# block 1

**Block 1: sequential cells colored by netlist name**

(1.5 px per um)
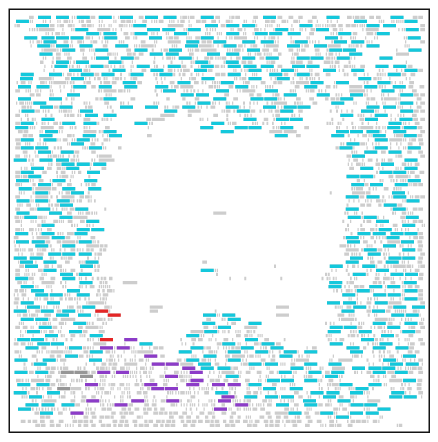
$ cat src/rtl/icache_refill_pkg.sv
// -----------------------------------------------------------------------------
// icache_refill_pkg
// Shared definitions for the instruction-cache refill engine and the cache
// array it writes: address/line geometry, refill state encoding, and the
// tag/index slice helpers (tag = paddr[33:14], idx = paddr[13:6]) that the
// array's flush logic uses as well.
// -----------------------------------------------------------------------------
package icache_refill_pkg;

    localparam int PHY_ADDR_WIDTH    = 34;
    localparam int ICACHE_TAG_WIDTH  = 20;
    localparam int ICACHE_IDX_WIDTH  = 8;
    localparam int ICACHE_DATA_WIDTH = 512;
    localparam int ICACHE_OFS_WIDTH  = 6;
    localparam int ICACHE_BEAT_WIDTH = 64;
    localparam int ICACHE_BEAT_CNT   = ICACHE_DATA_WIDTH / ICACHE_BEAT_WIDTH;

    typedef enum logic [1:0] {
        REFILL_IDLE  = 2'd0,
        REFILL_REQ   = 2'd1,
        REFILL_RESP  = 2'd2,
        REFILL_WRITE = 2'd3
    } refill_state_e;

    function automatic logic [ICACHE_TAG_WIDTH-1:0] icache_tag_of(
        input logic [PHY_ADDR_WIDTH-1:0] paddr
    );
        return paddr[PHY_ADDR_WIDTH-1 -: ICACHE_TAG_WIDTH];
    endfunction

    function automatic logic [ICACHE_IDX_WIDTH-1:0] icache_idx_of(
        input logic [PHY_ADDR_WIDTH-1:0] paddr
    );
        return paddr[ICACHE_OFS_WIDTH +: ICACHE_IDX_WIDTH];
    endfunction

endpackage

$ cat src/rtl/icache_refill_linebuf.sv
// -----------------------------------------------------------------------------
// icache_refill_linebuf
// Line assembly buffer: BEATS registers of BEAT_W bits, one written per
// response beat at the slot selected by the beat index. Contents persist
// between refills; slots not written by a short response keep old data.
//   clk, rst     : clock, asynchronous active-high reset (clears the buffer)
//   i_we         : write the beat this cycle
//   i_beat_idx   : slot to write
//   i_beat_data  : beat payload
//   o_line       : concatenated line, slot k at bits [k*BEAT_W +: BEAT_W]
// -----------------------------------------------------------------------------
module icache_refill_linebuf
    import icache_refill_pkg::*;
#(
    parameter int BEAT_W = ICACHE_BEAT_WIDTH,
    parameter int BEATS  = ICACHE_BEAT_CNT,
    parameter int CNT_W  = $clog2(BEATS)
) (
    input  logic                    clk,
    input  logic                    rst,
    input  logic                    i_we,
    input  logic [CNT_W-1:0]        i_beat_idx,
    input  logic [BEAT_W-1:0]       i_beat_data,
    output logic [BEATS*BEAT_W-1:0] o_line
);

    logic [BEAT_W-1:0] beat_q [BEATS];
    logic [BEAT_W-1:0] beat_d [BEATS];

    always_comb begin
        for (int b = 0; b < BEATS; b++) begin
            beat_d[b] = beat_q[b];
            if (i_we && (i_beat_idx == CNT_W'(b))) begin
                beat_d[b] = i_beat_data;
            end
        end
    end

    always_ff @(posedge clk or posedge rst) begin
        if (rst) begin
            for (int b = 0; b < BEATS; b++) begin
                beat_q[b] <= '0;
            end
        end else begin
            for (int b = 0; b < BEATS; b++) begin
                beat_q[b] <= beat_d[b];
            end
        end
    end

    for (genvar g = 0; g < BEATS; g++) begin : g_pack
        assign o_line[g*BEAT_W +: BEAT_W] = beat_q[g];
    end

endmodule

$ cat src/rtl/icache_refill.sv
// -----------------------------------------------------------------------------
// icache_refill
// Instruction-cache refill engine. Accepts one miss, issues a line-aligned
// bus read, assembles the 8-beat response and writes the line into the cache
// array. Flushes and matching invalidates that race the refill kill it so a
// stale line is never installed.
//   clk, rst                         : clock, asynchronous active-high reset
//   i_miss_vld/i_miss_paddr/o_miss_rdy : miss request handshake
//   i_flush                          : pipeline flush, aborts the refill
//   i_icache_inv_vld/_paddr          : invalidate seen by the cache array
//   o_bus_req_vld/_addr, i_bus_req_rdy : bus read request
//   i_bus_rsp_vld/_data/_last/_err   : bus response beats (no backpressure)
//   o_icache_wren/_widx/_wtag/_wdat  : cache array write port
//   o_refill_done / o_refill_err     : one-cycle completion pulses
//   o_busy                           : engine not idle
// -----------------------------------------------------------------------------
module icache_refill
    import icache_refill_pkg::*;
#(
    parameter int PADDR_W = PHY_ADDR_WIDTH,
    parameter int TAG_W   = ICACHE_TAG_WIDTH,
    parameter int IDX_W   = ICACHE_IDX_WIDTH,
    parameter int LINE_W  = ICACHE_DATA_WIDTH,
    parameter int BEAT_W  = ICACHE_BEAT_WIDTH
) (
    input  logic               clk,
    input  logic               rst,
    input  logic               i_miss_vld,
    input  logic [PADDR_W-1:0] i_miss_paddr,
    output logic               o_miss_rdy,
    input  logic               i_flush,
    input  logic               i_icache_inv_vld,
    input  logic [PADDR_W-1:0] i_icache_inv_paddr,
    output logic               o_bus_req_vld,
    output logic [PADDR_W-1:0] o_bus_req_addr,
    input  logic               i_bus_req_rdy,
    input  logic               i_bus_rsp_vld,
    input  logic [BEAT_W-1:0]  i_bus_rsp_data,
    input  logic               i_bus_rsp_last,
    input  logic               i_bus_rsp_err,
    output logic               o_icache_wren,
    output logic [IDX_W-1:0]   o_icache_widx,
    output logic [TAG_W-1:0]   o_icache_wtag,
    output logic [LINE_W-1:0]  o_icache_wdat,
    output logic               o_refill_done,
    output logic               o_refill_err,
    output logic               o_busy
);

    localparam int LADDR_W = PADDR_W - ICACHE_OFS_WIDTH;
    localparam int BEATS   = LINE_W / BEAT_W;
    localparam int CNT_W   = $clog2(BEATS);

    refill_state_e      state_q, state_d;
    logic [LADDR_W-1:0] line_q, line_d;
    logic [CNT_W-1:0]   cnt_q, cnt_d;
    logic               kill_q, kill_d;
    logic               err_q, err_d;

    logic               beat_fire;
    logic               beat_final_slot;
    logic               last_bad;
    logic               inv_match;
    logic [PADDR_W-1:0] line_paddr;

    // Byte offsets of miss/invalidate addresses never matter.
    logic unused_ofs;
    assign unused_ofs = ^{i_miss_paddr[ICACHE_OFS_WIDTH-1:0],
                          i_icache_inv_paddr[ICACHE_OFS_WIDTH-1:0]};

    assign line_paddr      = {line_q, {ICACHE_OFS_WIDTH{1'b0}}};
    assign inv_match       = i_icache_inv_vld &&
                             (i_icache_inv_paddr[PADDR_W-1:ICACHE_OFS_WIDTH] == line_q);
    assign beat_fire       = (state_q == REFILL_RESP) && i_bus_rsp_vld;
    assign beat_final_slot = (cnt_q == CNT_W'(BEATS - 1));
    // last must coincide exactly with the final slot; anything else is a
    // protocol error on the bus side.
    assign last_bad        = (i_bus_rsp_last != beat_final_slot);

    always_ff @(posedge clk or posedge rst) begin
        if (rst) begin
            state_q <= REFILL_IDLE;
            line_q  <= '0;
            cnt_q   <= '0;
            kill_q  <= 1'b0;
            err_q   <= 1'b0;
        end else begin
            state_q <= state_d;
            line_q  <= line_d;
            cnt_q   <= cnt_d;
            kill_q  <= kill_d;
            err_q   <= err_d;
        end
    end

    always_comb begin
        state_d = state_q;
        case (state_q)
            REFILL_IDLE:  if (i_miss_vld) state_d = REFILL_REQ;
            REFILL_REQ: begin
                // Flush beats a same-cycle grant: the request never leaves.
                if (i_flush)            state_d = REFILL_IDLE;
                else if (i_bus_req_rdy) state_d = REFILL_RESP;
            end
            // Beat 7 ends collection even without last; later beats are dropped.
            REFILL_RESP:  if (beat_fire && (i_bus_rsp_last || beat_final_slot))
                              state_d = REFILL_WRITE;
            REFILL_WRITE: state_d = REFILL_IDLE;
            default:      state_d = REFILL_IDLE;
        endcase
    end

    always_comb begin
        line_d = line_q;
        cnt_d  = cnt_q;
        kill_d = kill_q;
        err_d  = err_q;
        if ((state_q == REFILL_IDLE) && i_miss_vld) begin
            line_d = i_miss_paddr[PADDR_W-1:ICACHE_OFS_WIDTH];
            cnt_d  = '0;
            kill_d = 1'b0;
            err_d  = 1'b0;
        end
        if (((state_q == REFILL_RESP) || (state_q == REFILL_WRITE)) && inv_match) begin
            kill_d = 1'b1;
        end
        // A flush during the response still drains beats, it only kills the install.
        if ((state_q == REFILL_RESP) && i_flush) begin
            kill_d = 1'b1;
        end
        if (beat_fire) begin
            cnt_d = cnt_q + 1'b1;
            if (i_bus_rsp_err || last_bad) err_d = 1'b1;
        end
    end

    always_comb begin
        o_miss_rdy     = (state_q == REFILL_IDLE);
        o_busy         = (state_q != REFILL_IDLE);
        o_bus_req_vld  = (state_q == REFILL_REQ) && !i_flush;
        o_bus_req_addr = line_paddr;
        // Same-cycle invalidate or flush must still block the install.
        o_icache_wren  = (state_q == REFILL_WRITE) && !kill_q && !err_q &&
                         !inv_match && !i_flush;
        o_refill_done  = o_icache_wren;
        o_refill_err   = (state_q == REFILL_WRITE) && err_q && !kill_q;
        o_icache_widx  = icache_idx_of(line_paddr);
        o_icache_wtag  = icache_tag_of(line_paddr);
    end

    icache_refill_linebuf #(
        .BEAT_W (BEAT_W),
        .BEATS  (BEATS),
        .CNT_W  (CNT_W)
    ) u_linebuf (
        .clk         (clk),
        .rst         (rst),
        .i_we        (beat_fire),
        .i_beat_idx  (cnt_q),
        .i_beat_data (i_bus_rsp_data),
        .o_line      (o_icache_wdat)
    );

endmodule

$ cat config.mk
export PLATFORM = sky130hd
export DESIGN_NAME = icache_refill
export DESIGN_NICKNAME = d
export VERILOG_FILES = /design/src/rtl/icache_refill_pkg.sv /design/src/rtl/icache_refill_linebuf.sv /design/src/rtl/icache_refill.sv
export SDC_FILE = /design/constraint.sdc
export NUM_CORES = 1
export LEC_CHECK = 0
export ABC_AREA = 1
export ABC_CLOCK_PERIOD_IN_PS = 23300
export CAP_MARGIN = 10
export CORE_AREA = 2 2 277 279
export DETAILED_ROUTE_END_ITERATION = 8
export DIE_AREA = 0 0 279 281
export GPL_TIMING_DRIVEN = 0
export HOLD_SLACK_MARGIN = 0.03
export PLACE_DENSITY = 0.61
export SYNTH_ARGS = -nofsm -noshare
export SYNTH_HDL_FRONTEND = slang
export SYNTH_HIERARCHICAL = 1
export SYNTH_SLANG_ARGS = --single-unit
export TNS_END_PERCENT = 1
$ cat constraint.sdc
create_clock -name clk -period 23.3 [get_ports clk]
set_clock_uncertainty 0.05 [all_clocks]
set_input_delay 6.99 -clock clk [delete_from_list [all_inputs] [get_ports clk]]
set_output_delay 6.99 -clock clk [all_outputs]
set_load 0.01 [all_outputs]
==> results_dict.tcl <==
# collected from the flow reports
set metrics [dict create \
    cp-start-kind "input pin" \
    postLayoutCellArea_um2 32300 \
    r2r_slack_ps 20710 \
    ys_top_cells_by_count "nand2_1 (1406), dfrtp_1 (547), nand3_1 (262)" \
    p_sw_share_pct 32.8 \
    cp_slowest_cell "clkdlybuf4s50_1" \
    first_global_vias 19000 \
    internal_power_mw 2.28 \
    antenna_found_initial 2 \
    met2WireLength_mm 43.0 \
    min_from "u_linebuf/o_line[118]$_DFFE_PP0P_" \
    ant_nets 0 \
    worst_pin_slew_ps 974 \
    p_clk_share_pct 30.6 \
    cts_tree "done" \
    status "finished, final reports clean" \
    cp_top_family "buffers and inverters" \
    warnings 47 \
    cts_root_buf "clkbuf_16" \
    core_area_um2 75400 \
    final_util_pct 42.8 \
    h-tree-depth 2 \
    grt-busiest-layer "met2" \
    slew_violations 0 \
    cts_num_sinks 547 \
    place_congestion 0.867 \
]
## Picture notes: 'sequential cells colored by netlist name' of block 1
Key: red = cnt_q [flops 3]; purple = line_q [flops 28]; cyan = u_linebuf/o_line [flops 512, where widely spread]
Another 4 sequential cells are not colored.


# block 2

$ cat config.mk
export PLATFORM = sky130hd
export DESIGN_NAME = rr_channel_arbiter
export DESIGN_NICKNAME = d
export VERILOG_FILES = /design/src/rtl/rr_channel_arbiter_pkg.sv /design/src/rtl/rr_channel_arbiter_mux.sv /design/src/rtl/rr_channel_arbiter.sv
export SDC_FILE = /design/constraint.sdc
export NUM_CORES = 1
export LEC_CHECK = 0
export CAP_MARGIN = 25
export CORE_MARGIN = 2
export CORE_UTILIZATION = 42
export DETAILED_ROUTE_END_ITERATION = 16
export PLACE_DENSITY = 0.9
export RECOVER_POWER = 50
export SLEW_MARGIN = 20
export SYNTH_ARGS = -nofsm -noshare
export SYNTH_HDL_FRONTEND = slang
export SYNTH_SLANG_ARGS = --single-unit
export TNS_END_PERCENT = 5
$ cat constraint.sdc
create_clock -name clk -period 4.35 [get_ports clk]
set_input_delay 0.6525 -clock clk [delete_from_list [all_inputs] [get_ports clk]]
set_output_delay 0.6525 -clock clk [all_outputs]
set_load 0.01 [all_outputs]
$ cat src/rtl/rr_channel_arbiter_pkg.sv
// -----------------------------------------------------------------------------
// rr_channel_arbiter_pkg
//   Shared definitions for the four-channel round-robin arbiter:
//   channel count, channel index constants, the output-stage state type
//   and the round-robin winner search.
// -----------------------------------------------------------------------------
package rr_channel_arbiter_pkg;

   localparam int NUM_CH = 4;

   typedef logic [1:0] ch_idx_t;

   localparam ch_idx_t CH_A = 2'd0;
   localparam ch_idx_t CH_B = 2'd1;
   localparam ch_idx_t CH_C = 2'd2;
   localparam ch_idx_t CH_D = 2'd3;

   // Output stage condition, decoded from out_valid/out_ready each cycle.
   typedef enum logic [1:0] {
      ST_EMPTY,
      ST_FULL_DRAINING,
      ST_FULL_STALLED
   } arb_state_t;

   // Returns the first requesting channel found when scanning upward from
   // last+1 with wrap-around. The request vector is rotated so that bit 0
   // corresponds to channel last+1; the lowest set bit of the rotated
   // vector wins. When req is all zero the result is last (caller ignores it).
   function automatic ch_idx_t rr_pick(input logic [NUM_CH-1:0] req,
                                       input ch_idx_t           last);
      logic [2*NUM_CH-1:0] dbl;
      logic [NUM_CH-1:0]   rot;
      ch_idx_t             win;
      dbl = {req, req};
      rot = NUM_CH'(dbl >> (3'(last) + 3'd1));
      win = last;
      // Scan from the top down so the lowest set bit is the last one written.
      for (int i = NUM_CH - 1; i >= 0; i--) begin
         if (rot[i]) win = last + ch_idx_t'(i) + 2'd1;
      end
      return win;
   endfunction

endpackage

$ cat src/rtl/rr_channel_arbiter_mux.sv
// -----------------------------------------------------------------------------
// rr_channel_arbiter_mux
//   4:1 data multiplexer used on the arbiter data path.
//   Ports:
//     sel  in   2           channel select
//     a..d in   DATA_WIDTH  channel words 0..3
//     y    out  DATA_WIDTH  selected word
// -----------------------------------------------------------------------------
module rr_channel_arbiter_mux
   import rr_channel_arbiter_pkg::*;
#(
   parameter int DATA_WIDTH = 8
) (
   input  logic [1:0]            sel,
   input  logic [DATA_WIDTH-1:0] a,
   input  logic [DATA_WIDTH-1:0] b,
   input  logic [DATA_WIDTH-1:0] c,
   input  logic [DATA_WIDTH-1:0] d,
   output logic [DATA_WIDTH-1:0] y
);

   always_comb begin
      // NOTE: assigning a default before the case keeps every path driven,
      // so no latch can be inferred even if the case list is later edited.
      y = a;
      case (sel)
         CH_A:    y = a;
         CH_B:    y = b;
         CH_C:    y = c;
         CH_D:    y = d;
         default: y = a;
      endcase
   end

endmodule

$ cat src/rtl/rr_channel_arbiter.sv
// -----------------------------------------------------------------------------
// rr_channel_arbiter
//   Round-robin arbiter over four producer channels feeding a single-entry
//   valid/ready output register. Sustains one word per cycle when the
//   consumer is ready; stalls all grants when the output is full and held.
//   Ports:
//     clk        in   1           rising-edge clock
//     rst        in   1           asynchronous active-high reset
//     req        in   4           per-channel valid (bit0=a .. bit3=d)
//     a..d       in   DATA_WIDTH  channel words, stable while requesting
//     gnt        out  4           one-hot accept pulse (word consumed now)
//     select     out  2           channel currently steering the mux
//     out_data   out  DATA_WIDTH  registered word
//     out_chan   out  2           source channel of out_data
//     out_valid  out  1           out_data holds an unconsumed word
//     out_ready  in   1           consumer takes out_data this cycle
// -----------------------------------------------------------------------------
module rr_channel_arbiter
   import rr_channel_arbiter_pkg::*;
#(
   parameter int DATA_WIDTH = 8
) (
   input  logic                  clk,
   input  logic                  rst,
   input  logic [NUM_CH-1:0]     req,
   input  logic [DATA_WIDTH-1:0] a,
   input  logic [DATA_WIDTH-1:0] b,
   input  logic [DATA_WIDTH-1:0] c,
   input  logic [DATA_WIDTH-1:0] d,
   output logic [NUM_CH-1:0]     gnt,
   output logic [1:0]            select,
   output logic [DATA_WIDTH-1:0] out_data,
   output logic [1:0]            out_chan,
   output logic                  out_valid,
   input  logic                  out_ready
);

   ch_idx_t               last_ptr;
   ch_idx_t               win_idx;
   logic                  win_vld;
   logic                  can_load;
   logic                  grant;
   arb_state_t            arb_state;
   logic [DATA_WIDTH-1:0] mux_out;

   always_comb begin
      arb_state = ST_EMPTY;
      if (out_valid) arb_state = out_ready ? ST_FULL_DRAINING : ST_FULL_STALLED;

      can_load = (arb_state != ST_FULL_STALLED);
      win_vld  = |req;
      win_idx  = rr_pick(req, last_ptr);
      // Gated by rst so the accept pulse is also cleared asynchronously.
      grant    = win_vld && can_load && !rst;
      select   = win_vld ? win_idx : last_ptr;

      gnt = '0;
      if (grant) gnt[win_idx] = 1'b1;
   end

   rr_channel_arbiter_mux #(
      .DATA_WIDTH (DATA_WIDTH)
   ) u_mux (
      .sel (select),
      .a   (a),
      .b   (b),
      .c   (c),
      .d   (d),
      .y   (mux_out)
   );

   // NOTE: state registers use non-blocking assignments so every flop
   // samples pre-edge values regardless of block ordering.
   always_ff @(posedge clk or posedge rst) begin
      if (rst) begin
         out_valid <= 1'b0;
         out_data  <= '0;
         out_chan  <= CH_A;
         last_ptr  <= CH_D;   // channel 0 gets first priority after reset
      end else if (grant) begin
         out_data  <= mux_out;
         out_chan  <= win_idx;
         out_valid <= 1'b1;
         last_ptr  <= win_idx;
      end else if (out_valid && out_ready) begin
         out_valid <= 1'b0;   // drain only; out_data keeps its last value
      end
   end

endmodule

==> results_dict.tcl <==
# collected from the flow reports
set metrics [dict create \
    critical_path.startpoint "req[0]" \
    place_congestion 0.914 \
    final_common_cell "clkdlybuf4s50_1" \
    worstPathMaxFanout 12 \
    status "finished, final reports clean" \
    fin_setup_tns_ps 0 \
    synth_cell_types 34 \
    inverters 3 \
    crit_chain "dlygate4sd3_1 > a21oi_1 > a31oi_1 > a21oi_4 > nand2_4 > nor2_1 > clkdlybuf4s50_1" \
    grt_overflow 0 \
    whs_ps 505 \
    power.switching_uw 257 \
    hold_viol 0 \
    dp_cells 185 \
    reg2reg_to "out_data[5]$_DFFE_PP0P_" \
    highest_layer "met4" \
    clkCellAreaFrac_pct 1.62 \
    top_regs "out_data: 8 flops, last_ptr: 2 flops, out_chan: 2 flops" \
    fill_cells 184 \
]
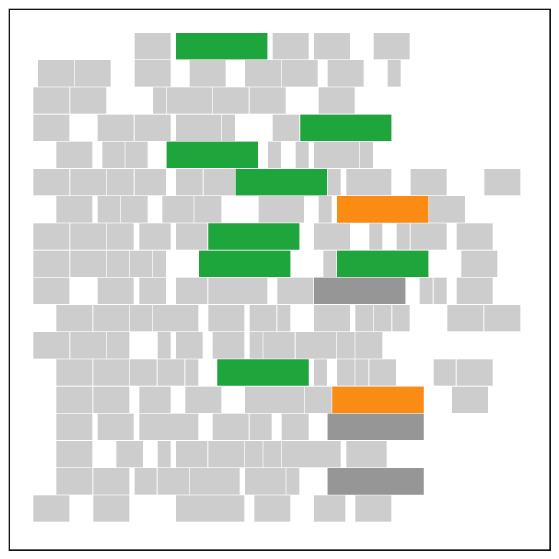
**Above:** block 2 (sequential cells colored by netlist name).
(10 px per um)
Key: green = out_data [flops 8]; orange = out_chan [flops 2]

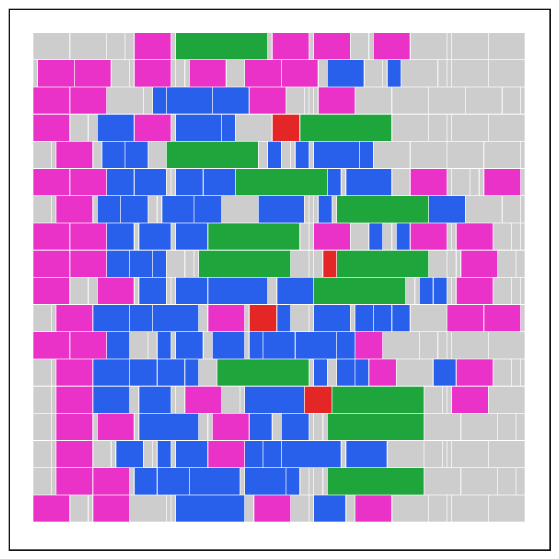
**Above:** block 2 (cells colored by class).
(10 px per um) Fill, decap, tap and diode cells in gray.
Key: red = clock drivers and dummy loads [cells 4]; blue = remaining logic cells [cells 85]; green = registers [cells 13]; magenta = remaining buffers and delay cells [cells 57]


# block 3

**Block 3: cells colored by class**

(4 px per um) Fill, decap, tap and diode cells in gray.
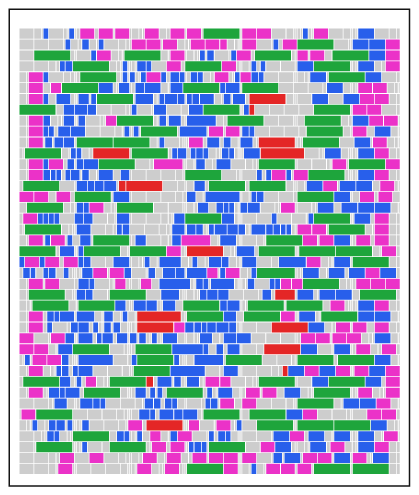
**Block 3: clock network drawn from the DEF**

(4 px per um)
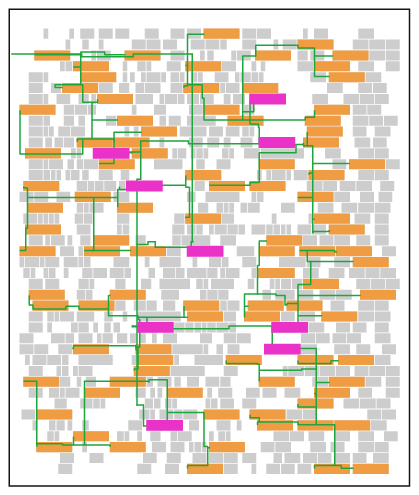
File: src/rtl/fetch_unit.sv
// Instruction-fetch stage: owns the PC, drives the synchronous instruction memory,
// and pairs each returned word with its PC, with stall hold and zero-bubble redirect.
module fetch_unit #(
    parameter logic [31:0] RESET_PC = 32'h0000_0000
) (
    input  logic        clk,
    input  logic        reset,
    input  logic        stall,
    input  logic        redirect,
    input  logic [31:0] redirect_pc,
    output logic [31:0] i_addr,
    input  logic [31:0] mem_instruction,
    output logic        if_valid,
    output logic [31:0] if_pc,
    output logic [31:0] if_instruction
);

    logic [31:0] fetch_pc;
    logic [31:0] resp_pc;
    logic        resp_valid;
    logic [31:0] hold_instr;
    logic        hold_valid;
    logic [31:0] target_pc;

    assign target_pc = redirect_pc & ~32'h3;

    // Redirect target goes straight to memory so its word returns next cycle.
    assign i_addr         = redirect ? target_pc : fetch_pc;
    assign if_valid       = resp_valid;
    assign if_pc          = resp_pc;
    assign if_instruction = hold_valid ? hold_instr : mem_instruction;

    always_ff @(posedge clk or posedge reset) begin
        if (reset) begin
            fetch_pc   <= RESET_PC;
            resp_pc    <= 32'h0;
            resp_valid <= 1'b0;
            hold_instr <= 32'h0;
            hold_valid <= 1'b0;
        end else if (redirect) begin
            resp_pc    <= target_pc;
            resp_valid <= 1'b1;
            fetch_pc   <= target_pc + 32'd4;
            hold_valid <= 1'b0;
        end else if (stall) begin
            // Memory output moves on while stalled, so latch the presented word once.
            if (resp_valid && !hold_valid) begin
                hold_instr <= mem_instruction;
                hold_valid <= 1'b1;
            end
        end else begin
            resp_pc    <= fetch_pc;
            resp_valid <= 1'b1;
            fetch_pc   <= fetch_pc + 32'd4;
            hold_valid <= 1'b0;
        end
    end

endmodule

File: config.mk
export PLATFORM = sky130hd
export DESIGN_NAME = fetch_unit
export DESIGN_NICKNAME = d
export VERILOG_FILES = /design/src/rtl/fetch_unit.sv
export SDC_FILE = /design/constraint.sdc
export NUM_CORES = 1
export LEC_CHECK = 0
export CORE_ASPECT_RATIO = 1.2
export CORE_MARGIN = 2
export CORE_UTILIZATION = 47
export DETAILED_ROUTE_END_ITERATION = 8
export PLACE_DENSITY_LB_ADDON = 0.15
export SLEW_MARGIN = 20
export SYNTH_ARGS = -nofsm -noshare
export SYNTH_HDL_FRONTEND = slang
export SYNTH_SLANG_ARGS = --single-unit
File: constraint.sdc
create_clock -name clk -period 4.5 [get_ports clk]
set_clock_uncertainty 0.1 [all_clocks]
set_input_delay 1.125 -clock clk [delete_from_list [all_inputs] [get_ports clk]]
set_output_delay 1.125 -clock clk [all_outputs]
set_load 0.03 [all_outputs]
==> results_dict.tcl <==
# collected from the flow reports
set metrics [dict create \
    largest-register "hold_instr" \
    die_h_um 119 \
    synth.top_cell.area_share_pct 45.6 \
    clkLatencyLatePin_ps 340 \
    synth_top_cell_by_count "dfrtp_1" \
    cp_slowest_cell "clkdlybuf4s50_1" \
    status "finished, final reports clean" \
    dieWidth_um 99.7 \
    ys_seq_share_pct 45.6 \
    comb_share_pct 35.6 \
    power.switching_uw 872 \
    post-route-min-period_ps 4100 \
    synth-edff-count 0 \
    final-instance-count-excl-fill 780 \
    final_common_cell "clkdlybuf4s50_1" \
    grt-busiest-layer "met2" \
    h-tree-depth 3 \
    post_cts_resize_count 0 \
    logic_family "multiplexers" \
    cp_top_family "buffers and inverters" \
    drt_iter0_markers 193 \
]
Notes on 'cells colored by class' of block 3 above:
Key: green = registers [cells 94]; blue = remaining logic cells [cells 367]; magenta = remaining buffers and delay cells [cells 174]; red = clock drivers and dummy loads [cells 16]

Notes on 'clock network drawn from the DEF' of block 3 above:
Key: green = clock wires [length 1160 um]; magenta = clock-net drivers [count 9]; orange = flip-flops [count 94]
There are 10 routed clock nets. Position of the flops: widely spread.


# block 4

**Block 4: cells colored by class**

(10 px per um) Fill, decap, tap and diode cells in gray.
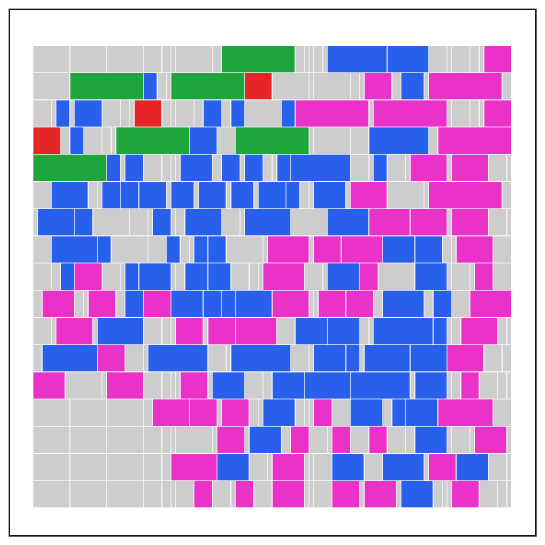
**Block 4: sequential cells colored by netlist name**

(10 px per um)
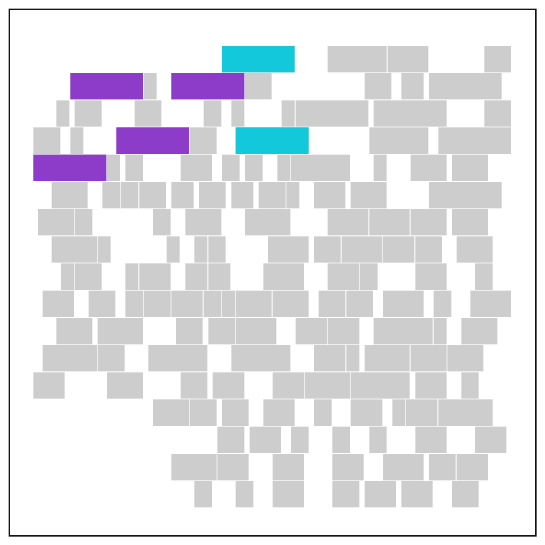
### config.mk
export PLATFORM = sky130hd
export DESIGN_NAME = hazard_controller
export DESIGN_NICKNAME = d
export VERILOG_FILES = /design/src/rtl/hazard_controller.sv
export SDC_FILE = /design/constraint.sdc
export NUM_CORES = 1
export LEC_CHECK = 0
export CAP_MARGIN = 15
export CORE_MARGIN = 2
export CORE_UTILIZATION = 31
export DETAILED_ROUTE_END_ITERATION = 12
export PLACE_DENSITY = 0.68
export SETUP_SLACK_MARGIN = 0.1
export SYNTH_ARGS = -nofsm -noshare
export SYNTH_HDL_FRONTEND = slang
export SYNTH_SLANG_ARGS = --single-unit
### constraint.sdc
create_clock -name clk -period 4.2 [get_ports clk]
set_clock_uncertainty 0.05 [all_clocks]
set_input_delay 1.26 -clock clk [delete_from_list [all_inputs] [get_ports clk]]
set_output_delay 1.26 -clock clk [all_outputs]
set_load 0.05 [all_outputs]
### src/rtl/hazard_controller.sv
// hazard_controller: load-use, branch-operand and multi-cycle EX stall/flush sequencer.
// Optional HAZARD_PERF_EN adds 16-bit stall and flush event counters.
module hazard_controller #(
    parameter int LAT_W = 4
) (
    input  logic             clk,
    input  logic             rst,
    input  logic [4:0]       id_rs,
    input  logic [4:0]       id_rt,
    input  logic             id_uses_rt,
    input  logic             id_is_branch,
    input  logic             id_take,
    input  logic             ex_mem_read,
    input  logic             ex_reg_write,
    input  logic [4:0]       ex_rd,
    input  logic             mem_mem_read,
    input  logic [4:0]       mem_rd,
    input  logic             ex_mc_start,
    input  logic [LAT_W-1:0] ex_mc_lat,
    output logic             holdPC,
    output logic             hold_if_id,
    output logic             flush,
    output logic             bubble_id_ex,
    output logic             hold_id_ex,
    output logic             bubble_ex_mem,
    output logic             mc_busy
`ifdef HAZARD_PERF_EN
   ,output logic [15:0]      perf_stall_cnt,
    output logic [15:0]      perf_flush_cnt
`endif
);
    typedef enum logic [1:0] {RUN, BUSY, LAST} state_t;
    state_t state, state_n;
    logic [LAT_W-1:0] cnt, cnt_n;
    logic ex_hit, mem_hit, ld_stall, br_stall, id_stall, mc_stall, hold;
    assign ex_hit   = ex_rd != 5'd0 && (ex_rd == id_rs || (id_uses_rt && ex_rd == id_rt));
    assign mem_hit  = mem_rd != 5'd0 && (mem_rd == id_rs || (id_uses_rt && mem_rd == id_rt));
    assign ld_stall = ex_mem_read && ex_hit;
    assign br_stall = id_is_branch && ((ex_reg_write && ex_hit) || (mem_mem_read && mem_hit));
    assign id_stall = ld_stall || br_stall;
    always_comb begin
        state_n  = state;
        cnt_n    = cnt;
        mc_stall = 1'b0;
        case (state)
            RUN: if (ex_mc_start && ex_mc_lat >= LAT_W'(2)) begin
                mc_stall = 1'b1;
                state_n  = ex_mc_lat == LAT_W'(2) ? LAST : BUSY;
                cnt_n    = ex_mc_lat - LAT_W'(3);
            end
            BUSY: begin
                mc_stall = 1'b1;
                state_n  = cnt == '0 ? LAST : BUSY;
                cnt_n    = cnt == '0 ? cnt : cnt - LAT_W'(1);
            end
            default: state_n = RUN;
        endcase
    end
    always_ff @(posedge clk) begin
        if (rst) begin
            state <= RUN;
            cnt   <= '0;
        end else begin
            state <= state_n;
            cnt   <= cnt_n;
        end
    end
    // Reset forces every control low, even while a BUSY state is still registered.
    assign hold          = !rst && (mc_stall || id_stall);
    assign holdPC        = hold;
    assign hold_if_id    = hold;
    assign bubble_id_ex  = !rst && id_stall && !mc_stall;
    assign hold_id_ex    = !rst && mc_stall;
    assign bubble_ex_mem = !rst && mc_stall;
    assign flush         = !rst && id_take && !id_stall && !mc_stall;
    assign mc_busy       = !rst && state != RUN;
`ifdef HAZARD_PERF_EN
    always_ff @(posedge clk) begin
        if (rst) begin
            perf_stall_cnt <= '0;
            perf_flush_cnt <= '0;
        end else begin
            perf_stall_cnt <= perf_stall_cnt + {15'd0, holdPC};
            perf_flush_cnt <= perf_flush_cnt + {15'd0, flush};
        end
    end
`endif
endmodule

==> results_dict.tcl <==
# collected from the flow reports
set metrics [dict create \
    status "finished, final reports clean" \
    final-instance-count-excl-fill 181 \
    synth_cells 95 \
    via_per_inst 4.99 \
    grtUsageMet2_pct 36.3 \
    worstPathMaxFanout 3 \
    fmax_ghz 0.247 \
    post-route-min-period_ps 4050 \
    internal_power_uw 190 \
    combinationalPowerShare_pct 59.8 \
    core_area_um2 2210 \
    top_regs "cnt: 4 flops, state: 2 flops" \
    critical_path.startpoint "id_rt[1]" \
    grt_overflow 0 \
    route.met3.wl_um 166 \
    flop-count 6 \
    arrival_ps 2740 \
    hold_viol 0 \
    synthArstFlopShare_pct 0 \
    seq_power_share_pct 23.8 \
    slew_violations 0 \
    power_leader "combinational logic" \
    clkCellAreaFrac_pct 1.59 \
    area_growth_pct 94.2 \
    whs_ps 455 \
    ir_drop_uv 269 \
    slowest_delay_ps 440 \
    sh_seq_area_pct 8.48 \
    io-pin-count 40 \
    synthFlopType "dfxtp_1" \
    clkbuf_count 3 \
    dp_slack_ps -253 \
    wl_met1_mm 1.04 \
    synth_cell_types 32 \
    n_antenna_cell 0 \
    min_from "cnt[3]$_SDFFE_PP0P_" \
]
## Picture notes: 'cells colored by class' of block 4
Key: blue = remaining logic cells [cells 85]; red = clock-net drivers [cells 3]; magenta = remaining buffers and delay cells [cells 59]; green = registers [cells 6]

## Picture notes: 'sequential cells colored by netlist name' of block 4
Key: cyan = state [flops 2]; purple = cnt [flops 4, where top left]


# block 5

===== src/rtl/alarm_tone_if.sv =====
// Alarm tone generator signal bundle: the enable from the speaker PIO and
// the speaker-side outputs of the melody generator.
interface alarm_tone_if;
  logic       alarm_en;
  logic       spk_out;
  logic       playing;
  logic [2:0] note_idx;

  // Controller side: drives the enable, observes the speaker outputs.
  modport master (
    output alarm_en,
    input  spk_out,
    input  playing,
    input  note_idx
  );

  // Generator side: consumes the enable, drives the speaker outputs.
  modport slave (
    input  alarm_en,
    output spk_out,
    output playing,
    output note_idx
  );
endinterface


===== src/rtl/alarm_tone_gen.sv =====
// Alarm melody generator: while alarm_en is high, plays C5..C6 ascending as
// square waves on spk_out, each note followed by a silent gap and each pass
// followed by a pause. Dropping alarm_en returns to idle; re-enabling always
// restarts from note 0.
module alarm_tone_gen #(
  parameter int unsigned CLK_HZ       = 50_000_000,
  parameter int unsigned NOTE_CYCLES  = 12_500_000,
  parameter int unsigned GAP_CYCLES   = 1_250_000,
  parameter int unsigned PAUSE_CYCLES = 25_000_000
) (
  input logic         clk_clk,
  input logic         reset_reset_n,
  alarm_tone_if.slave bus
);

  // Half-period in clock cycles for a tone of frequency f.
  function automatic int unsigned hp_of(input int unsigned f);
    return CLK_HZ / (2 * f);
  endfunction

  // C5 is the lowest note, so it has the longest half-period.
  localparam int unsigned HP_MAX   = hp_of(523);
  localparam int unsigned HW       = (HP_MAX > 1) ? $clog2(HP_MAX) : 1;
  localparam int unsigned SLOT_MAX = (NOTE_CYCLES > PAUSE_CYCLES) ? NOTE_CYCLES : PAUSE_CYCLES;
  localparam int unsigned SW       = (SLOT_MAX > 1) ? $clog2(SLOT_MAX) : 1;

  localparam logic [SW-1:0] TONE_LAST  = SW'(NOTE_CYCLES - GAP_CYCLES - 1);
  localparam logic [SW-1:0] NOTE_LAST  = SW'(NOTE_CYCLES - 1);
  localparam logic [SW-1:0] PAUSE_LAST = SW'(PAUSE_CYCLES - 1);

  // Terminal value of half_cnt for each note (HP[i]-1).
  function automatic logic [HW-1:0] hp_last(input logic [2:0] idx);
    logic [HW-1:0] r;
    case (idx)
      3'd0:    r = HW'(hp_of(523)  - 1);
      3'd1:    r = HW'(hp_of(587)  - 1);
      3'd2:    r = HW'(hp_of(659)  - 1);
      3'd3:    r = HW'(hp_of(698)  - 1);
      3'd4:    r = HW'(hp_of(784)  - 1);
      3'd5:    r = HW'(hp_of(880)  - 1);
      3'd6:    r = HW'(hp_of(988)  - 1);
      default: r = HW'(hp_of(1047) - 1);
    endcase
    return r;
  endfunction

  typedef enum logic [1:0] {
    S_IDLE,
    S_TONE,
    S_GAP,
    S_PAUSE
  } state_t;

  state_t        state, state_nxt;
  logic [HW-1:0] half_cnt, half_nxt;
  logic [SW-1:0] slot_cnt, slot_nxt;
  logic          spk_q, spk_nxt;
  logic [2:0]    idx_q, idx_nxt;
  logic          playing_q, playing_nxt;

  // State register.
  always_ff @(posedge clk_clk or negedge reset_reset_n) begin
    if (!reset_reset_n) state <= S_IDLE;
    else                state <= state_nxt;
  end

  // Next state, counters and outputs; disable overrides every transition.
  always_comb begin
    state_nxt = state;
    half_nxt  = half_cnt;
    slot_nxt  = slot_cnt;
    spk_nxt   = spk_q;
    idx_nxt   = idx_q;

    if (!bus.alarm_en) begin
      state_nxt = S_IDLE;
      half_nxt  = '0;
      slot_nxt  = '0;
      spk_nxt   = 1'b0;
      idx_nxt   = '0;
    end else begin
      case (state)
        S_IDLE: begin
          state_nxt = S_TONE;
          half_nxt  = '0;
          slot_nxt  = '0;
          spk_nxt   = 1'b0;
          idx_nxt   = '0;
        end

        S_TONE: begin
          // The slot counter runs on into GAP so the whole slot is timed by
          // one count; any partial half-period is cut off at GAP entry.
          slot_nxt = slot_cnt + SW'(1);
          if (slot_cnt == TONE_LAST) begin
            state_nxt = S_GAP;
            half_nxt  = '0;
            spk_nxt   = 1'b0;
          end else if (half_cnt == hp_last(idx_q)) begin
            half_nxt = '0;
            spk_nxt  = ~spk_q;
          end else begin
            half_nxt = half_cnt + HW'(1);
          end
        end

        S_GAP: begin
          spk_nxt = 1'b0;
          if (slot_cnt == NOTE_LAST) begin
            half_nxt = '0;
            slot_nxt = '0;
            if (idx_q == 3'd7) begin
              state_nxt = S_PAUSE;
            end else begin
              state_nxt = S_TONE;
              idx_nxt   = idx_q + 3'd1;
            end
          end else begin
            slot_nxt = slot_cnt + SW'(1);
          end
        end

        S_PAUSE: begin
          spk_nxt = 1'b0;
          if (slot_cnt == PAUSE_LAST) begin
            state_nxt = S_TONE;
            half_nxt  = '0;
            slot_nxt  = '0;
            idx_nxt   = '0;
          end else begin
            slot_nxt = slot_cnt + SW'(1);
          end
        end

        default: begin
          state_nxt = S_IDLE;
          half_nxt  = '0;
          slot_nxt  = '0;
          spk_nxt   = 1'b0;
          idx_nxt   = '0;
        end
      endcase
    end

    playing_nxt = (state_nxt != S_IDLE);
  end

  // Counter and output registers.
  always_ff @(posedge clk_clk or negedge reset_reset_n) begin
    if (!reset_reset_n) begin
      half_cnt  <= '0;
      slot_cnt  <= '0;
      spk_q     <= 1'b0;
      idx_q     <= '0;
      playing_q <= 1'b0;
    end else begin
      half_cnt  <= half_nxt;
      slot_cnt  <= slot_nxt;
      spk_q     <= spk_nxt;
      idx_q     <= idx_nxt;
      playing_q <= playing_nxt;
    end
  end

  assign bus.spk_out  = spk_q;
  assign bus.playing  = playing_q;
  assign bus.note_idx = idx_q;

endmodule


===== src/flat_wrapper.sv =====
// flat-port wrapper written by rule: the top's interface ports become plain ports
module alarm_tone_gen_flat 
#(
  parameter int unsigned CLK_HZ       = 50_000_000,
  parameter int unsigned NOTE_CYCLES  = 12_500_000,
  parameter int unsigned GAP_CYCLES   = 1_250_000,
  parameter int unsigned PAUSE_CYCLES = 25_000_000
)
  (clk_clk, reset_reset_n, bus_alarm_en, bus_spk_out, bus_playing, bus_note_idx);
  alarm_tone_if bus_i ();
  input logic clk_clk;
  input logic reset_reset_n;
  input wire logic [$bits(bus_i.alarm_en)-1:0] bus_alarm_en;
  output wire logic [$bits(bus_i.spk_out)-1:0] bus_spk_out;
  output wire logic [$bits(bus_i.playing)-1:0] bus_playing;
  output wire logic [$bits(bus_i.note_idx)-1:0] bus_note_idx;
  assign bus_i.alarm_en = bus_alarm_en;
  assign bus_spk_out = bus_i.spk_out;
  assign bus_playing = bus_i.playing;
  assign bus_note_idx = bus_i.note_idx;
  alarm_tone_gen #(.CLK_HZ(CLK_HZ), .NOTE_CYCLES(NOTE_CYCLES), .GAP_CYCLES(GAP_CYCLES), .PAUSE_CYCLES(PAUSE_CYCLES)) u_core (.clk_clk(clk_clk), .reset_reset_n(reset_reset_n), .bus(bus_i));
endmodule

===== config.mk =====
export PLATFORM = sky130hd
export DESIGN_NAME = alarm_tone_gen_flat
export DESIGN_NICKNAME = d
export VERILOG_FILES = /design/src/rtl/alarm_tone_if.sv /design/src/rtl/alarm_tone_gen.sv /design/src/flat_wrapper.sv
export SDC_FILE = /design/constraint.sdc
export NUM_CORES = 1
export LEC_CHECK = 0
export ABC_AREA = 1
export CAP_MARGIN = 5
export CORE_ASPECT_RATIO = 0.6
export CORE_MARGIN = 2
export CORE_UTILIZATION = 65
export DETAILED_ROUTE_END_ITERATION = 10
export PLACE_DENSITY = 0.9
export SLEW_MARGIN = 20
export SYNTH_ARGS = -nofsm -noshare
export SYNTH_HDL_FRONTEND = slang
export SYNTH_SLANG_ARGS = --single-unit

===== constraint.sdc =====
create_clock -name clk_clk -period 3.9 [get_ports clk_clk]
set_clock_uncertainty 0.05 [all_clocks]
set_input_delay 0.78 -clock clk_clk [delete_from_list [all_inputs] [get_ports clk_clk]]
set_output_delay 0.78 -clock clk_clk [all_outputs]
set_load 0.1 [all_outputs]

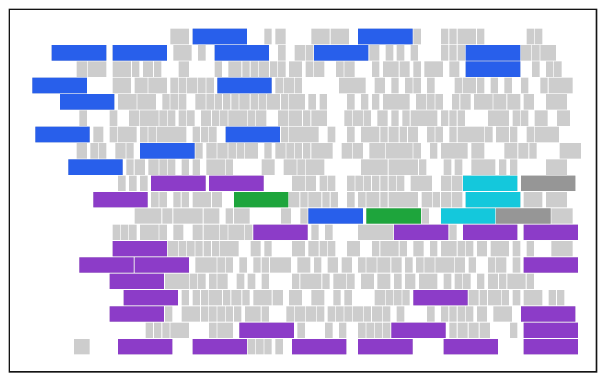
**Above:** block 5 (sequential cells colored by netlist name).
(6 px per um)
Key: purple = u_core.slot_cnt [flops 25]; green = u_core.state [flops 2]; blue = u_core.half_cnt [flops 16]; cyan = u_core.bus.note_idx [flops 3]
Another 2 sequential cells are not colored.

==> results_dict.tcl <==
# collected from the flow reports
set metrics [dict create \
    synth_cell_types 34 \
    synth-edff-count 0 \
    fin_ws_ps 927 \
    worst_pin_slew_ps 971 \
    flop-count 48 \
    post-route-min-period_ps 2970 \
    power_uw 826 \
    cts_num_sinks 48 \
    port_buffers 7 \
    p_clk_share_pct 34.9 \
    io-pin-count 8 \
    std_cell_rows 20 \
    area_growth_pct 4.10 \
    status "finished, final reports clean" \
    post_dp_cell_area_um2 3480 \
    drive_gt1_share_pct 8.40 \
    path_depth 1 \
    maxSlewHeadroom_pct 35.0 \
    use_met3_pct 6.78 \
    largest_class "combinational gates" \
    max_cap_viol_count 0 \
    p_sw_share_pct 23.8 \
    min_period_over_period_pct 76.2 \
    finalSetupViolCount 0 \
    cts_root_buf "clkbuf_8" \
    power_leader "registers" \
]
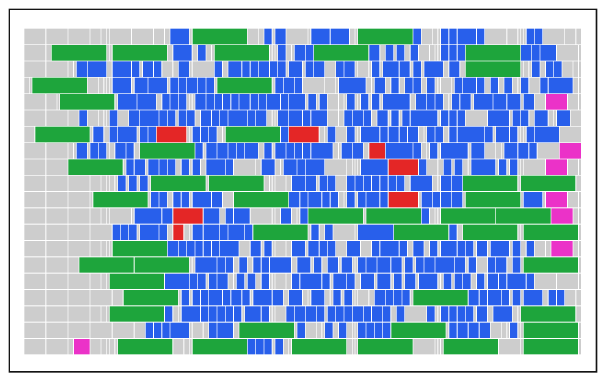
**Above:** block 5 (cells colored by class).
(6 px per um) Fill, decap, tap and diode cells in gray.
Key: green = registers [cells 48]; red = clock drivers and dummy loads [cells 7]; blue = remaining logic cells [cells 426]; magenta = remaining buffers and delay cells [cells 7]


# block 6

[config.mk]
export PLATFORM = sky130hd
export DESIGN_NAME = dma_writer
export DESIGN_NICKNAME = d
export VERILOG_FILES = /design/src/rtl/dma_pkg.sv /design/src/rtl/dma_writer.sv
export SDC_FILE = /design/constraint.sdc
export NUM_CORES = 2
export LEC_CHECK = 0
export CAP_MARGIN = 20
export CORE_AREA = 4 4 751 753
export CTS_CLUSTER_DIAMETER = 60
export DETAILED_ROUTE_END_ITERATION = 16
export DIE_AREA = 0 0 755 757
export PLACE_DENSITY = 0.42
export SLEW_MARGIN = 0
export SYNTH_ARGS = -nofsm -noshare
export SYNTH_HDL_FRONTEND = slang
export SYNTH_SLANG_ARGS = --single-unit
[constraint.sdc]
create_clock -name clk -period 485.6 [get_ports clk]
set_input_delay 97.12 -clock clk [delete_from_list [all_inputs] [get_ports clk]]
set_output_delay 97.12 -clock clk [all_outputs]
set_load 0.005 [all_outputs]
[src/rtl/dma_pkg.sv]
// Shared definitions for the DMA reader/writer pair: default sizes, the
// transfer FSM state type and the word-count clamp.
package dma_pkg;

  localparam int WORD_SIZE         = 16;
  localparam int MEM_ADDRESS_WIDTH = 3;
  localparam int BUFFER_SIZE       = 120;

  typedef enum logic [1:0] {
    IDLE  = 2'd0,
    WRITE = 2'd1,
    DONE  = 2'd2
  } dma_state_t;

  // A request can never move more words than the source buffer holds.
  function automatic int clamp_count(input int count, input int buffer_size);
    return (count > buffer_size) ? buffer_size : count;
  endfunction

endpackage

[src/rtl/dma_writer.sv]
// Drains a packed word buffer into word-addressed memory, one word per cycle,
// using the same start-level / o_ready handshake as the DMA reader.
module dma_writer #(
  parameter int BUFFER_SIZE       = dma_pkg::BUFFER_SIZE,
  parameter int WORD_SIZE         = dma_pkg::WORD_SIZE,
  parameter int MEM_ADDRESS_WIDTH = dma_pkg::MEM_ADDRESS_WIDTH
) (
  input  logic                                   clk,
  input  logic                                   rst,
  input  logic                                   i_write,
  input  logic [MEM_ADDRESS_WIDTH-1:0]           i_address,
  input  logic [MEM_ADDRESS_WIDTH:0]             i_count,
  input  logic [0:BUFFER_SIZE-1][WORD_SIZE-1:0]  i_buffer,
  output logic [MEM_ADDRESS_WIDTH-1:0]           o_mem_addr,
  output logic [WORD_SIZE-1:0]                   o_mem_data,
  output logic                                   o_mem_write,
  output logic                                   o_busy,
  output logic                                   o_ready
);
  import dma_pkg::*;

  localparam int CNT_W = MEM_ADDRESS_WIDTH + 1;
  localparam int IDX_W = (BUFFER_SIZE > 1) ? $clog2(BUFFER_SIZE) : 1;

  dma_state_t                            state;
  logic [MEM_ADDRESS_WIDTH-1:0]          addr_q;
  logic [CNT_W-1:0]                      remaining_q;
  logic [IDX_W-1:0]                      idx_q;
  logic [0:BUFFER_SIZE-1][WORD_SIZE-1:0] snap_q;
  logic [CNT_W-1:0]                      eff_count;

  assign eff_count = CNT_W'(clamp_count(int'(i_count), BUFFER_SIZE));

  // NOTE: the snapshot is a wide data store, not control state; it is only
  // read after being loaded at acceptance, so it carries no reset.
  always_ff @(posedge clk) begin
    if (!rst && state == IDLE && i_write) begin
      snap_q <= i_buffer;
    end
  end

  // NOTE: every register here uses <= so all of them see pre-edge values.
  always_ff @(posedge clk) begin
    if (rst) begin
      state       <= IDLE;
      addr_q      <= '0;
      remaining_q <= '0;
      idx_q       <= '0;
      o_mem_addr  <= '0;
      o_mem_data  <= '0;
      o_mem_write <= 1'b0;
      o_busy      <= 1'b0;
      o_ready     <= 1'b0;
    end else begin
      case (state)
        IDLE: begin
          o_mem_write <= 1'b0;
          o_ready     <= 1'b0;
          if (i_write) begin
            addr_q      <= i_address;
            remaining_q <= eff_count;
            idx_q       <= '0;
            o_mem_data  <= i_buffer[0];
            o_busy      <= (eff_count != '0);
            state       <= (eff_count == '0) ? DONE : WRITE;
          end
        end

        WRITE: begin
          // Outputs registered here appear in the cycle after this edge.
          o_mem_write <= 1'b1;
          o_mem_addr  <= addr_q;
          o_mem_data  <= snap_q[idx_q];
          addr_q      <= addr_q + MEM_ADDRESS_WIDTH'(1);
          idx_q       <= idx_q + IDX_W'(1);
          remaining_q <= remaining_q - CNT_W'(1);
          if (remaining_q == CNT_W'(1)) begin
            state <= DONE;
          end
        end

        DONE: begin
          o_mem_write <= 1'b0;
          o_busy      <= 1'b0;
          // o_ready is shown for at least one cycle, then held until the
          // request level drops so a held i_write does not retrigger.
          if (!o_ready) begin
            o_ready <= 1'b1;
          end else if (!i_write) begin
            o_ready <= 1'b0;
            state   <= IDLE;
          end
        end

        default: begin
          state <= IDLE;
        end
      endcase
    end
  end

endmodule

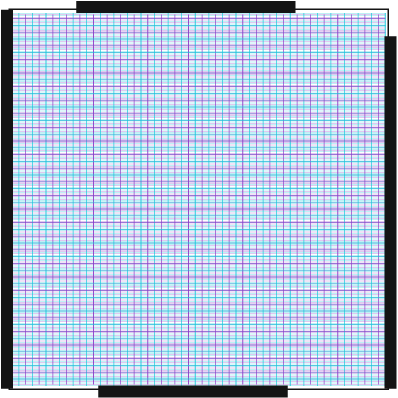
**Above:** block 6 (PDN straps and rails).
(0.5 px per um) Pins as bars on the die edge.
Key: purple = VDD; cyan = VSS
The core has 274 rows. 1952 signal pins sit on the boundary. 275 met1 rails follow the rows.

==> results_dict.tcl <==
# collected from the flow reports
set metrics [dict create \
    status "finished, final reports clean" \
    std_cell_rows 274 \
    path_buffers 8 \
    powerSeq_uw 201 \
    yosysWarnings 0 \
    cp_top_family "buffers and inverters" \
    ys_seq_share_pct 77.1 \
    pg_clk_uw 202 \
    sh_seq_area_pct 51.3 \
    dp_slack_ps 381050 \
    die_h_um 757 \
    power.switching_uw 111 \
    ys_top_cells_by_count "edfxtp_1 (1920), mux4_2 (405), mux2i_1 (178)" \
    holdPathEnd "o_mem_addr[0]$_SDFFE_PP0N_" \
    synth_stat.cells 3426 \
    inverters 12 \
    final_util_pct 20.5 \
    cts_root_buf "clkbuf_16" \
    synth.top_cell.area_share_pct 76.1 \
    hold_class "reg -> reg" \
]

# block 7

**Block 7: track usage over the die**

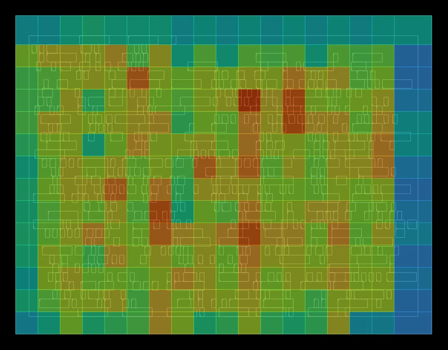
**Block 7: cells colored by class**

(4 px per um) Fill, decap, tap and diode cells in gray.
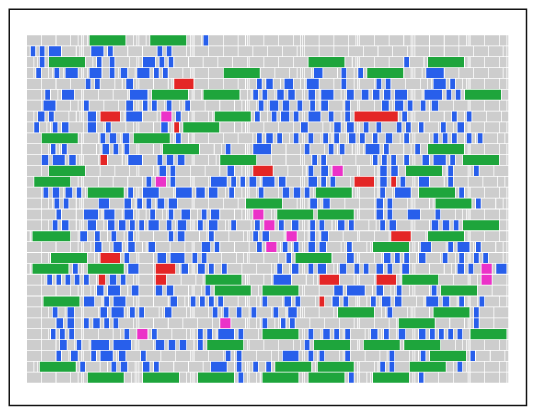
**Block 7: PDN straps and rails**

(3 px per um) Pins as bars on the die edge.
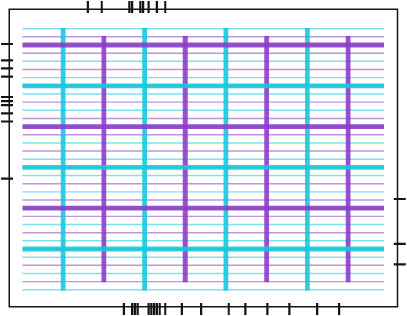
`src/rtl/tft_seq_player.sv`:
```
// Command-sequence player for the TFT SPI link: walks 10-bit opcodes in a
// sync ROM from start_addr and drives the byte transmitter.
// Ports:
//   clk, rst               clock, async active-high reset
//   start, start_addr      run request (taken only when idle) and first entry
//   rom_addr, rom_data     sync ROM read port, data one cycle after address
//   tft_busy               transmitter busy flag
//   tft_transmit/dc/data   one-cycle send strobe with byte and D/C select
//   busy, done             sequence running / last sequence finished (sticky)
module tft_seq_player #(
    parameter int ADDR_W     = 7,
    parameter int CLK_PER_MS = 50000,
    parameter int PRESC_W    = 16
) (
    input  logic              clk,
    input  logic              rst,
    input  logic              start,
    input  logic [ADDR_W-1:0] start_addr,
    output logic [ADDR_W-1:0] rom_addr,
    input  logic [9:0]        rom_data,
    input  logic              tft_busy,
    output logic              tft_transmit,
    output logic              tft_dc,
    output logic [7:0]        tft_data,
    output logic              busy,
    output logic              done
);

    typedef enum logic [2:0] {
        S_IDLE, S_FETCH, S_DECODE, S_SEND,
        S_ACK, S_DRAIN, S_DELAY, S_DONE
    } state_t;

    localparam logic [PRESC_W-1:0] PRESC_MAX = PRESC_W'(CLK_PER_MS - 1);
    localparam logic [ADDR_W-1:0]  ADDR_LAST = '1;

    state_t              state_q, state_d;
    logic [ADDR_W-1:0]   addr_q, addr_d;
    logic                xmit_q, xmit_d;
    logic                dc_q, dc_d;
    logic [7:0]          data_q, data_d;
    logic                busy_q, busy_d;
    logic                done_q, done_d;
    logic [6:0]          cnt_q, cnt_d;
    logic [PRESC_W-1:0]  presc_q, presc_d;
    logic [7:0]          ms_q, ms_d;
    // Decoded byte waits here so tft_data only changes on the SEND edge.
    logic [7:0]          arg_q, arg_d;
    logic                isdat_q, isdat_d;
    logic                adv;

    logic [1:0] op;
    logic [7:0] arg;
    assign op  = rom_data[9:8];
    assign arg = rom_data[7:0];

    always_comb begin
        state_d = state_q;
        addr_d  = addr_q;
        xmit_d  = 1'b0;
        dc_d    = dc_q;
        data_d  = data_q;
        busy_d  = busy_q;
        done_d  = done_q;
        cnt_d   = cnt_q;
        presc_d = presc_q;
        ms_d    = ms_q;
        arg_d   = arg_q;
        isdat_d = isdat_q;
        adv     = 1'b0;

        unique case (state_q)
            S_IDLE: begin
                if (start && !busy_q) begin
                    addr_d  = start_addr;
                    busy_d  = 1'b1;
                    done_d  = 1'b0;
                    state_d = S_FETCH;
                end
            end
            S_FETCH: state_d = S_DECODE;
            S_DECODE: begin
                unique case (op)
                    2'b00, 2'b01: begin
                        arg_d   = arg;
                        isdat_d = op[0];
                        // A pending repeat count only applies to DATA.
                        if (!op[0]) cnt_d = '0;
                        state_d = S_SEND;
                    end
                    2'b10: begin
                        cnt_d = '0;
                        if (arg != 8'd0) begin
                            ms_d    = arg;
                            presc_d = '0;
                            state_d = S_DELAY;
                        end else begin
                            adv = 1'b1;
                        end
                    end
                    2'b11: begin
                        if (arg[7]) begin
                            state_d = S_DONE;
                        end else begin
                            cnt_d = arg[6:0];
                            adv   = 1'b1;
                        end
                    end
                endcase
            end
            S_SEND: begin
                if (!tft_busy) begin
                    xmit_d  = 1'b1;
                    dc_d    = isdat_q;
                    data_d  = arg_q;
                    state_d = S_ACK;
                end
            end
            S_ACK: begin
                if (tft_busy) state_d = S_DRAIN;
            end
            S_DRAIN: begin
                if (!tft_busy) begin
                    if (cnt_q != 7'd0) begin
                        cnt_d   = cnt_q - 7'd1;
                        state_d = S_SEND;
                    end else begin
                        adv = 1'b1;
                    end
                end
            end
            S_DELAY: begin
                if (presc_q == PRESC_MAX) begin
                    presc_d = '0;
                    if (ms_q == 8'd1) begin
                        ms_d = 8'd0;
                        adv  = 1'b1;
                    end else begin
                        ms_d = ms_q - 8'd1;
                    end
                end else begin
                    presc_d = presc_q + 1'b1;
                end
            end
            S_DONE: begin
                busy_d  = 1'b0;
                done_d  = 1'b1;
                state_d = S_IDLE;
            end
            default: state_d = S_IDLE;
        endcase

        // Running off the top of the ROM ends the sequence; no wrap.
        if (adv) begin
            if (addr_q == ADDR_LAST) begin
                state_d = S_DONE;
            end else begin
                addr_d  = addr_q + 1'b1;
                state_d = S_FETCH;
            end
        end
    end

    always_ff @(posedge clk or posedge rst) begin
        if (rst) begin
            state_q <= S_IDLE;
            addr_q  <= '0;
            xmit_q  <= 1'b0;
            dc_q    <= 1'b0;
            data_q  <= '0;
            busy_q  <= 1'b0;
            done_q  <= 1'b0;
            cnt_q   <= '0;
            presc_q <= '0;
            ms_q    <= '0;
            arg_q   <= '0;
            isdat_q <= 1'b0;
        end else begin
            state_q <= state_d;
            addr_q  <= addr_d;
            xmit_q  <= xmit_d;
            dc_q    <= dc_d;
            data_q  <= data_d;
            busy_q  <= busy_d;
            done_q  <= done_d;
            cnt_q   <= cnt_d;
            presc_q <= presc_d;
            ms_q    <= ms_d;
            arg_q   <= arg_d;
            isdat_q <= isdat_d;
        end
    end

    assign rom_addr     = addr_q;
    assign tft_transmit = xmit_q;
    assign tft_dc       = dc_q;
    assign tft_data     = data_q;
    assign busy         = busy_q;
    assign done         = done_q;

endmodule

```
`config.mk`:
```
export PLATFORM = sky130hd
export DESIGN_NAME = tft_seq_player
export DESIGN_NICKNAME = d
export VERILOG_FILES = /design/src/rtl/tft_seq_player.sv
export SDC_FILE = /design/constraint.sdc
export NUM_CORES = 1
export LEC_CHECK = 0
export ABC_AREA = 1
export CAP_MARGIN = 20
export CELL_PAD_IN_SITES_DETAIL_PLACEMENT = 1
export CELL_PAD_IN_SITES_GLOBAL_PLACEMENT = 2
export CORE_ASPECT_RATIO = 0.75
export CORE_MARGIN = 4
export CORE_UTILIZATION = 34
export CTS_BUF_LIST = sky130_fd_sc_hd__clkbuf_8
export DETAILED_ROUTE_END_ITERATION = 8
export DONT_BUFFER_PORTS = 1
export MAX_ROUTING_LAYER = met4
export PLACE_DENSITY_LB_ADDON = 0.1
export SLEW_MARGIN = 20
export SYNTH_ARGS = -nofsm -noshare
export SYNTH_HDL_FRONTEND = slang
export SYNTH_SLANG_ARGS = --single-unit
```
`constraint.sdc`:
```
create_clock -name clk -period 2 [get_ports clk]
set_input_delay 0.5 -clock clk [delete_from_list [all_inputs] [get_ports clk]]
set_output_delay 0.5 -clock clk [all_outputs]
set_load 0.01 [all_outputs]
```
==> results_dict.tcl <==
# collected from the flow reports
set metrics [dict create \
    route.met3.wl_um 337 \
    synth_area_leader_cell "dfrtp_1" \
    yosysWarnings 0 \
    synth_flops 62 \
    final_net_count 545 \
    cp_top_family "simple AND/OR/NAND/NOR gates" \
    seq_power_share_pct 39.9 \
    status "finished, final reports clean" \
    p_sw_share_pct 44.7 \
    inverters 60 \
    dp_hpwl_mm 8.13 \
    dr.pass1.iters 4 \
    crit_top_cell "nand2_1" \
    routed_wl_mm 10.5 \
    synth_top_cell_by_count "nand2_1" \
    path_buffers 3 \
    logic_gates 374 \
    cts_num_sinks 62 \
    final-instance-count-excl-fill 659 \
]
About 'track usage over the die' of block 7:
met3 Use GR: 4.39%
total global-route track usage: 18.3%

About 'cells colored by class' of block 7:
Key: magenta = remaining buffers and delay cells [cells 11]; blue = remaining logic cells [cells 434]; red = clock drivers and dummy loads [cells 16]; green = registers [cells 62]

About 'PDN straps and rails' of block 7:
Key: cyan = VSS; purple = VDD
33 met1 rails follow the rows. 40 signal pins sit on the boundary. 8 straps on met4.


# block 8

**Block 8: track usage over the die**

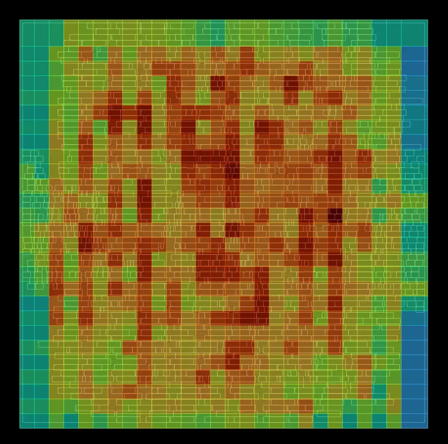
**Block 8: PDN straps and rails**

(2 px per um) Pins as bars on the die edge.
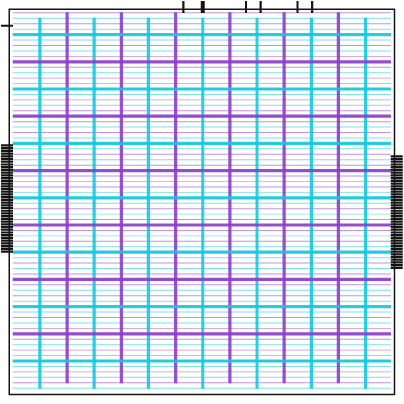
## config.mk

```make
export PLATFORM = sky130hd
export DESIGN_NAME = imem_fetch
export DESIGN_NICKNAME = d
export VERILOG_FILES = /design/src/rtl/imem_pkg.sv /design/src/rtl/imem_ram.sv /design/src/rtl/imem_fetch.sv
export SDC_FILE = /design/constraint.sdc
export NUM_CORES = 1
export LEC_CHECK = 0
export CORE_UTILIZATION = 60
export CTS_CLUSTER_SIZE = 30
export DETAILED_ROUTE_END_ITERATION = 10
export GPL_TIMING_DRIVEN = 1
export PLACE_DENSITY = 0.77
export SLEW_MARGIN = 20
export SYNTH_ARGS = -nofsm -noshare
export SYNTH_HDL_FRONTEND = slang
export SYNTH_SLANG_ARGS = --single-unit
```

## constraint.sdc

```tcl
create_clock -name clk -period 2.7 [get_ports clk]
set_input_delay 0.675 -clock clk [delete_from_list [all_inputs] [get_ports clk]]
set_output_delay 0.675 -clock clk [all_outputs]
set_load 0.02 [all_outputs]
```

## src/rtl/imem_pkg.sv

```systemverilog
// Shared defaults for the instruction memory and the neighbouring fetch/decode stages.
package imem_pkg;

    localparam int              DATA_W_DEF   = 16;
    localparam int              ADDR_W_DEF   = 16;
    localparam int              DEPTH_DEF    = 32;
    localparam logic [15:0]     NOP_WORD_DEF = 16'h0000;

    typedef enum logic {
        ST_INIT = 1'b0,
        ST_RUN  = 1'b1
    } imem_state_e;

endpackage

```

## src/rtl/imem_ram.sv

```systemverilog
// Single-clock RAM, one write port and one registered read port with read-before-write.
module imem_ram #(
    parameter int                DATA_W  = 16,
    parameter int                DEPTH   = 32,
    parameter logic [DATA_W-1:0] RST_VAL = '0
) (
    input  logic                       clk,
    input  logic                       rst_n,
    input  logic                       i_we,
    input  logic [$clog2(DEPTH)-1:0]   i_waddr,
    input  logic [DATA_W-1:0]          i_wdata,
    input  logic                       i_re,
    input  logic [$clog2(DEPTH)-1:0]   i_raddr,
    output logic [DATA_W-1:0]          o_rdata
);

    logic [DATA_W-1:0] r_mem [DEPTH];
    logic [DATA_W-1:0] r_rdata;

    always_ff @(posedge clk) begin
        if (i_we) begin
            r_mem[i_waddr] <= i_wdata;
        end
    end

    // The read register is reset so the response path never shows X before the first fetch.
    always_ff @(posedge clk or negedge rst_n) begin
        if (!rst_n) begin
            r_rdata <= RST_VAL;
        end else if (i_re) begin
            r_rdata <= r_mem[i_raddr];
        end
    end

    assign o_rdata = r_rdata;

endmodule

```

## src/rtl/imem_fetch.sv

```systemverilog
// Synchronous instruction memory with program-load port and 1-cycle valid/ready fetch.
//   state   | meaning
//   ST_INIT | clearing mem[clr_cnt] to NOP, one entry per cycle; no loads or fetches
//   ST_RUN  | loads and fetches accepted
module imem_fetch
    import imem_pkg::*;
#(
    parameter int                DATA_W   = DATA_W_DEF,
    parameter int                ADDR_W   = ADDR_W_DEF,
    parameter int                DEPTH    = DEPTH_DEF,
    parameter logic [DATA_W-1:0] NOP_WORD = DATA_W'(NOP_WORD_DEF)
) (
    input  logic              clk,
    input  logic              rst_n,
    output logic              init_done,
    input  logic              ld_en,
    input  logic [ADDR_W-1:0] ld_addr,
    input  logic [DATA_W-1:0] ld_data,
    output logic              ld_ready,
    input  logic              req_valid,
    output logic              req_ready,
    input  logic [ADDR_W-1:0] req_pc,
    output logic              rsp_valid,
    input  logic              rsp_ready,
    output logic [DATA_W-1:0] rsp_instr,
    output logic              rsp_fault,
    output logic [ADDR_W-1:0] rsp_pc
);

    localparam int               IDX_W    = $clog2(DEPTH);
    localparam logic [ADDR_W:0]  DEPTH_W  = (ADDR_W + 1)'(DEPTH);
    localparam logic [IDX_W-1:0] LAST_IDX = IDX_W'(DEPTH - 1);

    imem_state_e       r_state;
    imem_state_e       w_state_nxt;
    logic [IDX_W-1:0]  r_clr_cnt;
    logic              w_clr_en;
    logic              w_run;

    logic              w_ld_in_range;
    logic              w_req_in_range;
    logic              w_req_accept;

    logic              w_ram_we;
    logic [IDX_W-1:0]  w_ram_waddr;
    logic [DATA_W-1:0] w_ram_wdata;
    logic [DATA_W-1:0] w_ram_rdata;

    logic              r_rsp_valid;
    logic              r_rsp_fault;
    logic [ADDR_W-1:0] r_rsp_pc;

    always_ff @(posedge clk or negedge rst_n) begin
        if (!rst_n) begin
            r_state <= ST_INIT;
        end else begin
            r_state <= w_state_nxt;
        end
    end

    always_comb begin
        w_state_nxt = r_state;
        case (r_state)
            ST_INIT: if (r_clr_cnt == LAST_IDX) w_state_nxt = ST_RUN;
            ST_RUN:  w_state_nxt = ST_RUN;
            default: w_state_nxt = ST_INIT;
        endcase
    end

    always_comb begin
        w_clr_en = 1'b0;
        w_run    = 1'b0;
        case (r_state)
            ST_INIT: w_clr_en = 1'b1;
            ST_RUN:  w_run    = 1'b1;
            default: w_clr_en = 1'b1;
        endcase
    end

    always_ff @(posedge clk or negedge rst_n) begin
        if (!rst_n) begin
            r_clr_cnt <= '0;
        end else if (w_clr_en) begin
            r_clr_cnt <= r_clr_cnt + IDX_W'(1);
        end
    end

    // Range checks use the full PC width so high addresses never alias into the array.
    assign w_ld_in_range  = ({1'b0, ld_addr} < DEPTH_W);
    assign w_req_in_range = ({1'b0, req_pc}  < DEPTH_W);

    assign req_ready    = w_run && (!r_rsp_valid || rsp_ready);
    assign w_req_accept = req_valid && req_ready;

    assign w_ram_we    = w_clr_en || (w_run && ld_en && w_ld_in_range);
    assign w_ram_waddr = w_clr_en ? r_clr_cnt : ld_addr[IDX_W-1:0];
    assign w_ram_wdata = w_clr_en ? NOP_WORD  : ld_data;

    imem_ram #(
        .DATA_W  (DATA_W),
        .DEPTH   (DEPTH),
        .RST_VAL (NOP_WORD)
    ) u_ram (
        .clk     (clk),
        .rst_n   (rst_n),
        .i_we    (w_ram_we),
        .i_waddr (w_ram_waddr),
        .i_wdata (w_ram_wdata),
        .i_re    (w_req_accept && w_req_in_range),
        .i_raddr (req_pc[IDX_W-1:0]),
        .o_rdata (w_ram_rdata)
    );

    always_ff @(posedge clk or negedge rst_n) begin
        if (!rst_n) begin
            r_rsp_valid <= 1'b0;
            r_rsp_fault <= 1'b0;
            r_rsp_pc    <= '0;
        end else if (w_req_accept) begin
            r_rsp_valid <= 1'b1;
            r_rsp_fault <= !w_req_in_range;
            r_rsp_pc    <= req_pc;
        end else if (rsp_ready) begin
            r_rsp_valid <= 1'b0;
        end
    end

    assign init_done = w_run;
    assign ld_ready  = w_run;
    assign rsp_valid = r_rsp_valid;
    assign rsp_fault = r_rsp_fault;
    assign rsp_pc    = r_rsp_pc;
    // Out-of-range fetches skip the RAM read, so the NOP is substituted here.
    assign rsp_instr = r_rsp_fault ? NOP_WORD : w_ram_rdata;

endmodule

```

==> results_dict.tcl <==
# collected from the flow reports
set metrics [dict create \
    place_congestion 0.860 \
    status "finished, violations left" \
    first_global_vias 11800 \
    grt_max_degree 38 \
    violations "negative setup slack" \
    worst_pin_slew_ps 1090 \
    via_per_inst 6.48 \
    fin_ws_ps -24.9 \
    finalSetupViolCount 1 \
    cp_slowest_cell "clkdlybuf4s50_1" \
    crit_type "reg -> out" \
    n_antenna_cell 0 \
    h-tree-depth 2 \
    hold_viol 0 \
    p_sw_share_pct 20.7 \
]
About 'track usage over the die' of block 8:
Final Util: 73.3%
total global-route track usage: 28.8%
met2 Use GR: 45.6%

About 'PDN straps and rails' of block 8:
Key: purple = VDD; cyan = VSS
The core has 69 rows. 13 straps on met4. 70 met1 rails follow the rows. 13 straps on met5.


# block 9

**Block 9: sequential cells colored by netlist name**

(3 px per um)
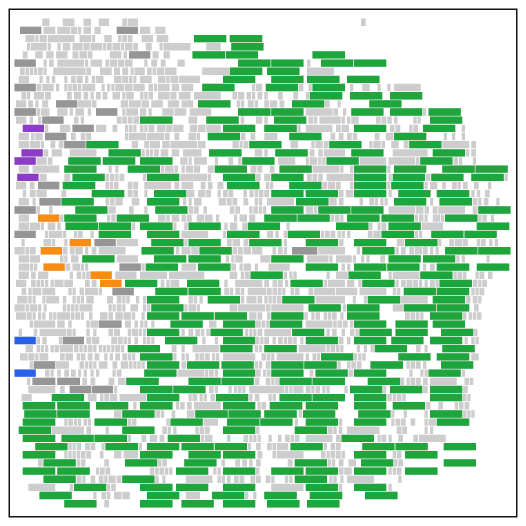
--- config.mk ---
export PLATFORM = sky130hd
export DESIGN_NAME = card_dealer
export DESIGN_NICKNAME = d
export VERILOG_FILES = /design/src/rtl/card_dealer.sv
export SDC_FILE = /design/constraint.sdc
export NUM_CORES = 1
export LEC_CHECK = 0
export ABC_AREA = 1
export CORE_UTILIZATION = 56
export DETAILED_ROUTE_END_ITERATION = 12
export PLACE_DENSITY = 0.73
export SLEW_MARGIN = 10
export SYNTH_ARGS = -nofsm -noshare
export SYNTH_HDL_FRONTEND = slang
export SYNTH_SLANG_ARGS = --single-unit
--- constraint.sdc ---
create_clock -name clk -period 4.2 [get_ports clk]
set_input_delay 0.84 -clock clk [delete_from_list [all_inputs] [get_ports clk]]
set_output_delay 0.84 -clock clk [all_outputs]
set_load 0.01 [all_outputs]
--- src/rtl/card_dealer.sv ---
// Deck buffer between the shuffler and the game controller.
// Captures the shuffled stream, deals one decoded card per request and flags a low shoe.
module card_dealer #(
  parameter int DECK_SIZE    = 52,
  parameter int RESHUFFLE_AT = 15
) (
  input  logic       clk,
  input  logic       rst,
  input  logic       card_valid,
  input  logic [5:0] card_in,
  input  logic       load_done,
  input  logic       deal_req,
  output logic       deck_ready,
  output logic       deal_valid,
  output logic [5:0] deal_card,
  output logic [1:0] deal_suit,
  output logic [3:0] deal_rank,
  output logic [3:0] deal_points,
  output logic       deal_is_ace,
  output logic       deal_err,
  output logic [5:0] remaining,
  output logic       shuffle_req
);

  localparam logic [1:0] ST_LOAD  = 2'd0;
  localparam logic [1:0] ST_READY = 2'd1;
  localparam logic [1:0] ST_EMPTY = 2'd2;

  localparam logic [5:0] DECK_N   = 6'(DECK_SIZE);
  localparam logic [5:0] LOW_MARK = 6'(RESHUFFLE_AT);
  localparam logic [5:0] SUIT_LEN = 6'd13;

  logic [1:0] state_reg;
  logic [5:0] wp_reg;
  logic [5:0] rp_reg;
  logic [5:0] deck [DECK_SIZE];

  logic       code_ok;
  logic       load_wr;
  logic       restart_wr;
  logic [5:0] wr_addr;
  logic [5:0] wp_inc;
  logic [5:0] rd_data;

  assign code_ok    = (card_in < DECK_N);
  assign load_wr    = (state_reg == ST_LOAD) && card_valid && code_ok && (wp_reg < DECK_N);
  assign restart_wr = (state_reg == ST_EMPTY) && card_valid && code_ok;
  assign wr_addr    = restart_wr ? 6'd0 : wp_reg;
  assign wp_inc     = wp_reg + 6'd1;
  assign rd_data    = deck[rp_reg];

  always_ff @(posedge clk) begin
    if (load_wr || restart_wr) begin
      deck[wr_addr] <= card_in;
    end
  end

  // Suit/rank by repeated subtraction of 13; at most three steps cover 0..51.
  logic [5:0] dec_rem;
  logic [1:0] dec_suit;
  logic [3:0] dec_rank;
  logic [3:0] dec_points;
  logic       unused_rem_bits;

  always_comb begin
    dec_rem  = rd_data;
    dec_suit = 2'd0;
    for (int i = 0; i < 3; i++) begin
      if (dec_rem >= SUIT_LEN) begin
        dec_rem  = dec_rem - SUIT_LEN;
        dec_suit = dec_suit + 2'd1;
      end
    end
    dec_rank = dec_rem[3:0];
    if (dec_rank == 4'd0) begin
      dec_points = 4'd11;
    end else if (dec_rank >= 4'd10) begin
      dec_points = 4'd10;
    end else begin
      dec_points = dec_rank + 4'd1;
    end
  end

  assign unused_rem_bits = ^dec_rem[5:4];

  assign remaining   = (state_reg == ST_LOAD) ? 6'd0 : (wp_reg - rp_reg);
  assign deck_ready  = (state_reg == ST_READY);
  assign shuffle_req = (state_reg == ST_EMPTY) ||
                       ((state_reg == ST_READY) && (remaining < LOW_MARK));

  always_ff @(posedge clk) begin
    if (rst) begin
      state_reg   <= ST_LOAD;
      wp_reg      <= 6'd0;
      rp_reg      <= 6'd0;
      deal_valid  <= 1'b0;
      deal_err    <= 1'b0;
      deal_card   <= 6'd0;
      deal_suit   <= 2'd0;
      deal_rank   <= 4'd0;
      deal_points <= 4'd0;
      deal_is_ace <= 1'b0;
    end else begin
      deal_valid <= 1'b0;
      deal_err   <= 1'b0;
      case (state_reg)
        ST_LOAD: begin
          if (deal_req) begin
            deal_err <= 1'b1;
          end
          if (load_wr) begin
            wp_reg <= wp_inc;
          end
          if (load_wr && (wp_inc == DECK_N)) begin
            state_reg <= ST_READY;
          end else if (load_done) begin
            // A short deck with nothing in it has nothing to deal.
            state_reg <= (load_wr || (wp_reg != 6'd0)) ? ST_READY : ST_EMPTY;
          end
        end
        ST_READY: begin
          if (remaining == 6'd0) begin
            state_reg <= ST_EMPTY;
          end else if (deal_req) begin
            deal_valid  <= 1'b1;
            deal_card   <= rd_data;
            deal_suit   <= dec_suit;
            deal_rank   <= dec_rank;
            deal_points <= dec_points;
            deal_is_ace <= (dec_rank == 4'd0);
            rp_reg      <= rp_reg + 6'd1;
            if (remaining == 6'd1) begin
              state_reg <= ST_EMPTY;
            end
          end
        end
        ST_EMPTY: begin
          if (deal_req) begin
            deal_err <= 1'b1;
          end
          if (restart_wr) begin
            wp_reg    <= 6'd1;
            rp_reg    <= 6'd0;
            state_reg <= ST_LOAD;
          end
        end
        default: begin
          state_reg <= ST_LOAD;
        end
      endcase
    end
  end

endmodule

==> results_dict.tcl <==
# collected from the flow reports
set metrics [dict create \
    status "finished, violations left" \
    violations "negative setup slack" \
    worst_pin_slew_ps 980 \
    highest_layer "met4" \
    sh_seq_area_pct 54.5 \
    slowest_delay_ps 470 \
    arrival_ps 4710 \
    finalSetupViolCount 4 \
    floorplan.tapcells 372 \
    final_common_cell "nand2_1" \
    lay_top_cells "nand2_1 (321), edfxtp_1 (312), nand3_1 (207)" \
    cp_top_family "simple AND/OR/NAND/NOR gates" \
    chipArea_um2 28400 \
    drcViolationCount 0 \
    flop-count 351 \
    cp_slowest_cell "dfxtp_4" \
    power_mw 10.8 \
    grtUsageMet2_pct 45.5 \
    r2r_cells 33 \
    post_cts_resize_count 16 \
    holdPathEnd "deal_points[2]$_SDFFE_PP0P_" \
    powerComb_mw 3.44 \
    synth_cells 1472 \
    port_buffers 37 \
    p_clk_share_pct 32.1 \
    combinationalPowerShare_pct 31.8 \
    fin_ws_ps -93.0 \
    cts_root_buf "clkbuf_16" \
    powerSeq_mw 3.91 \
    internal_power_mw 7.48 \
    synth.area.mux_share_pct 0 \
    skew_ps 16.5 \
    synth_cell_types 43 \
    synth-simple-area-share_pct 22.1 \
    synth_area_leader_cell "edfxtp_1" \
    floorplan.core_util_pct 57.4 \
]
Notes on 'sequential cells colored by netlist name' of block 9 above:
Key: orange = rp_reg [flops 6, where left middle]; purple = deal_rank [flops 4]; green = deck [flops 312, where widely spread]; blue = state_reg [flops 2]


# block 10

**Block 10: clock network drawn from the DEF**

(1.5 px per um)
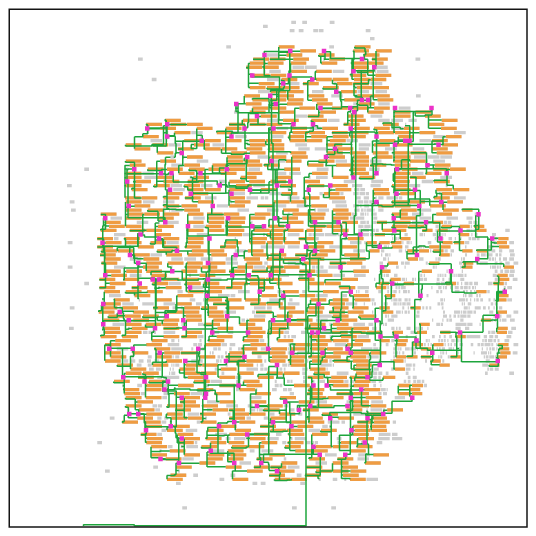
**Block 10: track usage over the die**

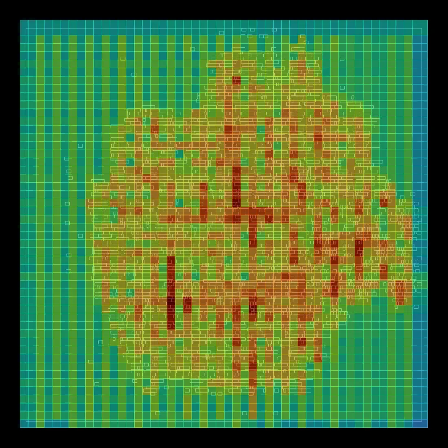
<file path="config.mk">
export PLATFORM = sky130hd
export DESIGN_NAME = i2s_tx
export DESIGN_NICKNAME = d
export VERILOG_FILES = /design/src/rtl/i2s_tx.sv
export SDC_FILE = /design/constraint.sdc
export NUM_CORES = 1
export LEC_CHECK = 0
export CAP_MARGIN = 20
export CORE_MARGIN = 5
export CORE_UTILIZATION = 30
export CTS_BUF_LIST = sky130_fd_sc_hd__clkbuf_2
export CTS_CLUSTER_SIZE = 25
export DETAILED_ROUTE_END_ITERATION = 10
export GPL_TIMING_DRIVEN = 1
export SLEW_MARGIN = 15
export SYNTH_ARGS = -nofsm -noshare
export SYNTH_HDL_FRONTEND = slang
export SYNTH_SLANG_ARGS = --single-unit
</file>
<file path="constraint.sdc">
create_clock -name clk -period 8.2 [get_ports clk]
set_input_delay 2.46 -clock clk [delete_from_list [all_inputs] [get_ports clk]]
set_output_delay 2.46 -clock clk [all_outputs]
set_load 0.05 [all_outputs]
</file>
<file path="src/rtl/i2s_tx.sv">
// -----------------------------------------------------------------------------
// i2s_tx : I2S master transmitter (Philips format)
//
// Buffers stereo frames from the system side in a small FIFO and serialises
// them to an external I2S DAC. Generates the bit clock and word select from
// the system clock. Outputs change on falling edges of i2s_clk so the
// receiver samples on rising edges.
//
// Ports:
//   clk            system clock
//   rst_n          synchronous active-low reset
//   enable         1 = run the interface, 0 = park it (outputs low)
//   sample_left    left-channel sample (two's complement, DATA_SIZE bits)
//   sample_right   right-channel sample
//   sample_valid   frame offered; accepted when valid && ready
//   sample_ready   FIFO not full
//   i2s_clk        bit clock
//   i2s_ws         word select (0 = left, 1 = right)
//   i2s_sd         serial data, MSB first, zero padded to 32-bit slots
//   fifo_empty     FIFO holds no frames
//   fifo_full      FIFO holds FIFO_DEPTH frames
//   fill_count     frames held in the FIFO
//   underrun       one-cycle pulse when a frame load finds the FIFO empty
//   underrun_count saturating count of underrun events
// -----------------------------------------------------------------------------
module i2s_tx #(
    parameter int CLK_FREQ     = 50_000_000,
    parameter int I2S_CLK_FREQ = 1_500_000,
    parameter int DATA_SIZE    = 24,
    parameter int FIFO_DEPTH   = 16,
    parameter int CNT_W        = $clog2(FIFO_DEPTH) + 1
) (
    input  logic                 clk,
    input  logic                 rst_n,
    input  logic                 enable,
    input  logic [DATA_SIZE-1:0] sample_left,
    input  logic [DATA_SIZE-1:0] sample_right,
    input  logic                 sample_valid,
    output logic                 sample_ready,
    output logic                 i2s_clk,
    output logic                 i2s_ws,
    output logic                 i2s_sd,
    output logic                 fifo_empty,
    output logic                 fifo_full,
    output logic [CNT_W-1:0]     fill_count,
    output logic                 underrun,
    output logic [7:0]           underrun_count
);

    localparam int DIV_RAW  = CLK_FREQ / (2 * I2S_CLK_FREQ);
    localparam int HALF_DIV = (DIV_RAW < 1) ? 1 : DIV_RAW;
    localparam int DIV_W    = (HALF_DIV > 1) ? $clog2(HALF_DIV) : 1;
    localparam int PTR_W    = (FIFO_DEPTH > 1) ? $clog2(FIFO_DEPTH) : 1;

    localparam logic [DIV_W-1:0] DIV_LAST = DIV_W'(HALF_DIV - 1);
    localparam logic [CNT_W-1:0] CNT_FULL = CNT_W'(FIFO_DEPTH);

    // FIFO storage. Kept small and read asynchronously (distributed RAM) so
    // the head frame is available on the very cycle the frame load happens.
    logic [DATA_SIZE-1:0] r_mem_l [FIFO_DEPTH];
    logic [DATA_SIZE-1:0] r_mem_r [FIFO_DEPTH];

    logic [PTR_W-1:0]     r_wr_ptr;
    logic [PTR_W-1:0]     r_rd_ptr;
    logic [CNT_W-1:0]     r_count;
    logic                 r_full;
    logic                 r_empty;

    logic [DIV_W-1:0]     r_div;
    logic                 r_sclk;
    logic                 r_ws;
    logic                 r_sd;
    logic [5:0]           r_bit_cnt;
    logic [DATA_SIZE-1:0] r_frame_l;
    logic [DATA_SIZE-1:0] r_frame_r;
    logic                 r_underrun;
    logic [7:0]           r_underrun_count;

    logic                 w_push;
    logic                 w_tick;
    logic                 w_fall;
    logic [5:0]           w_k;
    logic                 w_load;
    logic                 w_pop;
    logic                 w_underrun_ev;
    logic [DATA_SIZE-1:0] w_cur_l;
    logic [DATA_SIZE-1:0] w_cur_r;
    logic [DATA_SIZE-1:0] w_chan;
    logic [31:0]          w_pad;
    logic [4:0]           w_j;
    logic                 w_sd_bit;
    logic                 w_ws_bit;
    logic [CNT_W-1:0]     w_count_next;

    // Ready comes from the registered full flag only, so a pop in the same
    // cycle never makes room for a push.
    assign w_push        = sample_valid && !r_full;
    assign w_tick        = enable && (r_div == DIV_LAST);
    assign w_fall        = w_tick && r_sclk;
    assign w_k           = r_bit_cnt + 6'd1;
    assign w_load        = w_fall && (w_k == 6'd0);
    assign w_pop         = w_load && !r_empty;
    assign w_underrun_ev = w_load && r_empty;

    // On a load cycle the bit being emitted comes from the new frame (or
    // zeros on underrun), otherwise from the held frame register.
    always_comb begin
        w_cur_l = r_frame_l;
        w_cur_r = r_frame_r;
        if (w_load) begin
            if (r_empty) begin
                w_cur_l = '0;
                w_cur_r = '0;
            end else begin
                w_cur_l = r_mem_l[r_rd_ptr];
                w_cur_r = r_mem_r[r_rd_ptr];
            end
        end
    end

    // MSB-align the sample in a 32-bit slot; bits past DATA_SIZE are zero pad.
    assign w_chan   = w_k[5] ? w_cur_r : w_cur_l;
    assign w_pad    = 32'(w_chan) << (32 - DATA_SIZE);
    assign w_j      = w_k[4:0];
    assign w_sd_bit = w_pad[5'd31 - w_j];
    // Word select switches one bit before the MSB of the next slot.
    assign w_ws_bit = (w_k >= 6'd31) && (w_k <= 6'd62);

    always_comb begin
        w_count_next = r_count;
        if (w_push && !w_pop) begin
            w_count_next = r_count + CNT_W'(1);
        end else if (!w_push && w_pop) begin
            w_count_next = r_count - CNT_W'(1);
        end
    end

    always_ff @(posedge clk) begin
        if (w_push) begin
            r_mem_l[r_wr_ptr] <= sample_left;
            r_mem_r[r_wr_ptr] <= sample_right;
        end
    end

    always_ff @(posedge clk) begin
        if (!rst_n) begin
            r_wr_ptr         <= '0;
            r_rd_ptr         <= '0;
            r_count          <= '0;
            r_full           <= 1'b0;
            r_empty          <= 1'b1;
            r_div            <= '0;
            r_sclk           <= 1'b0;
            r_ws             <= 1'b0;
            r_sd             <= 1'b0;
            r_bit_cnt        <= 6'd63;
            r_frame_l        <= '0;
            r_frame_r        <= '0;
            r_underrun       <= 1'b0;
            r_underrun_count <= '0;
        end else begin
            if (w_push) begin
                r_wr_ptr <= r_wr_ptr + PTR_W'(1);
            end
            if (w_pop) begin
                r_rd_ptr <= r_rd_ptr + PTR_W'(1);
            end
            r_count <= w_count_next;
            r_full  <= (w_count_next == CNT_FULL);
            r_empty <= (w_count_next == '0);

            if (!enable) begin
                // Park: any partial frame is dropped, restart at frame start.
                r_div     <= '0;
                r_sclk    <= 1'b0;
                r_ws      <= 1'b0;
                r_sd      <= 1'b0;
                r_bit_cnt <= 6'd63;
                r_frame_l <= '0;
                r_frame_r <= '0;
            end else if (w_tick) begin
                r_div  <= '0;
                r_sclk <= !r_sclk;
                if (r_sclk) begin
                    r_bit_cnt <= w_k;
                    r_ws      <= w_ws_bit;
                    r_sd      <= w_sd_bit;
                    if (w_load) begin
                        r_frame_l <= w_cur_l;
                        r_frame_r <= w_cur_r;
                    end
                end
            end else begin
                r_div <= r_div + DIV_W'(1);
            end

            r_underrun <= w_underrun_ev;
            if (w_underrun_ev && (r_underrun_count != 8'hFF)) begin
                r_underrun_count <= r_underrun_count + 8'd1;
            end
        end
    end

    assign sample_ready   = !r_full;
    assign i2s_clk        = r_sclk;
    assign i2s_ws         = r_ws;
    assign i2s_sd         = r_sd;
    assign fifo_empty     = r_empty;
    assign fifo_full      = r_full;
    assign fill_count     = r_count;
    assign underrun       = r_underrun;
    assign underrun_count = r_underrun_count;

endmodule

</file>
==> results_dict.tcl <==
# collected from the flow reports
set metrics [dict create \
    status "finished, final reports clean" \
    synth_cells 1734 \
    warnings 38 \
    io-pin-count 72 \
    synth_top_cell_by_count "edfxtp_1" \
    whs_ps 461 \
    worst_pin_slew_ps 1200 \
    maxSlewHeadroom_pct 19.9 \
    top_regs "r_mem_l: 384 flops, r_mem_r: 384 flops" \
    n_antenna_cell 8 \
    path_depth 1 \
    synth_stat.cells 1734 \
    seq_power_share_pct 61.9 \
    worstPathMaxFanout 16 \
    largest_class "sequential cells" \
    power_mw 7.77 \
    synth_area_leader_cell "edfxtp_1" \
    use_met3_pct 4.36 \
    synth.top_cell.area_share_pct 68.8 \
    critical_path.startpoint "fifo_empty$_SDFF_PN1_" \
    clkTransAtPathRegs_ps 110 \
    dr.pass1.iters 5 \
]
About 'clock network drawn from the DEF' of block 10:
Key: green = clock wires [length 10800 um]; orange = flip-flops [count 857]; magenta = clock-net drivers [count 209]
There are 210 routed clock nets.

About 'track usage over the die' of block 10:
routed length per instance: 22.4 um
met2 Use GR: 21.7%
Final Util: 34.3%
grt peak-use layer: met2


# block 11

--- config.mk ---
export PLATFORM = sky130hd
export DESIGN_NAME = fetch_unit
export DESIGN_NICKNAME = d
export VERILOG_FILES = /design/src/rtl/fetch_unit.sv
export SDC_FILE = /design/constraint.sdc
export NUM_CORES = 1
export LEC_CHECK = 0
export CORE_MARGIN = 2
export CORE_UTILIZATION = 46
export CTS_CLUSTER_DIAMETER = 100
export DETAILED_ROUTE_END_ITERATION = 8
export HOLD_SLACK_MARGIN = 0.05
export PLACE_DENSITY = 0.79
export SLEW_MARGIN = 25
export SYNTH_ARGS = -nofsm -noshare
export SYNTH_HDL_FRONTEND = slang
export SYNTH_SLANG_ARGS = --single-unit
--- constraint.sdc ---
create_clock -name clk -period 2.85 [get_ports clk]
set_clock_uncertainty 0.1 [all_clocks]
set_input_delay 0.57 -clock clk [delete_from_list [all_inputs] [get_ports clk]]
set_output_delay 0.57 -clock clk [all_outputs]
set_load 0.005 [all_outputs]
--- src/rtl/fetch_unit.sv ---
// Instruction fetch stage: one outstanding imem read, presents a single fetched
// instruction to decode, and handles stall, redirect and stale-response draining.
module fetch_unit #(
   parameter logic [31:0] RESET_PC = 32'h01000000
) (
   input  logic        clk,
   input  logic        reset,
   input  logic        stall,
   input  logic        redirect_valid,
   input  logic [31:0] redirect_pc,
   output logic        imem_req,
   output logic [31:0] imem_addr,
   input  logic        imem_rvalid,
   input  logic [31:0] imem_rdata,
   output logic [31:0] PC_f,
   output logic [31:0] inst_f,
   output logic        valid_f,
   output logic [1:0]  state_o
);

   localparam logic [1:0] S_REQ   = 2'd0;
   localparam logic [1:0] S_WAIT  = 2'd1;
   localparam logic [1:0] S_HAVE  = 2'd2;
   localparam logic [1:0] S_DRAIN = 2'd3;
   localparam logic [31:0] NOP    = 32'h00000013;

   logic [1:0]  state_q, state_d;
   logic [31:0] pc_q, pc_d;
   logic [31:0] pc_f_q, pc_f_d;
   logic [31:0] inst_q, inst_d;
   logic        valid_q, valid_d;
   logic        req_c;
   logic [31:0] addr_c;
   logic [31:0] pc_inc;
   logic [31:0] redir_tgt;

   assign pc_inc    = pc_q + 32'd4;
   assign redir_tgt = {redirect_pc[31:2], 2'b00};

   always_comb begin
      state_d = state_q;
      pc_d    = pc_q;
      pc_f_d  = pc_f_q;
      inst_d  = inst_q;
      valid_d = valid_q;
      req_c   = 1'b0;
      addr_c  = pc_q;
      case (state_q)
         S_REQ: begin
            if (redirect_valid) begin
               pc_d    = redir_tgt;
               valid_d = 1'b0;
               pc_f_d  = 32'h0;
               inst_d  = NOP;
            end else begin
               req_c   = 1'b1;
               addr_c  = pc_q;
               state_d = S_WAIT;
            end
         end
         S_WAIT: begin
            if (redirect_valid) begin
               pc_d    = redir_tgt;
               valid_d = 1'b0;
               pc_f_d  = 32'h0;
               inst_d  = NOP;
               state_d = imem_rvalid ? S_REQ : S_DRAIN;
            end else if (imem_rvalid) begin
               inst_d  = imem_rdata;
               pc_f_d  = pc_q;
               valid_d = 1'b1;
               state_d = S_HAVE;
            end
         end
         S_HAVE: begin
            if (redirect_valid) begin
               pc_d    = redir_tgt;
               valid_d = 1'b0;
               pc_f_d  = 32'h0;
               inst_d  = NOP;
               state_d = S_REQ;
            end else if (!stall) begin
               req_c   = 1'b1;
               addr_c  = pc_inc;
               pc_d    = pc_inc;
               valid_d = 1'b0;
               pc_f_d  = 32'h0;
               inst_d  = NOP;
               state_d = S_WAIT;
            end
         end
         S_DRAIN: begin
            // A redirect here only retargets pc; the stale response must still
            // be consumed, otherwise nothing would ever leave DRAIN.
            if (redirect_valid) pc_d = redir_tgt;
            if (imem_rvalid) state_d = S_REQ;
         end
         default: state_d = S_REQ;
      endcase
   end

   always_ff @(posedge clk) begin
      if (reset) begin
         state_q <= S_REQ;
         pc_q    <= RESET_PC;
         pc_f_q  <= 32'h0;
         inst_q  <= NOP;
         valid_q <= 1'b0;
      end else begin
         state_q <= state_d;
         pc_q    <= pc_d;
         pc_f_q  <= pc_f_d;
         inst_q  <= inst_d;
         valid_q <= valid_d;
      end
   end

   assign imem_req  = req_c & ~reset;
   assign imem_addr = addr_c;
   assign PC_f      = pc_f_q;
   assign inst_f    = inst_q;
   assign valid_f   = valid_q;
   assign state_o   = state_q;

endmodule

==> results_dict.tcl <==
# collected from the flow reports
set metrics [dict create \
    status "finished, violations left" \
    violations "negative setup slack" \
    die_h_um 107 \
    min_period_over_period_pct 103 \
    cp-start-kind "flip-flop" \
    synth_cells 583 \
    min_path_cells 2 \
    sh_seq_area_pct 25.7 \
    synth_flops 96 \
    clkLatencyLatePin_ps 370 \
    buffer_area_share_pct 30.7 \
    grtUsageMet2_pct 49.4 \
    fin_ws_ps -99.5 \
    p_clk_share_pct 35.0 \
    leakage_nw 2.85 \
    ant_nets 0 \
    floorplan.tapcells 136 \
    dp_cells 888 \
    core_area_um2 10300 \
    crit_chain "ha_4 > nand4b_1 > or4_4 > buf_6 > buf_6 > nor4_4 > xor2_1 > buf_2" \
    drcViolationCount 0 \
    synthArstFlopShare_pct 0 \
    dieWidth_um 107 \
    worst_pin_slew_ps 512 \
    seq_area_um2 1930 \
    seq_power_share_pct 48.0 \
    finalSetupViolCount 5 \
    synth.top_cell.area_share_pct 39.5 \
    vias 5588 \
    whs_ps 419 \
]
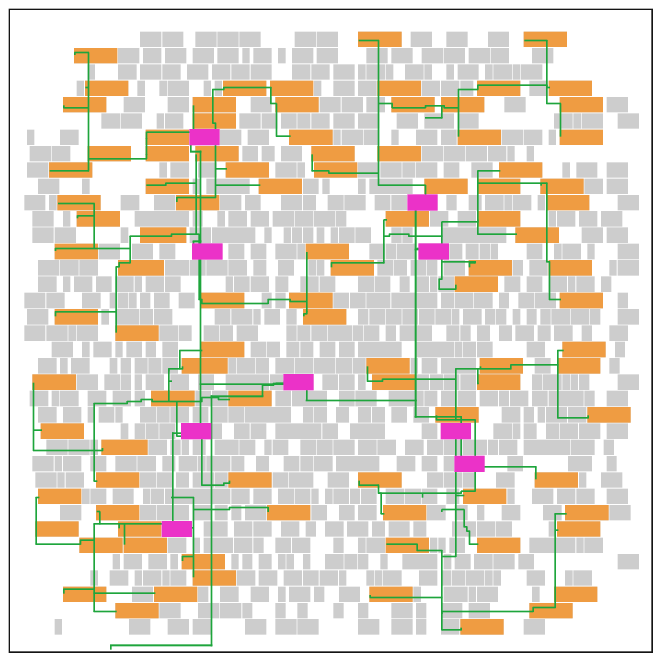
**Above:** block 11 (clock network drawn from the DEF).
(6 px per um)
Key: magenta = clock-net drivers [count 9]; green = clock wires [length 1180 um]; orange = flip-flops [count 96]
There are 10 routed clock nets.


# block 12

## config.mk

```make
export PLATFORM = sky130hd
export DESIGN_NAME = display_scan_multimode
export DESIGN_NICKNAME = d
export VERILOG_FILES = /design/src/rtl/display_scan_multimode.sv
export SDC_FILE = /design/constraint.sdc
export NUM_CORES = 1
export LEC_CHECK = 0
export CAP_MARGIN = 15
export CORE_MARGIN = 2
export CORE_UTILIZATION = 55
export DETAILED_ROUTE_END_ITERATION = 7
export PLACE_DENSITY = 0.74
export SLEW_MARGIN = 20
export SYNTH_ARGS = -nofsm -noshare
export SYNTH_HDL_FRONTEND = slang
export SYNTH_SLANG_ARGS = --single-unit
```

## constraint.sdc

```tcl
create_clock -name clk -period 3.15 [get_ports clk]
set_clock_uncertainty 0.15 [all_clocks]
set_input_delay 0.63 -clock clk [delete_from_list [all_inputs] [get_ports clk]]
set_output_delay 0.63 -clock clk [all_outputs]
set_load 0.01 [all_outputs]
```

## src/rtl/display_scan_multimode.sv

```systemverilog
// Multiplexed common-anode 7-segment scanner showing a captured result in binary,
// hex or unsigned decimal, with leading-zero blanking and overflow dashes.
module display_scan_multimode #(
  parameter int unsigned NUM_DIGITS = 8,
  parameter int unsigned DATA_W     = 8,
  parameter int unsigned SCAN_DIV   = 50000,
  parameter bit          HOLD       = 1'b0
) (
  input  logic                  clk,
  input  logic                  rst_n,
  input  logic [DATA_W-1:0]     resultado,
  input  logic                  done,
  input  logic [1:0]            mode,
  output logic [6:0]            Sseg,
  output logic [NUM_DIGITS-1:0] anodos,
  output logic                  busy
);

  localparam int unsigned HEX_D  = (DATA_W + 3) / 4;
  localparam int unsigned BCD_D  = (DATA_W * 3) / 10 + 1;
  localparam int unsigned NUM_A  = (HEX_D > BCD_D) ? HEX_D : BCD_D;
  localparam int unsigned MAX_D  = (NUM_A > NUM_DIGITS) ? NUM_A : NUM_DIGITS;
  localparam int unsigned NIB_W  = 4 * MAX_D;
  localparam int unsigned BCD_W  = 4 * BCD_D;
  localparam int unsigned MAX_B  = (DATA_W > NUM_DIGITS) ? DATA_W : NUM_DIGITS;
  localparam int unsigned PW     = $clog2(SCAN_DIV);
  localparam int unsigned DW     = $clog2(NUM_DIGITS);
  localparam int unsigned CW     = $clog2(DATA_W + 1);

  localparam logic [6:0] G_DASH  = 7'b1111110;
  localparam logic [6:0] G_BLANK = 7'b1111111;
  localparam logic [1:0] M_BIN   = 2'b00;
  localparam logic [1:0] M_HEX   = 2'b01;
  localparam logic [1:0] M_DEC   = 2'b10;

  typedef logic [NUM_DIGITS-1:0][6:0] buf_t;
  localparam buf_t BUF_BLANK = '1;

  function automatic logic [6:0] glyph(input logic [3:0] d);
    case (d)
      4'h0:    glyph = 7'b0000001;
      4'h1:    glyph = 7'b1001111;
      4'h2:    glyph = 7'b0010010;
      4'h3:    glyph = 7'b0000110;
      4'h4:    glyph = 7'b1001100;
      4'h5:    glyph = 7'b0100100;
      4'h6:    glyph = 7'b0100000;
      4'h7:    glyph = 7'b0001111;
      4'h8:    glyph = 7'b0000000;
      4'h9:    glyph = 7'b0000100;
      4'hA:    glyph = 7'b0001000;
      4'hB:    glyph = 7'b1100000;
      4'hC:    glyph = 7'b0110001;
      4'hD:    glyph = 7'b1000010;
      4'hE:    glyph = 7'b0110000;
      default: glyph = 7'b0111000;
    endcase
  endfunction

  // Nibble-per-digit encoder shared by hex and BCD: blanking plus overflow dashes.
  function automatic buf_t enc_num(input logic [NIB_W-1:0] d);
    buf_t b;
    logic ovf;
    logic seen;
    ovf = 1'b0;
    for (int i = int'(NUM_DIGITS); i < int'(MAX_D); i++) ovf |= (d[4*i +: 4] != 4'h0);
    seen = 1'b0;
    for (int i = int'(NUM_DIGITS) - 1; i >= 0; i--) begin
      seen |= (d[4*i +: 4] != 4'h0) || (i == 0);
      b[i] = ovf ? G_DASH : (seen ? glyph(d[4*i +: 4]) : G_BLANK);
    end
    return b;
  endfunction

  function automatic buf_t enc_bin(input logic [MAX_B-1:0] v);
    buf_t b;
    logic ovf;
    ovf = 1'b0;
    for (int i = int'(NUM_DIGITS); i < int'(MAX_B); i++) ovf |= v[i];
    for (int i = 0; i < int'(NUM_DIGITS); i++)
      b[i] = ovf ? G_DASH : ((i < int'(DATA_W)) ? glyph({3'b000, v[i]}) : G_BLANK);
    return b;
  endfunction

  logic [PW-1:0]     pre;
  logic [DW-1:0]     sptr;
  logic              done_q;
  logic              rise;
  logic [DATA_W-1:0] cap_val;
  logic [1:0]        cap_mode;
  logic              pend;
  logic [CW-1:0]     cnt;
  logic [DATA_W-1:0] shreg;
  logic [BCD_W-1:0]  bcd;
  logic [BCD_W-1:0]  bcd_adj;
  logic [BCD_W-1:0]  bcd_next;
  buf_t              dbuf;

  always_comb rise = done & ~done_q;

  // One double-dabble step: add-3 correction then shift in the next binary bit.
  always_comb begin
    bcd_adj = bcd;
    for (int i = 0; i < int'(BCD_D); i++)
      if (bcd_adj[4*i +: 4] >= 4'd5) bcd_adj[4*i +: 4] = bcd_adj[4*i +: 4] + 4'd3;
    bcd_next = (bcd_adj << 1) | BCD_W'(shreg[DATA_W-1]);
  end

  // Scan: sptr names the digit loaded at the next terminal count.
  always_ff @(posedge clk or negedge rst_n) begin
    if (!rst_n) begin
      pre    <= '0;
      sptr   <= '0;
      Sseg   <= G_BLANK;
      anodos <= '1;
    end else if (pre == PW'(SCAN_DIV - 1)) begin
      pre    <= '0;
      sptr   <= (sptr == DW'(NUM_DIGITS - 1)) ? '0 : sptr + DW'(1);
      anodos <= ~(NUM_DIGITS'(1) << sptr);
      Sseg   <= dbuf[sptr];
    end else begin
      pre <= pre + PW'(1);
    end
  end

  // Capture, encode and sequential BCD conversion; a new capture freezes any running
  // conversion so a stale value can never land in the buffer.
  always_ff @(posedge clk or negedge rst_n) begin
    if (!rst_n) begin
      done_q   <= 1'b0;
      cap_val  <= '0;
      cap_mode <= '0;
      pend     <= 1'b0;
      busy     <= 1'b0;
      cnt      <= '0;
      shreg    <= '0;
      bcd      <= '0;
      dbuf     <= BUF_BLANK;
    end else begin
      done_q <= done;
      if (rise) begin
        cap_val  <= resultado;
        cap_mode <= mode;
        pend     <= 1'b1;
      end else if (!done_q && !HOLD) begin
        pend <= 1'b0;
        busy <= 1'b0;
        dbuf <= BUF_BLANK;
      end else if (pend) begin
        pend <= 1'b0;
        case (cap_mode)
          M_DEC: begin
            busy  <= 1'b1;
            shreg <= cap_val;
            bcd   <= '0;
            cnt   <= '0;
          end
          M_BIN: begin
            busy <= 1'b0;
            dbuf <= enc_bin(MAX_B'(cap_val));
          end
          M_HEX: begin
            busy <= 1'b0;
            dbuf <= enc_num(NIB_W'(cap_val));
          end
          default: begin
            busy <= 1'b0;
            dbuf <= BUF_BLANK;
          end
        endcase
      end else if (busy) begin
        shreg <= shreg << 1;
        bcd   <= bcd_next;
        cnt   <= cnt + CW'(1);
        if (cnt == CW'(DATA_W - 1)) begin
          busy <= 1'b0;
          dbuf <= enc_num(NIB_W'(bcd_next));
        end
      end
    end
  end

endmodule
```

==> results_dict.tcl <==
# collected from the flow reports
set metrics [dict create \
    routed_wl_mm 14.1 \
    ant_nets 0 \
    sh_seq_area_pct 36.3 \
    synth_area_um2 6200 \
    drive_gt1_share_pct 17.1 \
    cts_tree "done" \
    vias 4955 \
    h-tree-depth 3 \
    dr.pass1.iters 5 \
    largest_register_ff_count 27 \
    lay_top_cells "nand2_1 (74), dfrtp_1 (56), o21ai_0 (55)" \
    seq_area_um2 2500 \
    slew_violations 0 \
    hold_viol 0 \
    place_congestion 0.904 \
    status "finished, final reports clean" \
    r2r_cells 11 \
    synth_stat.cells 660 \
    clkTransAtPathRegs_ps 70 \
]
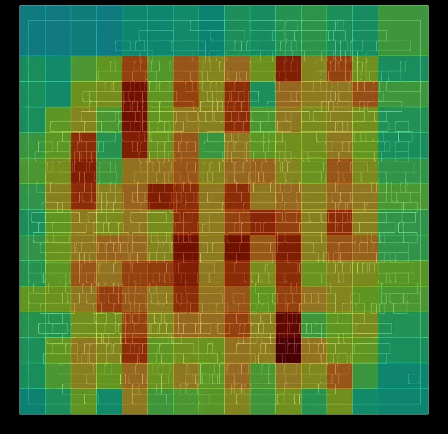
**Above:** block 12 (track usage over the die).
total global-route track usage: 25.2%
routed length per instance: 17.3 um
met3 Use GR: 6.00%
grt peak-use layer: met2


# block 13

<file path="src/rtl/battle_resolver.sv">
// Multi-cycle combat resolver: alternates player/enemy strikes against a built-in enemy stat table.
// Optional macro BATTLE_ROUND_STEP_EN adds i_step to pace each round after the first.
module battle_resolver #(
   parameter int TILE_W     = 8,
   parameter int STAT_W     = 16,
   parameter int ROUND_W    = 8,
   parameter int MAX_ROUNDS = 255
) (
   input  logic               i_clk,
   input  logic               i_rst,
   input  logic               i_start,
   input  logic [TILE_W-1:0]  i_tile_id,
   input  logic [STAT_W-1:0]  i_p_atk,
   input  logic [STAT_W-1:0]  i_p_def,
   input  logic [STAT_W-1:0]  i_p_hp,
`ifdef BATTLE_ROUND_STEP_EN
   input  logic               i_step,
`endif
   output logic               o_busy,
   output logic               o_done,
   output logic [2:0]         o_result,
   output logic [ROUND_W-1:0] o_rounds,
   output logic [STAT_W-1:0]  o_damage_taken,
   output logic [STAT_W-1:0]  o_enemy_hp_left
);

   // Enemy family base tile IDs; each family occupies 8 consecutive IDs.
   localparam logic [TILE_W-1:0] RS_SLIME    = TILE_W'(8'h10);
   localparam logic [TILE_W-1:0] RS_BAT      = TILE_W'(8'h18);
   localparam logic [TILE_W-1:0] RS_SKELETON = TILE_W'(8'h20);
   localparam logic [TILE_W-1:0] RS_MUMMY    = TILE_W'(8'h28);
   localparam logic [TILE_W-1:0] RS_WIZARD   = TILE_W'(8'h30);
   localparam logic [TILE_W-1:0] RS_KNIGHT   = TILE_W'(8'h38);

   localparam logic [2:0] RES_WIN        = 3'd0;
   localparam logic [2:0] RES_LOSE       = 3'd1;
   localparam logic [2:0] RES_CANNOT_WIN = 3'd2;
   localparam logic [2:0] RES_NOT_ENEMY  = 3'd3;
   localparam logic [2:0] RES_TIMEOUT    = 3'd4;

   typedef enum logic [2:0] {
      S_IDLE,
      S_LOAD,
      S_PLAYER_HIT,
      S_ENEMY_HIT,
`ifdef BATTLE_ROUND_STEP_EN
      S_WAIT_STEP,
`endif
      S_DONE
   } state_t;

   state_t             r_state, w_state_nxt;
   logic [TILE_W-1:0]  r_tile, w_tile_nxt;
   logic [STAT_W-1:0]  r_patk, w_patk_nxt, r_pdef, w_pdef_nxt, r_php, w_php_nxt;
   logic [STAT_W-1:0]  r_eatk, w_eatk_nxt, r_edef, w_edef_nxt, r_ehp, w_ehp_nxt;
   logic [STAT_W-1:0]  r_dmg, w_dmg_nxt;
   logic [ROUND_W-1:0] r_rounds, w_rounds_nxt;
   logic [2:0]         r_result, w_result_nxt;

   logic [2:0]          w_idx;
   logic [TILE_W-4:0]   w_fam;
   logic [STAT_W-1:0]   w_tab_atk, w_pdmg, w_edmg, w_dsat;
   logic [STAT_W:0]     w_dsum;
   logic                w_go_player;

   assign w_idx = r_tile[2:0];
   assign w_fam = r_tile[TILE_W-1:3];

   always_comb begin
      w_tab_atk = '0;
      if (w_fam == RS_SLIME[TILE_W-1:3])
         w_tab_atk = STAT_W'(w_idx[2:1]) + STAT_W'(1);
      else if (w_fam == RS_BAT[TILE_W-1:3])
         w_tab_atk = STAT_W'(w_idx[2:1]) + STAT_W'(2);
      else if (w_fam == RS_SKELETON[TILE_W-1:3])
         w_tab_atk = STAT_W'(w_idx[2:1]) + STAT_W'(3);
      else if (w_fam == RS_MUMMY[TILE_W-1:3] || w_fam == RS_WIZARD[TILE_W-1:3] ||
               w_fam == RS_KNIGHT[TILE_W-1:3])
         w_tab_atk = STAT_W'({w_idx[2:1], 1'b0}) + STAT_W'(4);
   end

   assign w_pdmg = (r_patk > r_edef) ? r_patk - r_edef : '0;
   assign w_edmg = (r_eatk > r_pdef) ? r_eatk - r_pdef : '0;
   assign w_dsum = {1'b0, r_dmg} + {1'b0, w_edmg};
   assign w_dsat = w_dsum[STAT_W] ? '1 : w_dsum[STAT_W-1:0];

`ifdef BATTLE_ROUND_STEP_EN
   assign w_go_player = i_step;
`else
   assign w_go_player = 1'b1;
`endif

   always_comb begin
      w_state_nxt  = r_state;
      w_tile_nxt   = r_tile;
      w_patk_nxt   = r_patk;
      w_pdef_nxt   = r_pdef;
      w_php_nxt    = r_php;
      w_eatk_nxt   = r_eatk;
      w_edef_nxt   = r_edef;
      w_ehp_nxt    = r_ehp;
      w_dmg_nxt    = r_dmg;
      w_rounds_nxt = r_rounds;
      w_result_nxt = r_result;
      case (r_state)
         S_IDLE: if (i_start) begin
            w_tile_nxt  = i_tile_id;
            w_patk_nxt  = i_p_atk;
            w_pdef_nxt  = i_p_def;
            w_php_nxt   = i_p_hp;
            w_state_nxt = S_LOAD;
         end
         S_LOAD: begin
            w_eatk_nxt   = w_tab_atk;
            w_edef_nxt   = w_tab_atk >> 1;
            w_ehp_nxt    = w_tab_atk << 3;
            w_rounds_nxt = '0;
            w_dmg_nxt    = '0;
            if (w_tab_atk == '0) begin
               w_result_nxt = RES_NOT_ENEMY;
               w_state_nxt  = S_DONE;
            end else begin
               w_state_nxt  = S_PLAYER_HIT;
            end
         end
         S_PLAYER_HIT: begin
            if (w_pdmg == '0) begin
               w_result_nxt = RES_CANNOT_WIN;
               w_state_nxt  = S_DONE;
            end else begin
               w_rounds_nxt = r_rounds + ROUND_W'(1);
               if (r_ehp <= w_pdmg) begin
                  w_ehp_nxt    = '0;
                  w_result_nxt = RES_WIN;
                  w_state_nxt  = S_DONE;
               end else begin
                  w_ehp_nxt    = r_ehp - w_pdmg;
                  w_state_nxt  = S_ENEMY_HIT;
               end
            end
         end
         S_ENEMY_HIT: begin
            w_dmg_nxt = w_dsat;
            if (w_dsat >= r_php) begin
               w_result_nxt = RES_LOSE;
               w_state_nxt  = S_DONE;
            end else if (r_rounds == ROUND_W'(MAX_ROUNDS)) begin
               w_result_nxt = RES_TIMEOUT;
               w_state_nxt  = S_DONE;
            end else if (w_go_player) begin
               w_state_nxt  = S_PLAYER_HIT;
            end else begin
`ifdef BATTLE_ROUND_STEP_EN
               w_state_nxt  = S_WAIT_STEP;
`else
               w_state_nxt  = S_PLAYER_HIT;
`endif
            end
         end
`ifdef BATTLE_ROUND_STEP_EN
         S_WAIT_STEP: if (i_step) w_state_nxt = S_PLAYER_HIT;
`endif
         S_DONE:  w_state_nxt = S_IDLE;
         default: w_state_nxt = S_IDLE;
      endcase
   end

   always_ff @(posedge i_clk) begin
      if (i_rst) begin
         r_state  <= S_IDLE;
         r_tile   <= '0;
         r_patk   <= '0;
         r_pdef   <= '0;
         r_php    <= '0;
         r_eatk   <= '0;
         r_edef   <= '0;
         r_ehp    <= '0;
         r_dmg    <= '0;
         r_rounds <= '0;
         r_result <= '0;
      end else begin
         r_state  <= w_state_nxt;
         r_tile   <= w_tile_nxt;
         r_patk   <= w_patk_nxt;
         r_pdef   <= w_pdef_nxt;
         r_php    <= w_php_nxt;
         r_eatk   <= w_eatk_nxt;
         r_edef   <= w_edef_nxt;
         r_ehp    <= w_ehp_nxt;
         r_dmg    <= w_dmg_nxt;
         r_rounds <= w_rounds_nxt;
         r_result <= w_result_nxt;
      end
   end

   assign o_busy          = (r_state != S_IDLE);
   assign o_done          = (r_state == S_DONE);
   assign o_result        = r_result;
   assign o_rounds        = r_rounds;
   assign o_damage_taken  = r_dmg;
   assign o_enemy_hp_left = r_ehp;

endmodule

</file>
<file path="config.mk">
export PLATFORM = sky130hd
export DESIGN_NAME = battle_resolver
export DESIGN_NICKNAME = d
export VERILOG_FILES = /design/src/rtl/battle_resolver.sv
export SDC_FILE = /design/constraint.sdc
export NUM_CORES = 1
export LEC_CHECK = 0
export CAP_MARGIN = 25
export CORE_ASPECT_RATIO = 1.1
export CORE_MARGIN = 3
export CORE_UTILIZATION = 50
export DETAILED_ROUTE_END_ITERATION = 16
export GPL_ROUTABILITY_DRIVEN = 0
export GPL_TIMING_DRIVEN = 0
export PLACE_DENSITY_LB_ADDON = 0.2
export SYNTH_ARGS = -nofsm -noshare
export SYNTH_HDL_FRONTEND = slang
export SYNTH_SLANG_ARGS = --single-unit
export TNS_END_PERCENT = 30
</file>
<file path="constraint.sdc">
create_clock -name i_clk -period 7.3 [get_ports i_clk]
set_input_delay 1.825 -clock i_clk [delete_from_list [all_inputs] [get_ports i_clk]]
set_output_delay 1.825 -clock i_clk [all_outputs]
set_load 0.02 [all_outputs]
</file>
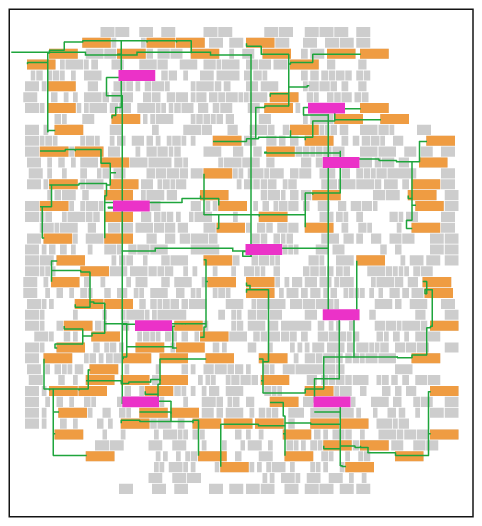
**Above:** block 13 (clock network drawn from the DEF).
(4 px per um)
Key: orange = flip-flops [count 105]; green = clock wires [length 1380 um]; magenta = clock-net drivers [count 9]
There are 10 routed clock nets. Position of the flops: widely spread.

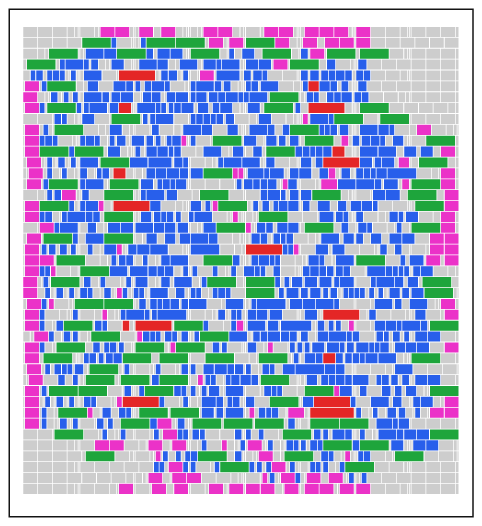
**Above:** block 13 (cells colored by class).
(4 px per um) Fill, decap, tap and diode cells in gray.
Key: red = clock drivers and dummy loads [cells 16]; blue = remaining logic cells [cells 709]; magenta = remaining buffers and delay cells [cells 137]; green = registers [cells 105]

==> results_dict.tcl <==
# collected from the flow reports
set metrics [dict create \
    status "finished, final reports clean" \
    reg2reg_to "o_result[0]$_SDFFE_PP0P_" \
    cp_top_family "AND-OR/OR-AND gates" \
    r2r_cells 26 \
    cts_tree "done" \
    warnings 28 \
    drcViolationCount 0 \
    grtUsageMet2_pct 39.7 \
    cp-end-kind "flip-flop" \
    clkLatencyLatePin_ps 360 \
    cts.path.max_buffers 2 \
    cp-start-kind "flip-flop" \
    dp_slack_ps 1010 \
    wl_per_cell_um 14.5 \
    flop-count 105 \
    synth_stat.cells 844 \
    core_area_um2 12800 \
    synth_area_leader_cell "dfxtp_1" \
    route.met3.wl_um 626 \
]

# block 14

==> config.mk <==
export PLATFORM = sky130hd
export DESIGN_NAME = rf_write_queue
export DESIGN_NICKNAME = d
export VERILOG_FILES = /design/src/rtl/rf_pkg.sv /design/src/rtl/rf_fwd_match.sv /design/src/rtl/rf_write_queue.sv
export SDC_FILE = /design/constraint.sdc
export NUM_CORES = 1
export LEC_CHECK = 0
export ABC_AREA = 0
export CAP_MARGIN = 20
export CORE_MARGIN = 2
export CORE_UTILIZATION = 52
export CTS_CLUSTER_SIZE = 28
export DETAILED_ROUTE_END_ITERATION = 6
export PLACE_DENSITY = 0.78
export SLEW_MARGIN = 40
export SYNTH_ARGS = -nofsm -noshare
export SYNTH_HDL_FRONTEND = slang
export SYNTH_SLANG_ARGS = --single-unit
==> constraint.sdc <==
create_clock -name clk -period 2.5 [get_ports clk]
set_input_delay 0.375 -clock clk [delete_from_list [all_inputs] [get_ports clk]]
set_output_delay 0.375 -clock clk [all_outputs]
set_load 0.1 [all_outputs]
==> src/rtl/rf_pkg.sv <==
// Shared register-file types: writeback record passed from the ALU result
// path to the write queue and on to the 32x32 register bank.
package rf_pkg;

    localparam int RF_AW = 5;
    localparam int RF_DW = 32;

    typedef struct packed {
        logic [RF_AW-1:0] addr;
        logic [RF_DW-1:0] data;
    } rf_wr_t;

endpackage

==> src/rtl/rf_fwd_match.sv <==
// Priority search over N candidate writes for one read address.
// Entry 0 is the oldest candidate and entry N-1 the youngest, so the
// youngest matching entry determines the forwarded data.
module rf_fwd_match #(
    parameter int N  = 5,
    parameter int AW = 5,
    parameter int DW = 32
) (
    input  logic [AW-1:0]         addr,
    input  logic [N-1:0]          valid,
    input  logic [N-1:0][AW-1:0]  addrs,
    input  logic [N-1:0][DW-1:0]  datas,
    output logic                  hit,
    output logic [DW-1:0]         data
);

    // Walk from oldest to youngest; later matches override earlier ones.
    always_comb begin
        hit  = 1'b0;
        data = '0;
        for (int i = 0; i < N; i++) begin
            if (valid[i] && (addrs[i] == addr)) begin
                hit  = 1'b1;
                data = datas[i];
            end
        end
    end

endmodule

==> src/rtl/rf_write_queue.sv <==
// Writeback queue in front of the register bank's single write port.
// Buffers {addr, data} writes, issues one per cycle in FIFO order through
// a registered output stage, and forwards the newest pending value for two
// read addresses so readers never see a stale bank entry.
module rf_write_queue
    import rf_pkg::*;
#(
    parameter int DEPTH = 4,
    parameter int AW    = RF_AW,
    parameter int DW    = RF_DW
) (
    input  logic                      clk,
    input  logic                      rst_n,
    input  logic                      in_valid,
    output logic                      in_ready,
    input  logic [AW-1:0]             in_addr,
    input  logic [DW-1:0]             in_data,
    input  logic                      hold,
    output logic [AW-1:0]             aw,
    output logic [DW-1:0]             dataIn,
    output logic                      we,
    input  logic [AW-1:0]             ar1,
    input  logic [AW-1:0]             ar2,
    output logic                      hit1,
    output logic                      hit2,
    output logic [DW-1:0]             fwd1,
    output logic [DW-1:0]             fwd2,
    output logic [$clog2(DEPTH):0]    count
);

    localparam int PW = $clog2(DEPTH);
    localparam int CW = PW + 1;

    // Storage uses the shared record type; addresses and data are sized
    // to the record on the way in and back to AW/DW on the way out.
    rf_wr_t           mem [DEPTH];
    logic [PW-1:0]    head;
    logic [PW-1:0]    tail;
    logic             push;
    logic             pop;

    logic [DEPTH:0]           srch_valid;
    logic [DEPTH:0][AW-1:0]   srch_addr;
    logic [DEPTH:0][DW-1:0]   srch_data;

    // A full queue can still accept a write when the head drains this cycle.
    assign pop      = !hold && (count != '0);
    assign in_ready = (count < CW'(DEPTH)) || pop;
    assign push     = in_valid && in_ready;

    // Queue storage: written at the tail, never reset.
    always_ff @(posedge clk) begin
        if (push) begin
            mem[tail] <= '{addr: RF_AW'(in_addr), data: RF_DW'(in_data)};
        end
    end

    // Pointers, occupancy and the registered bank write port.
    always_ff @(posedge clk) begin
        if (!rst_n) begin
            head   <= '0;
            tail   <= '0;
            count  <= '0;
            we     <= 1'b0;
            aw     <= '0;
            dataIn <= '0;
        end else begin
            if (push) begin
                tail <= tail + PW'(1);
            end
            if (pop) begin
                head   <= head + PW'(1);
                aw     <= AW'(mem[head].addr);
                dataIn <= DW'(mem[head].data);
                we     <= 1'b1;
            end else begin
                we     <= 1'b0;
            end
            case ({push, pop})
                2'b10:   count <= count + CW'(1);
                2'b01:   count <= count - CW'(1);
                default: count <= count;
            endcase
        end
    end

    // Candidate list for forwarding, oldest first: output stage, then the
    // queue from head to the newest occupied slot.
    always_comb begin
        srch_valid    = '0;
        srch_addr     = '0;
        srch_data     = '0;
        srch_valid[0] = we;
        srch_addr[0]  = aw;
        srch_data[0]  = dataIn;
        for (int i = 0; i < DEPTH; i++) begin
            srch_valid[i+1] = (CW'(i) < count);
            srch_addr[i+1]  = AW'(mem[head + PW'(i)].addr);
            srch_data[i+1]  = DW'(mem[head + PW'(i)].data);
        end
    end

    rf_fwd_match #(.N(DEPTH + 1), .AW(AW), .DW(DW)) u_fwd1 (
        .addr  (ar1),
        .valid (srch_valid),
        .addrs (srch_addr),
        .datas (srch_data),
        .hit   (hit1),
        .data  (fwd1)
    );

    rf_fwd_match #(.N(DEPTH + 1), .AW(AW), .DW(DW)) u_fwd2 (
        .addr  (ar2),
        .valid (srch_valid),
        .addrs (srch_addr),
        .datas (srch_data),
        .hit   (hit2),
        .data  (fwd2)
    );

endmodule

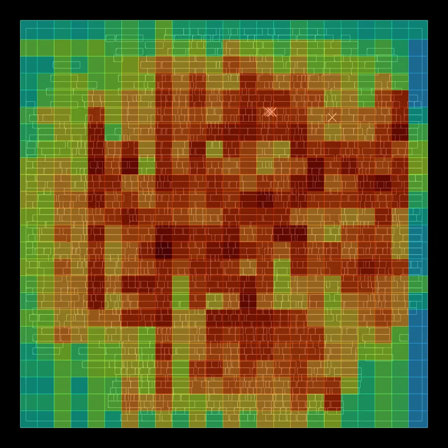
**Above:** block 14 (track usage over the die).
Final Util: 74.2%
grt met1 use: 43.3%
grt peak-use layer: met2

==> results_dict.tcl <==
# collected from the flow reports
set metrics [dict create \
    wl_per_cell_um 27.9 \
    vias 13200 \
    logic_family "AND-OR/OR-AND gates" \
    routed_wl_mm 50.7 \
    slew_violations 0 \
    status "finished, violations left" \
    violations "design-rule violations, negative setup slack" \
    synth_cells 1231 \
    crit_path_end "fwd1[1]" \
    dp_cells 1753 \
    slowest_delay_ps 450 \
    fin_ws_ps -1220 \
    drt_iter0_markers 2130 \
    drive_gt1_share_pct 42.6 \
    dp_slack_ps -825 \
    synth_flops 195 \
    ir_drop_uv 584 \
    met2WireLength_mm 23.3 \
    path_depth 9 \
    finalSetupViolCount 66 \
    holdPathEnd "dataIn[9]$_SDFFE_PN0P_" \
    drcViolationCount 23 \
    worst_pin_slew_ps 701 \
    clkLatencyLatePin_ps 450 \
    critical_path.startpoint "head[0]$_SDFFE_PN0P_" \
    cts_setup_buffers 17 \
]
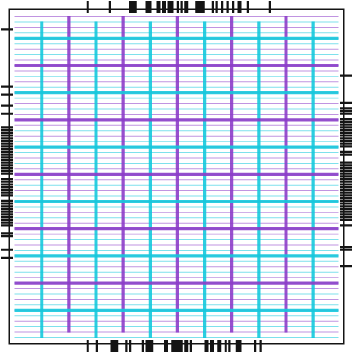
**Above:** block 14 (PDN straps and rails).
(2 px per um) Pins as bars on the die edge.
Key: cyan = VSS; purple = VDD
159 signal pins sit on the boundary. 60 met1 rails follow the rows. 11 straps on met5. 11 straps on met4. The core has 59 rows.



==> screenshots <==
Clock network drawn from the DEF.
image #1
(4 px per um)
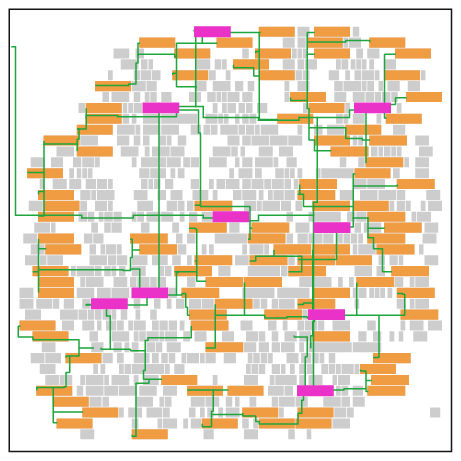
image #2
(3 px per um)
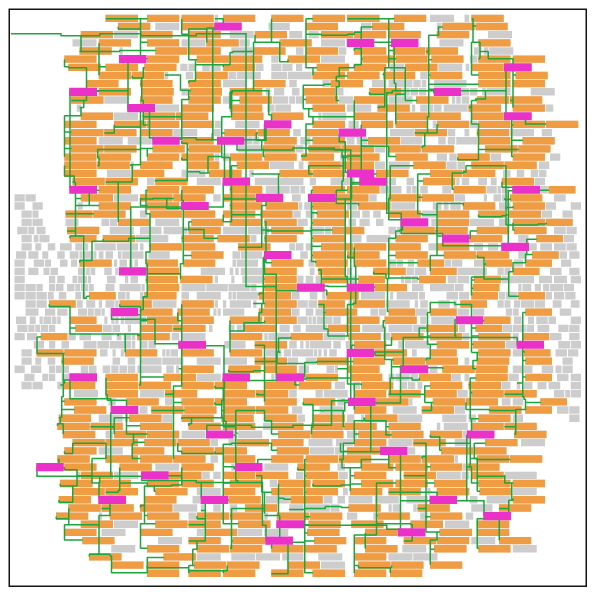
image #3
(12 px per um)
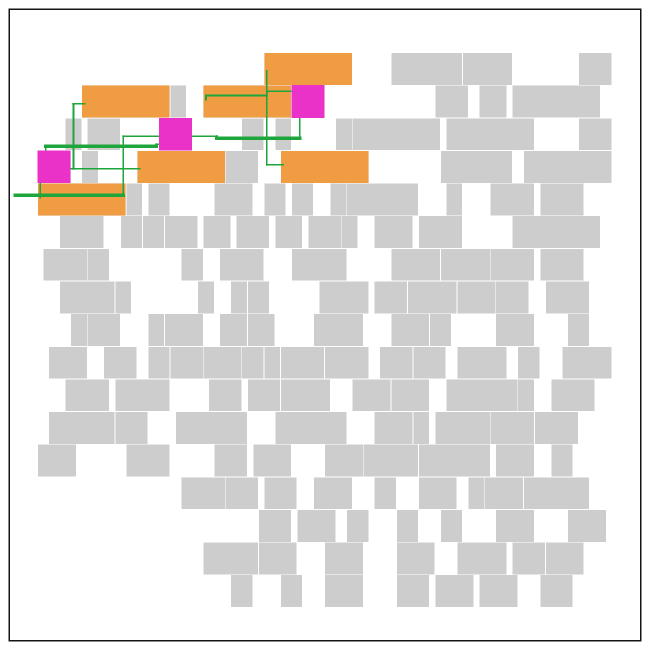
image #4
(8 px per um)
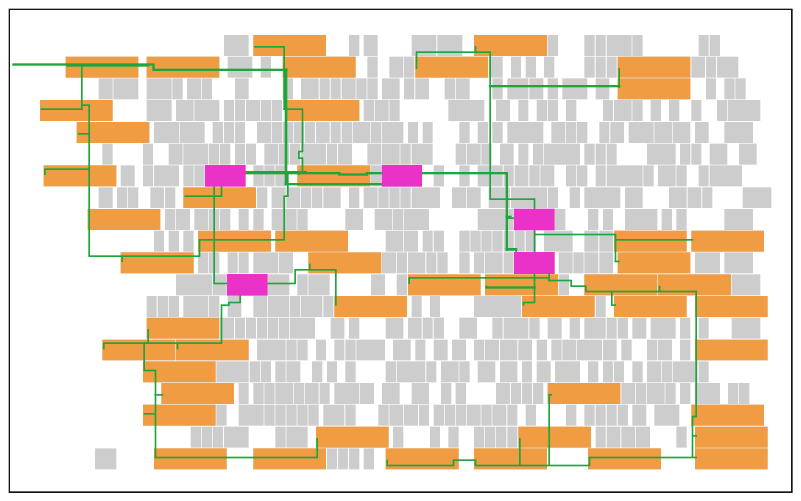
image #5
(1 px per um)
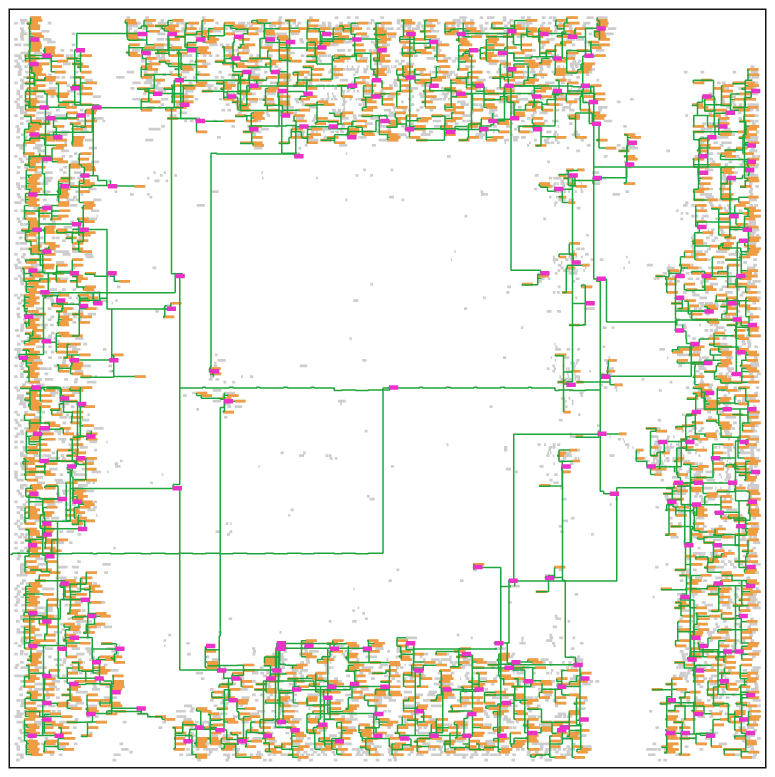
image #6
(12 px per um)
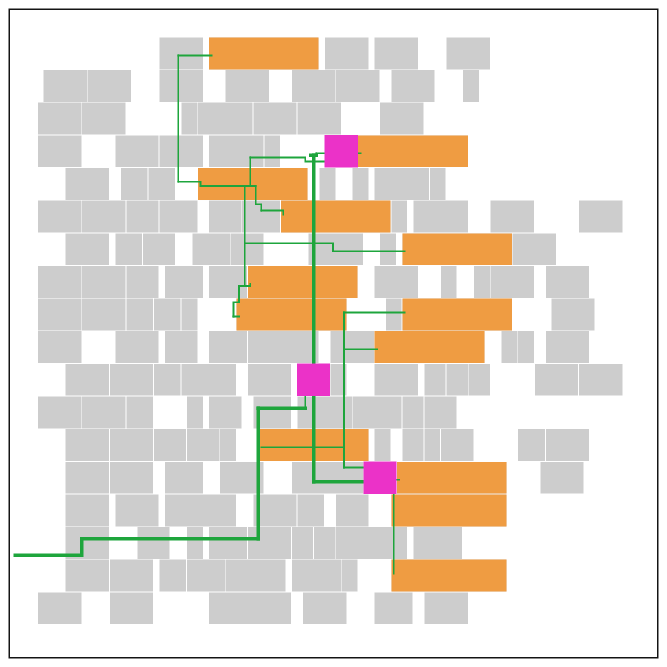
block 4: image #3
block 2: image #6
block 12: image #1
block 6: image #5
block 5: image #4
block 8: image #2
Of these, largest die: image #5
Of these, most sequential cells: image #5


==> gallery <==
Clock network drawn from the DEF.
picture 1
(2 px per um)
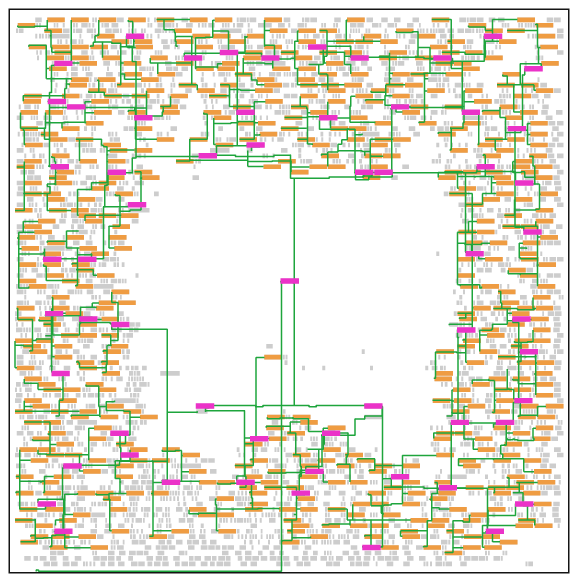
picture 2
(3 px per um)
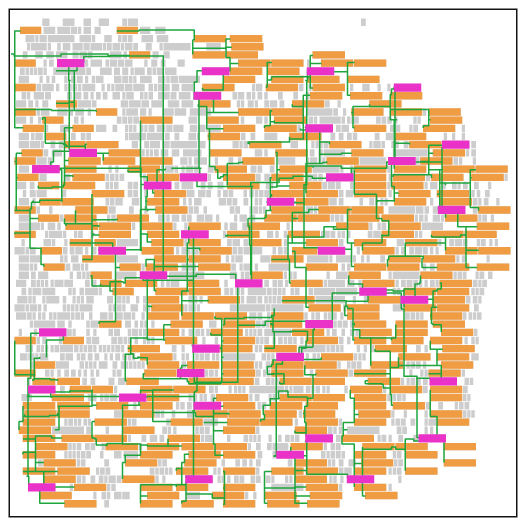
picture 3
(3 px per um)
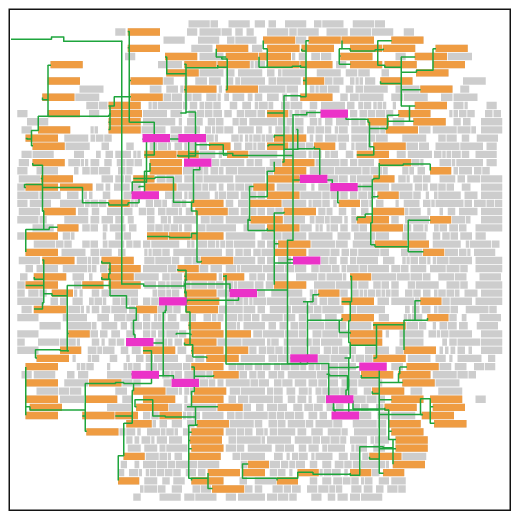
picture 4
(4 px per um)
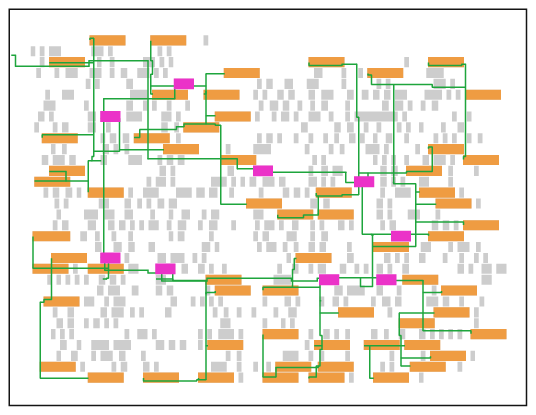
- block 1 = picture 1
- block 14 = picture 3
- block 7 = picture 4
- block 9 = picture 2

Key to picture 3:
Key: magenta = clock-net drivers [count 17]; green = clock wires [length 2340 um]; orange = flip-flops [count 195]
There are 18 routed clock nets. Position of the flops: widely spread.

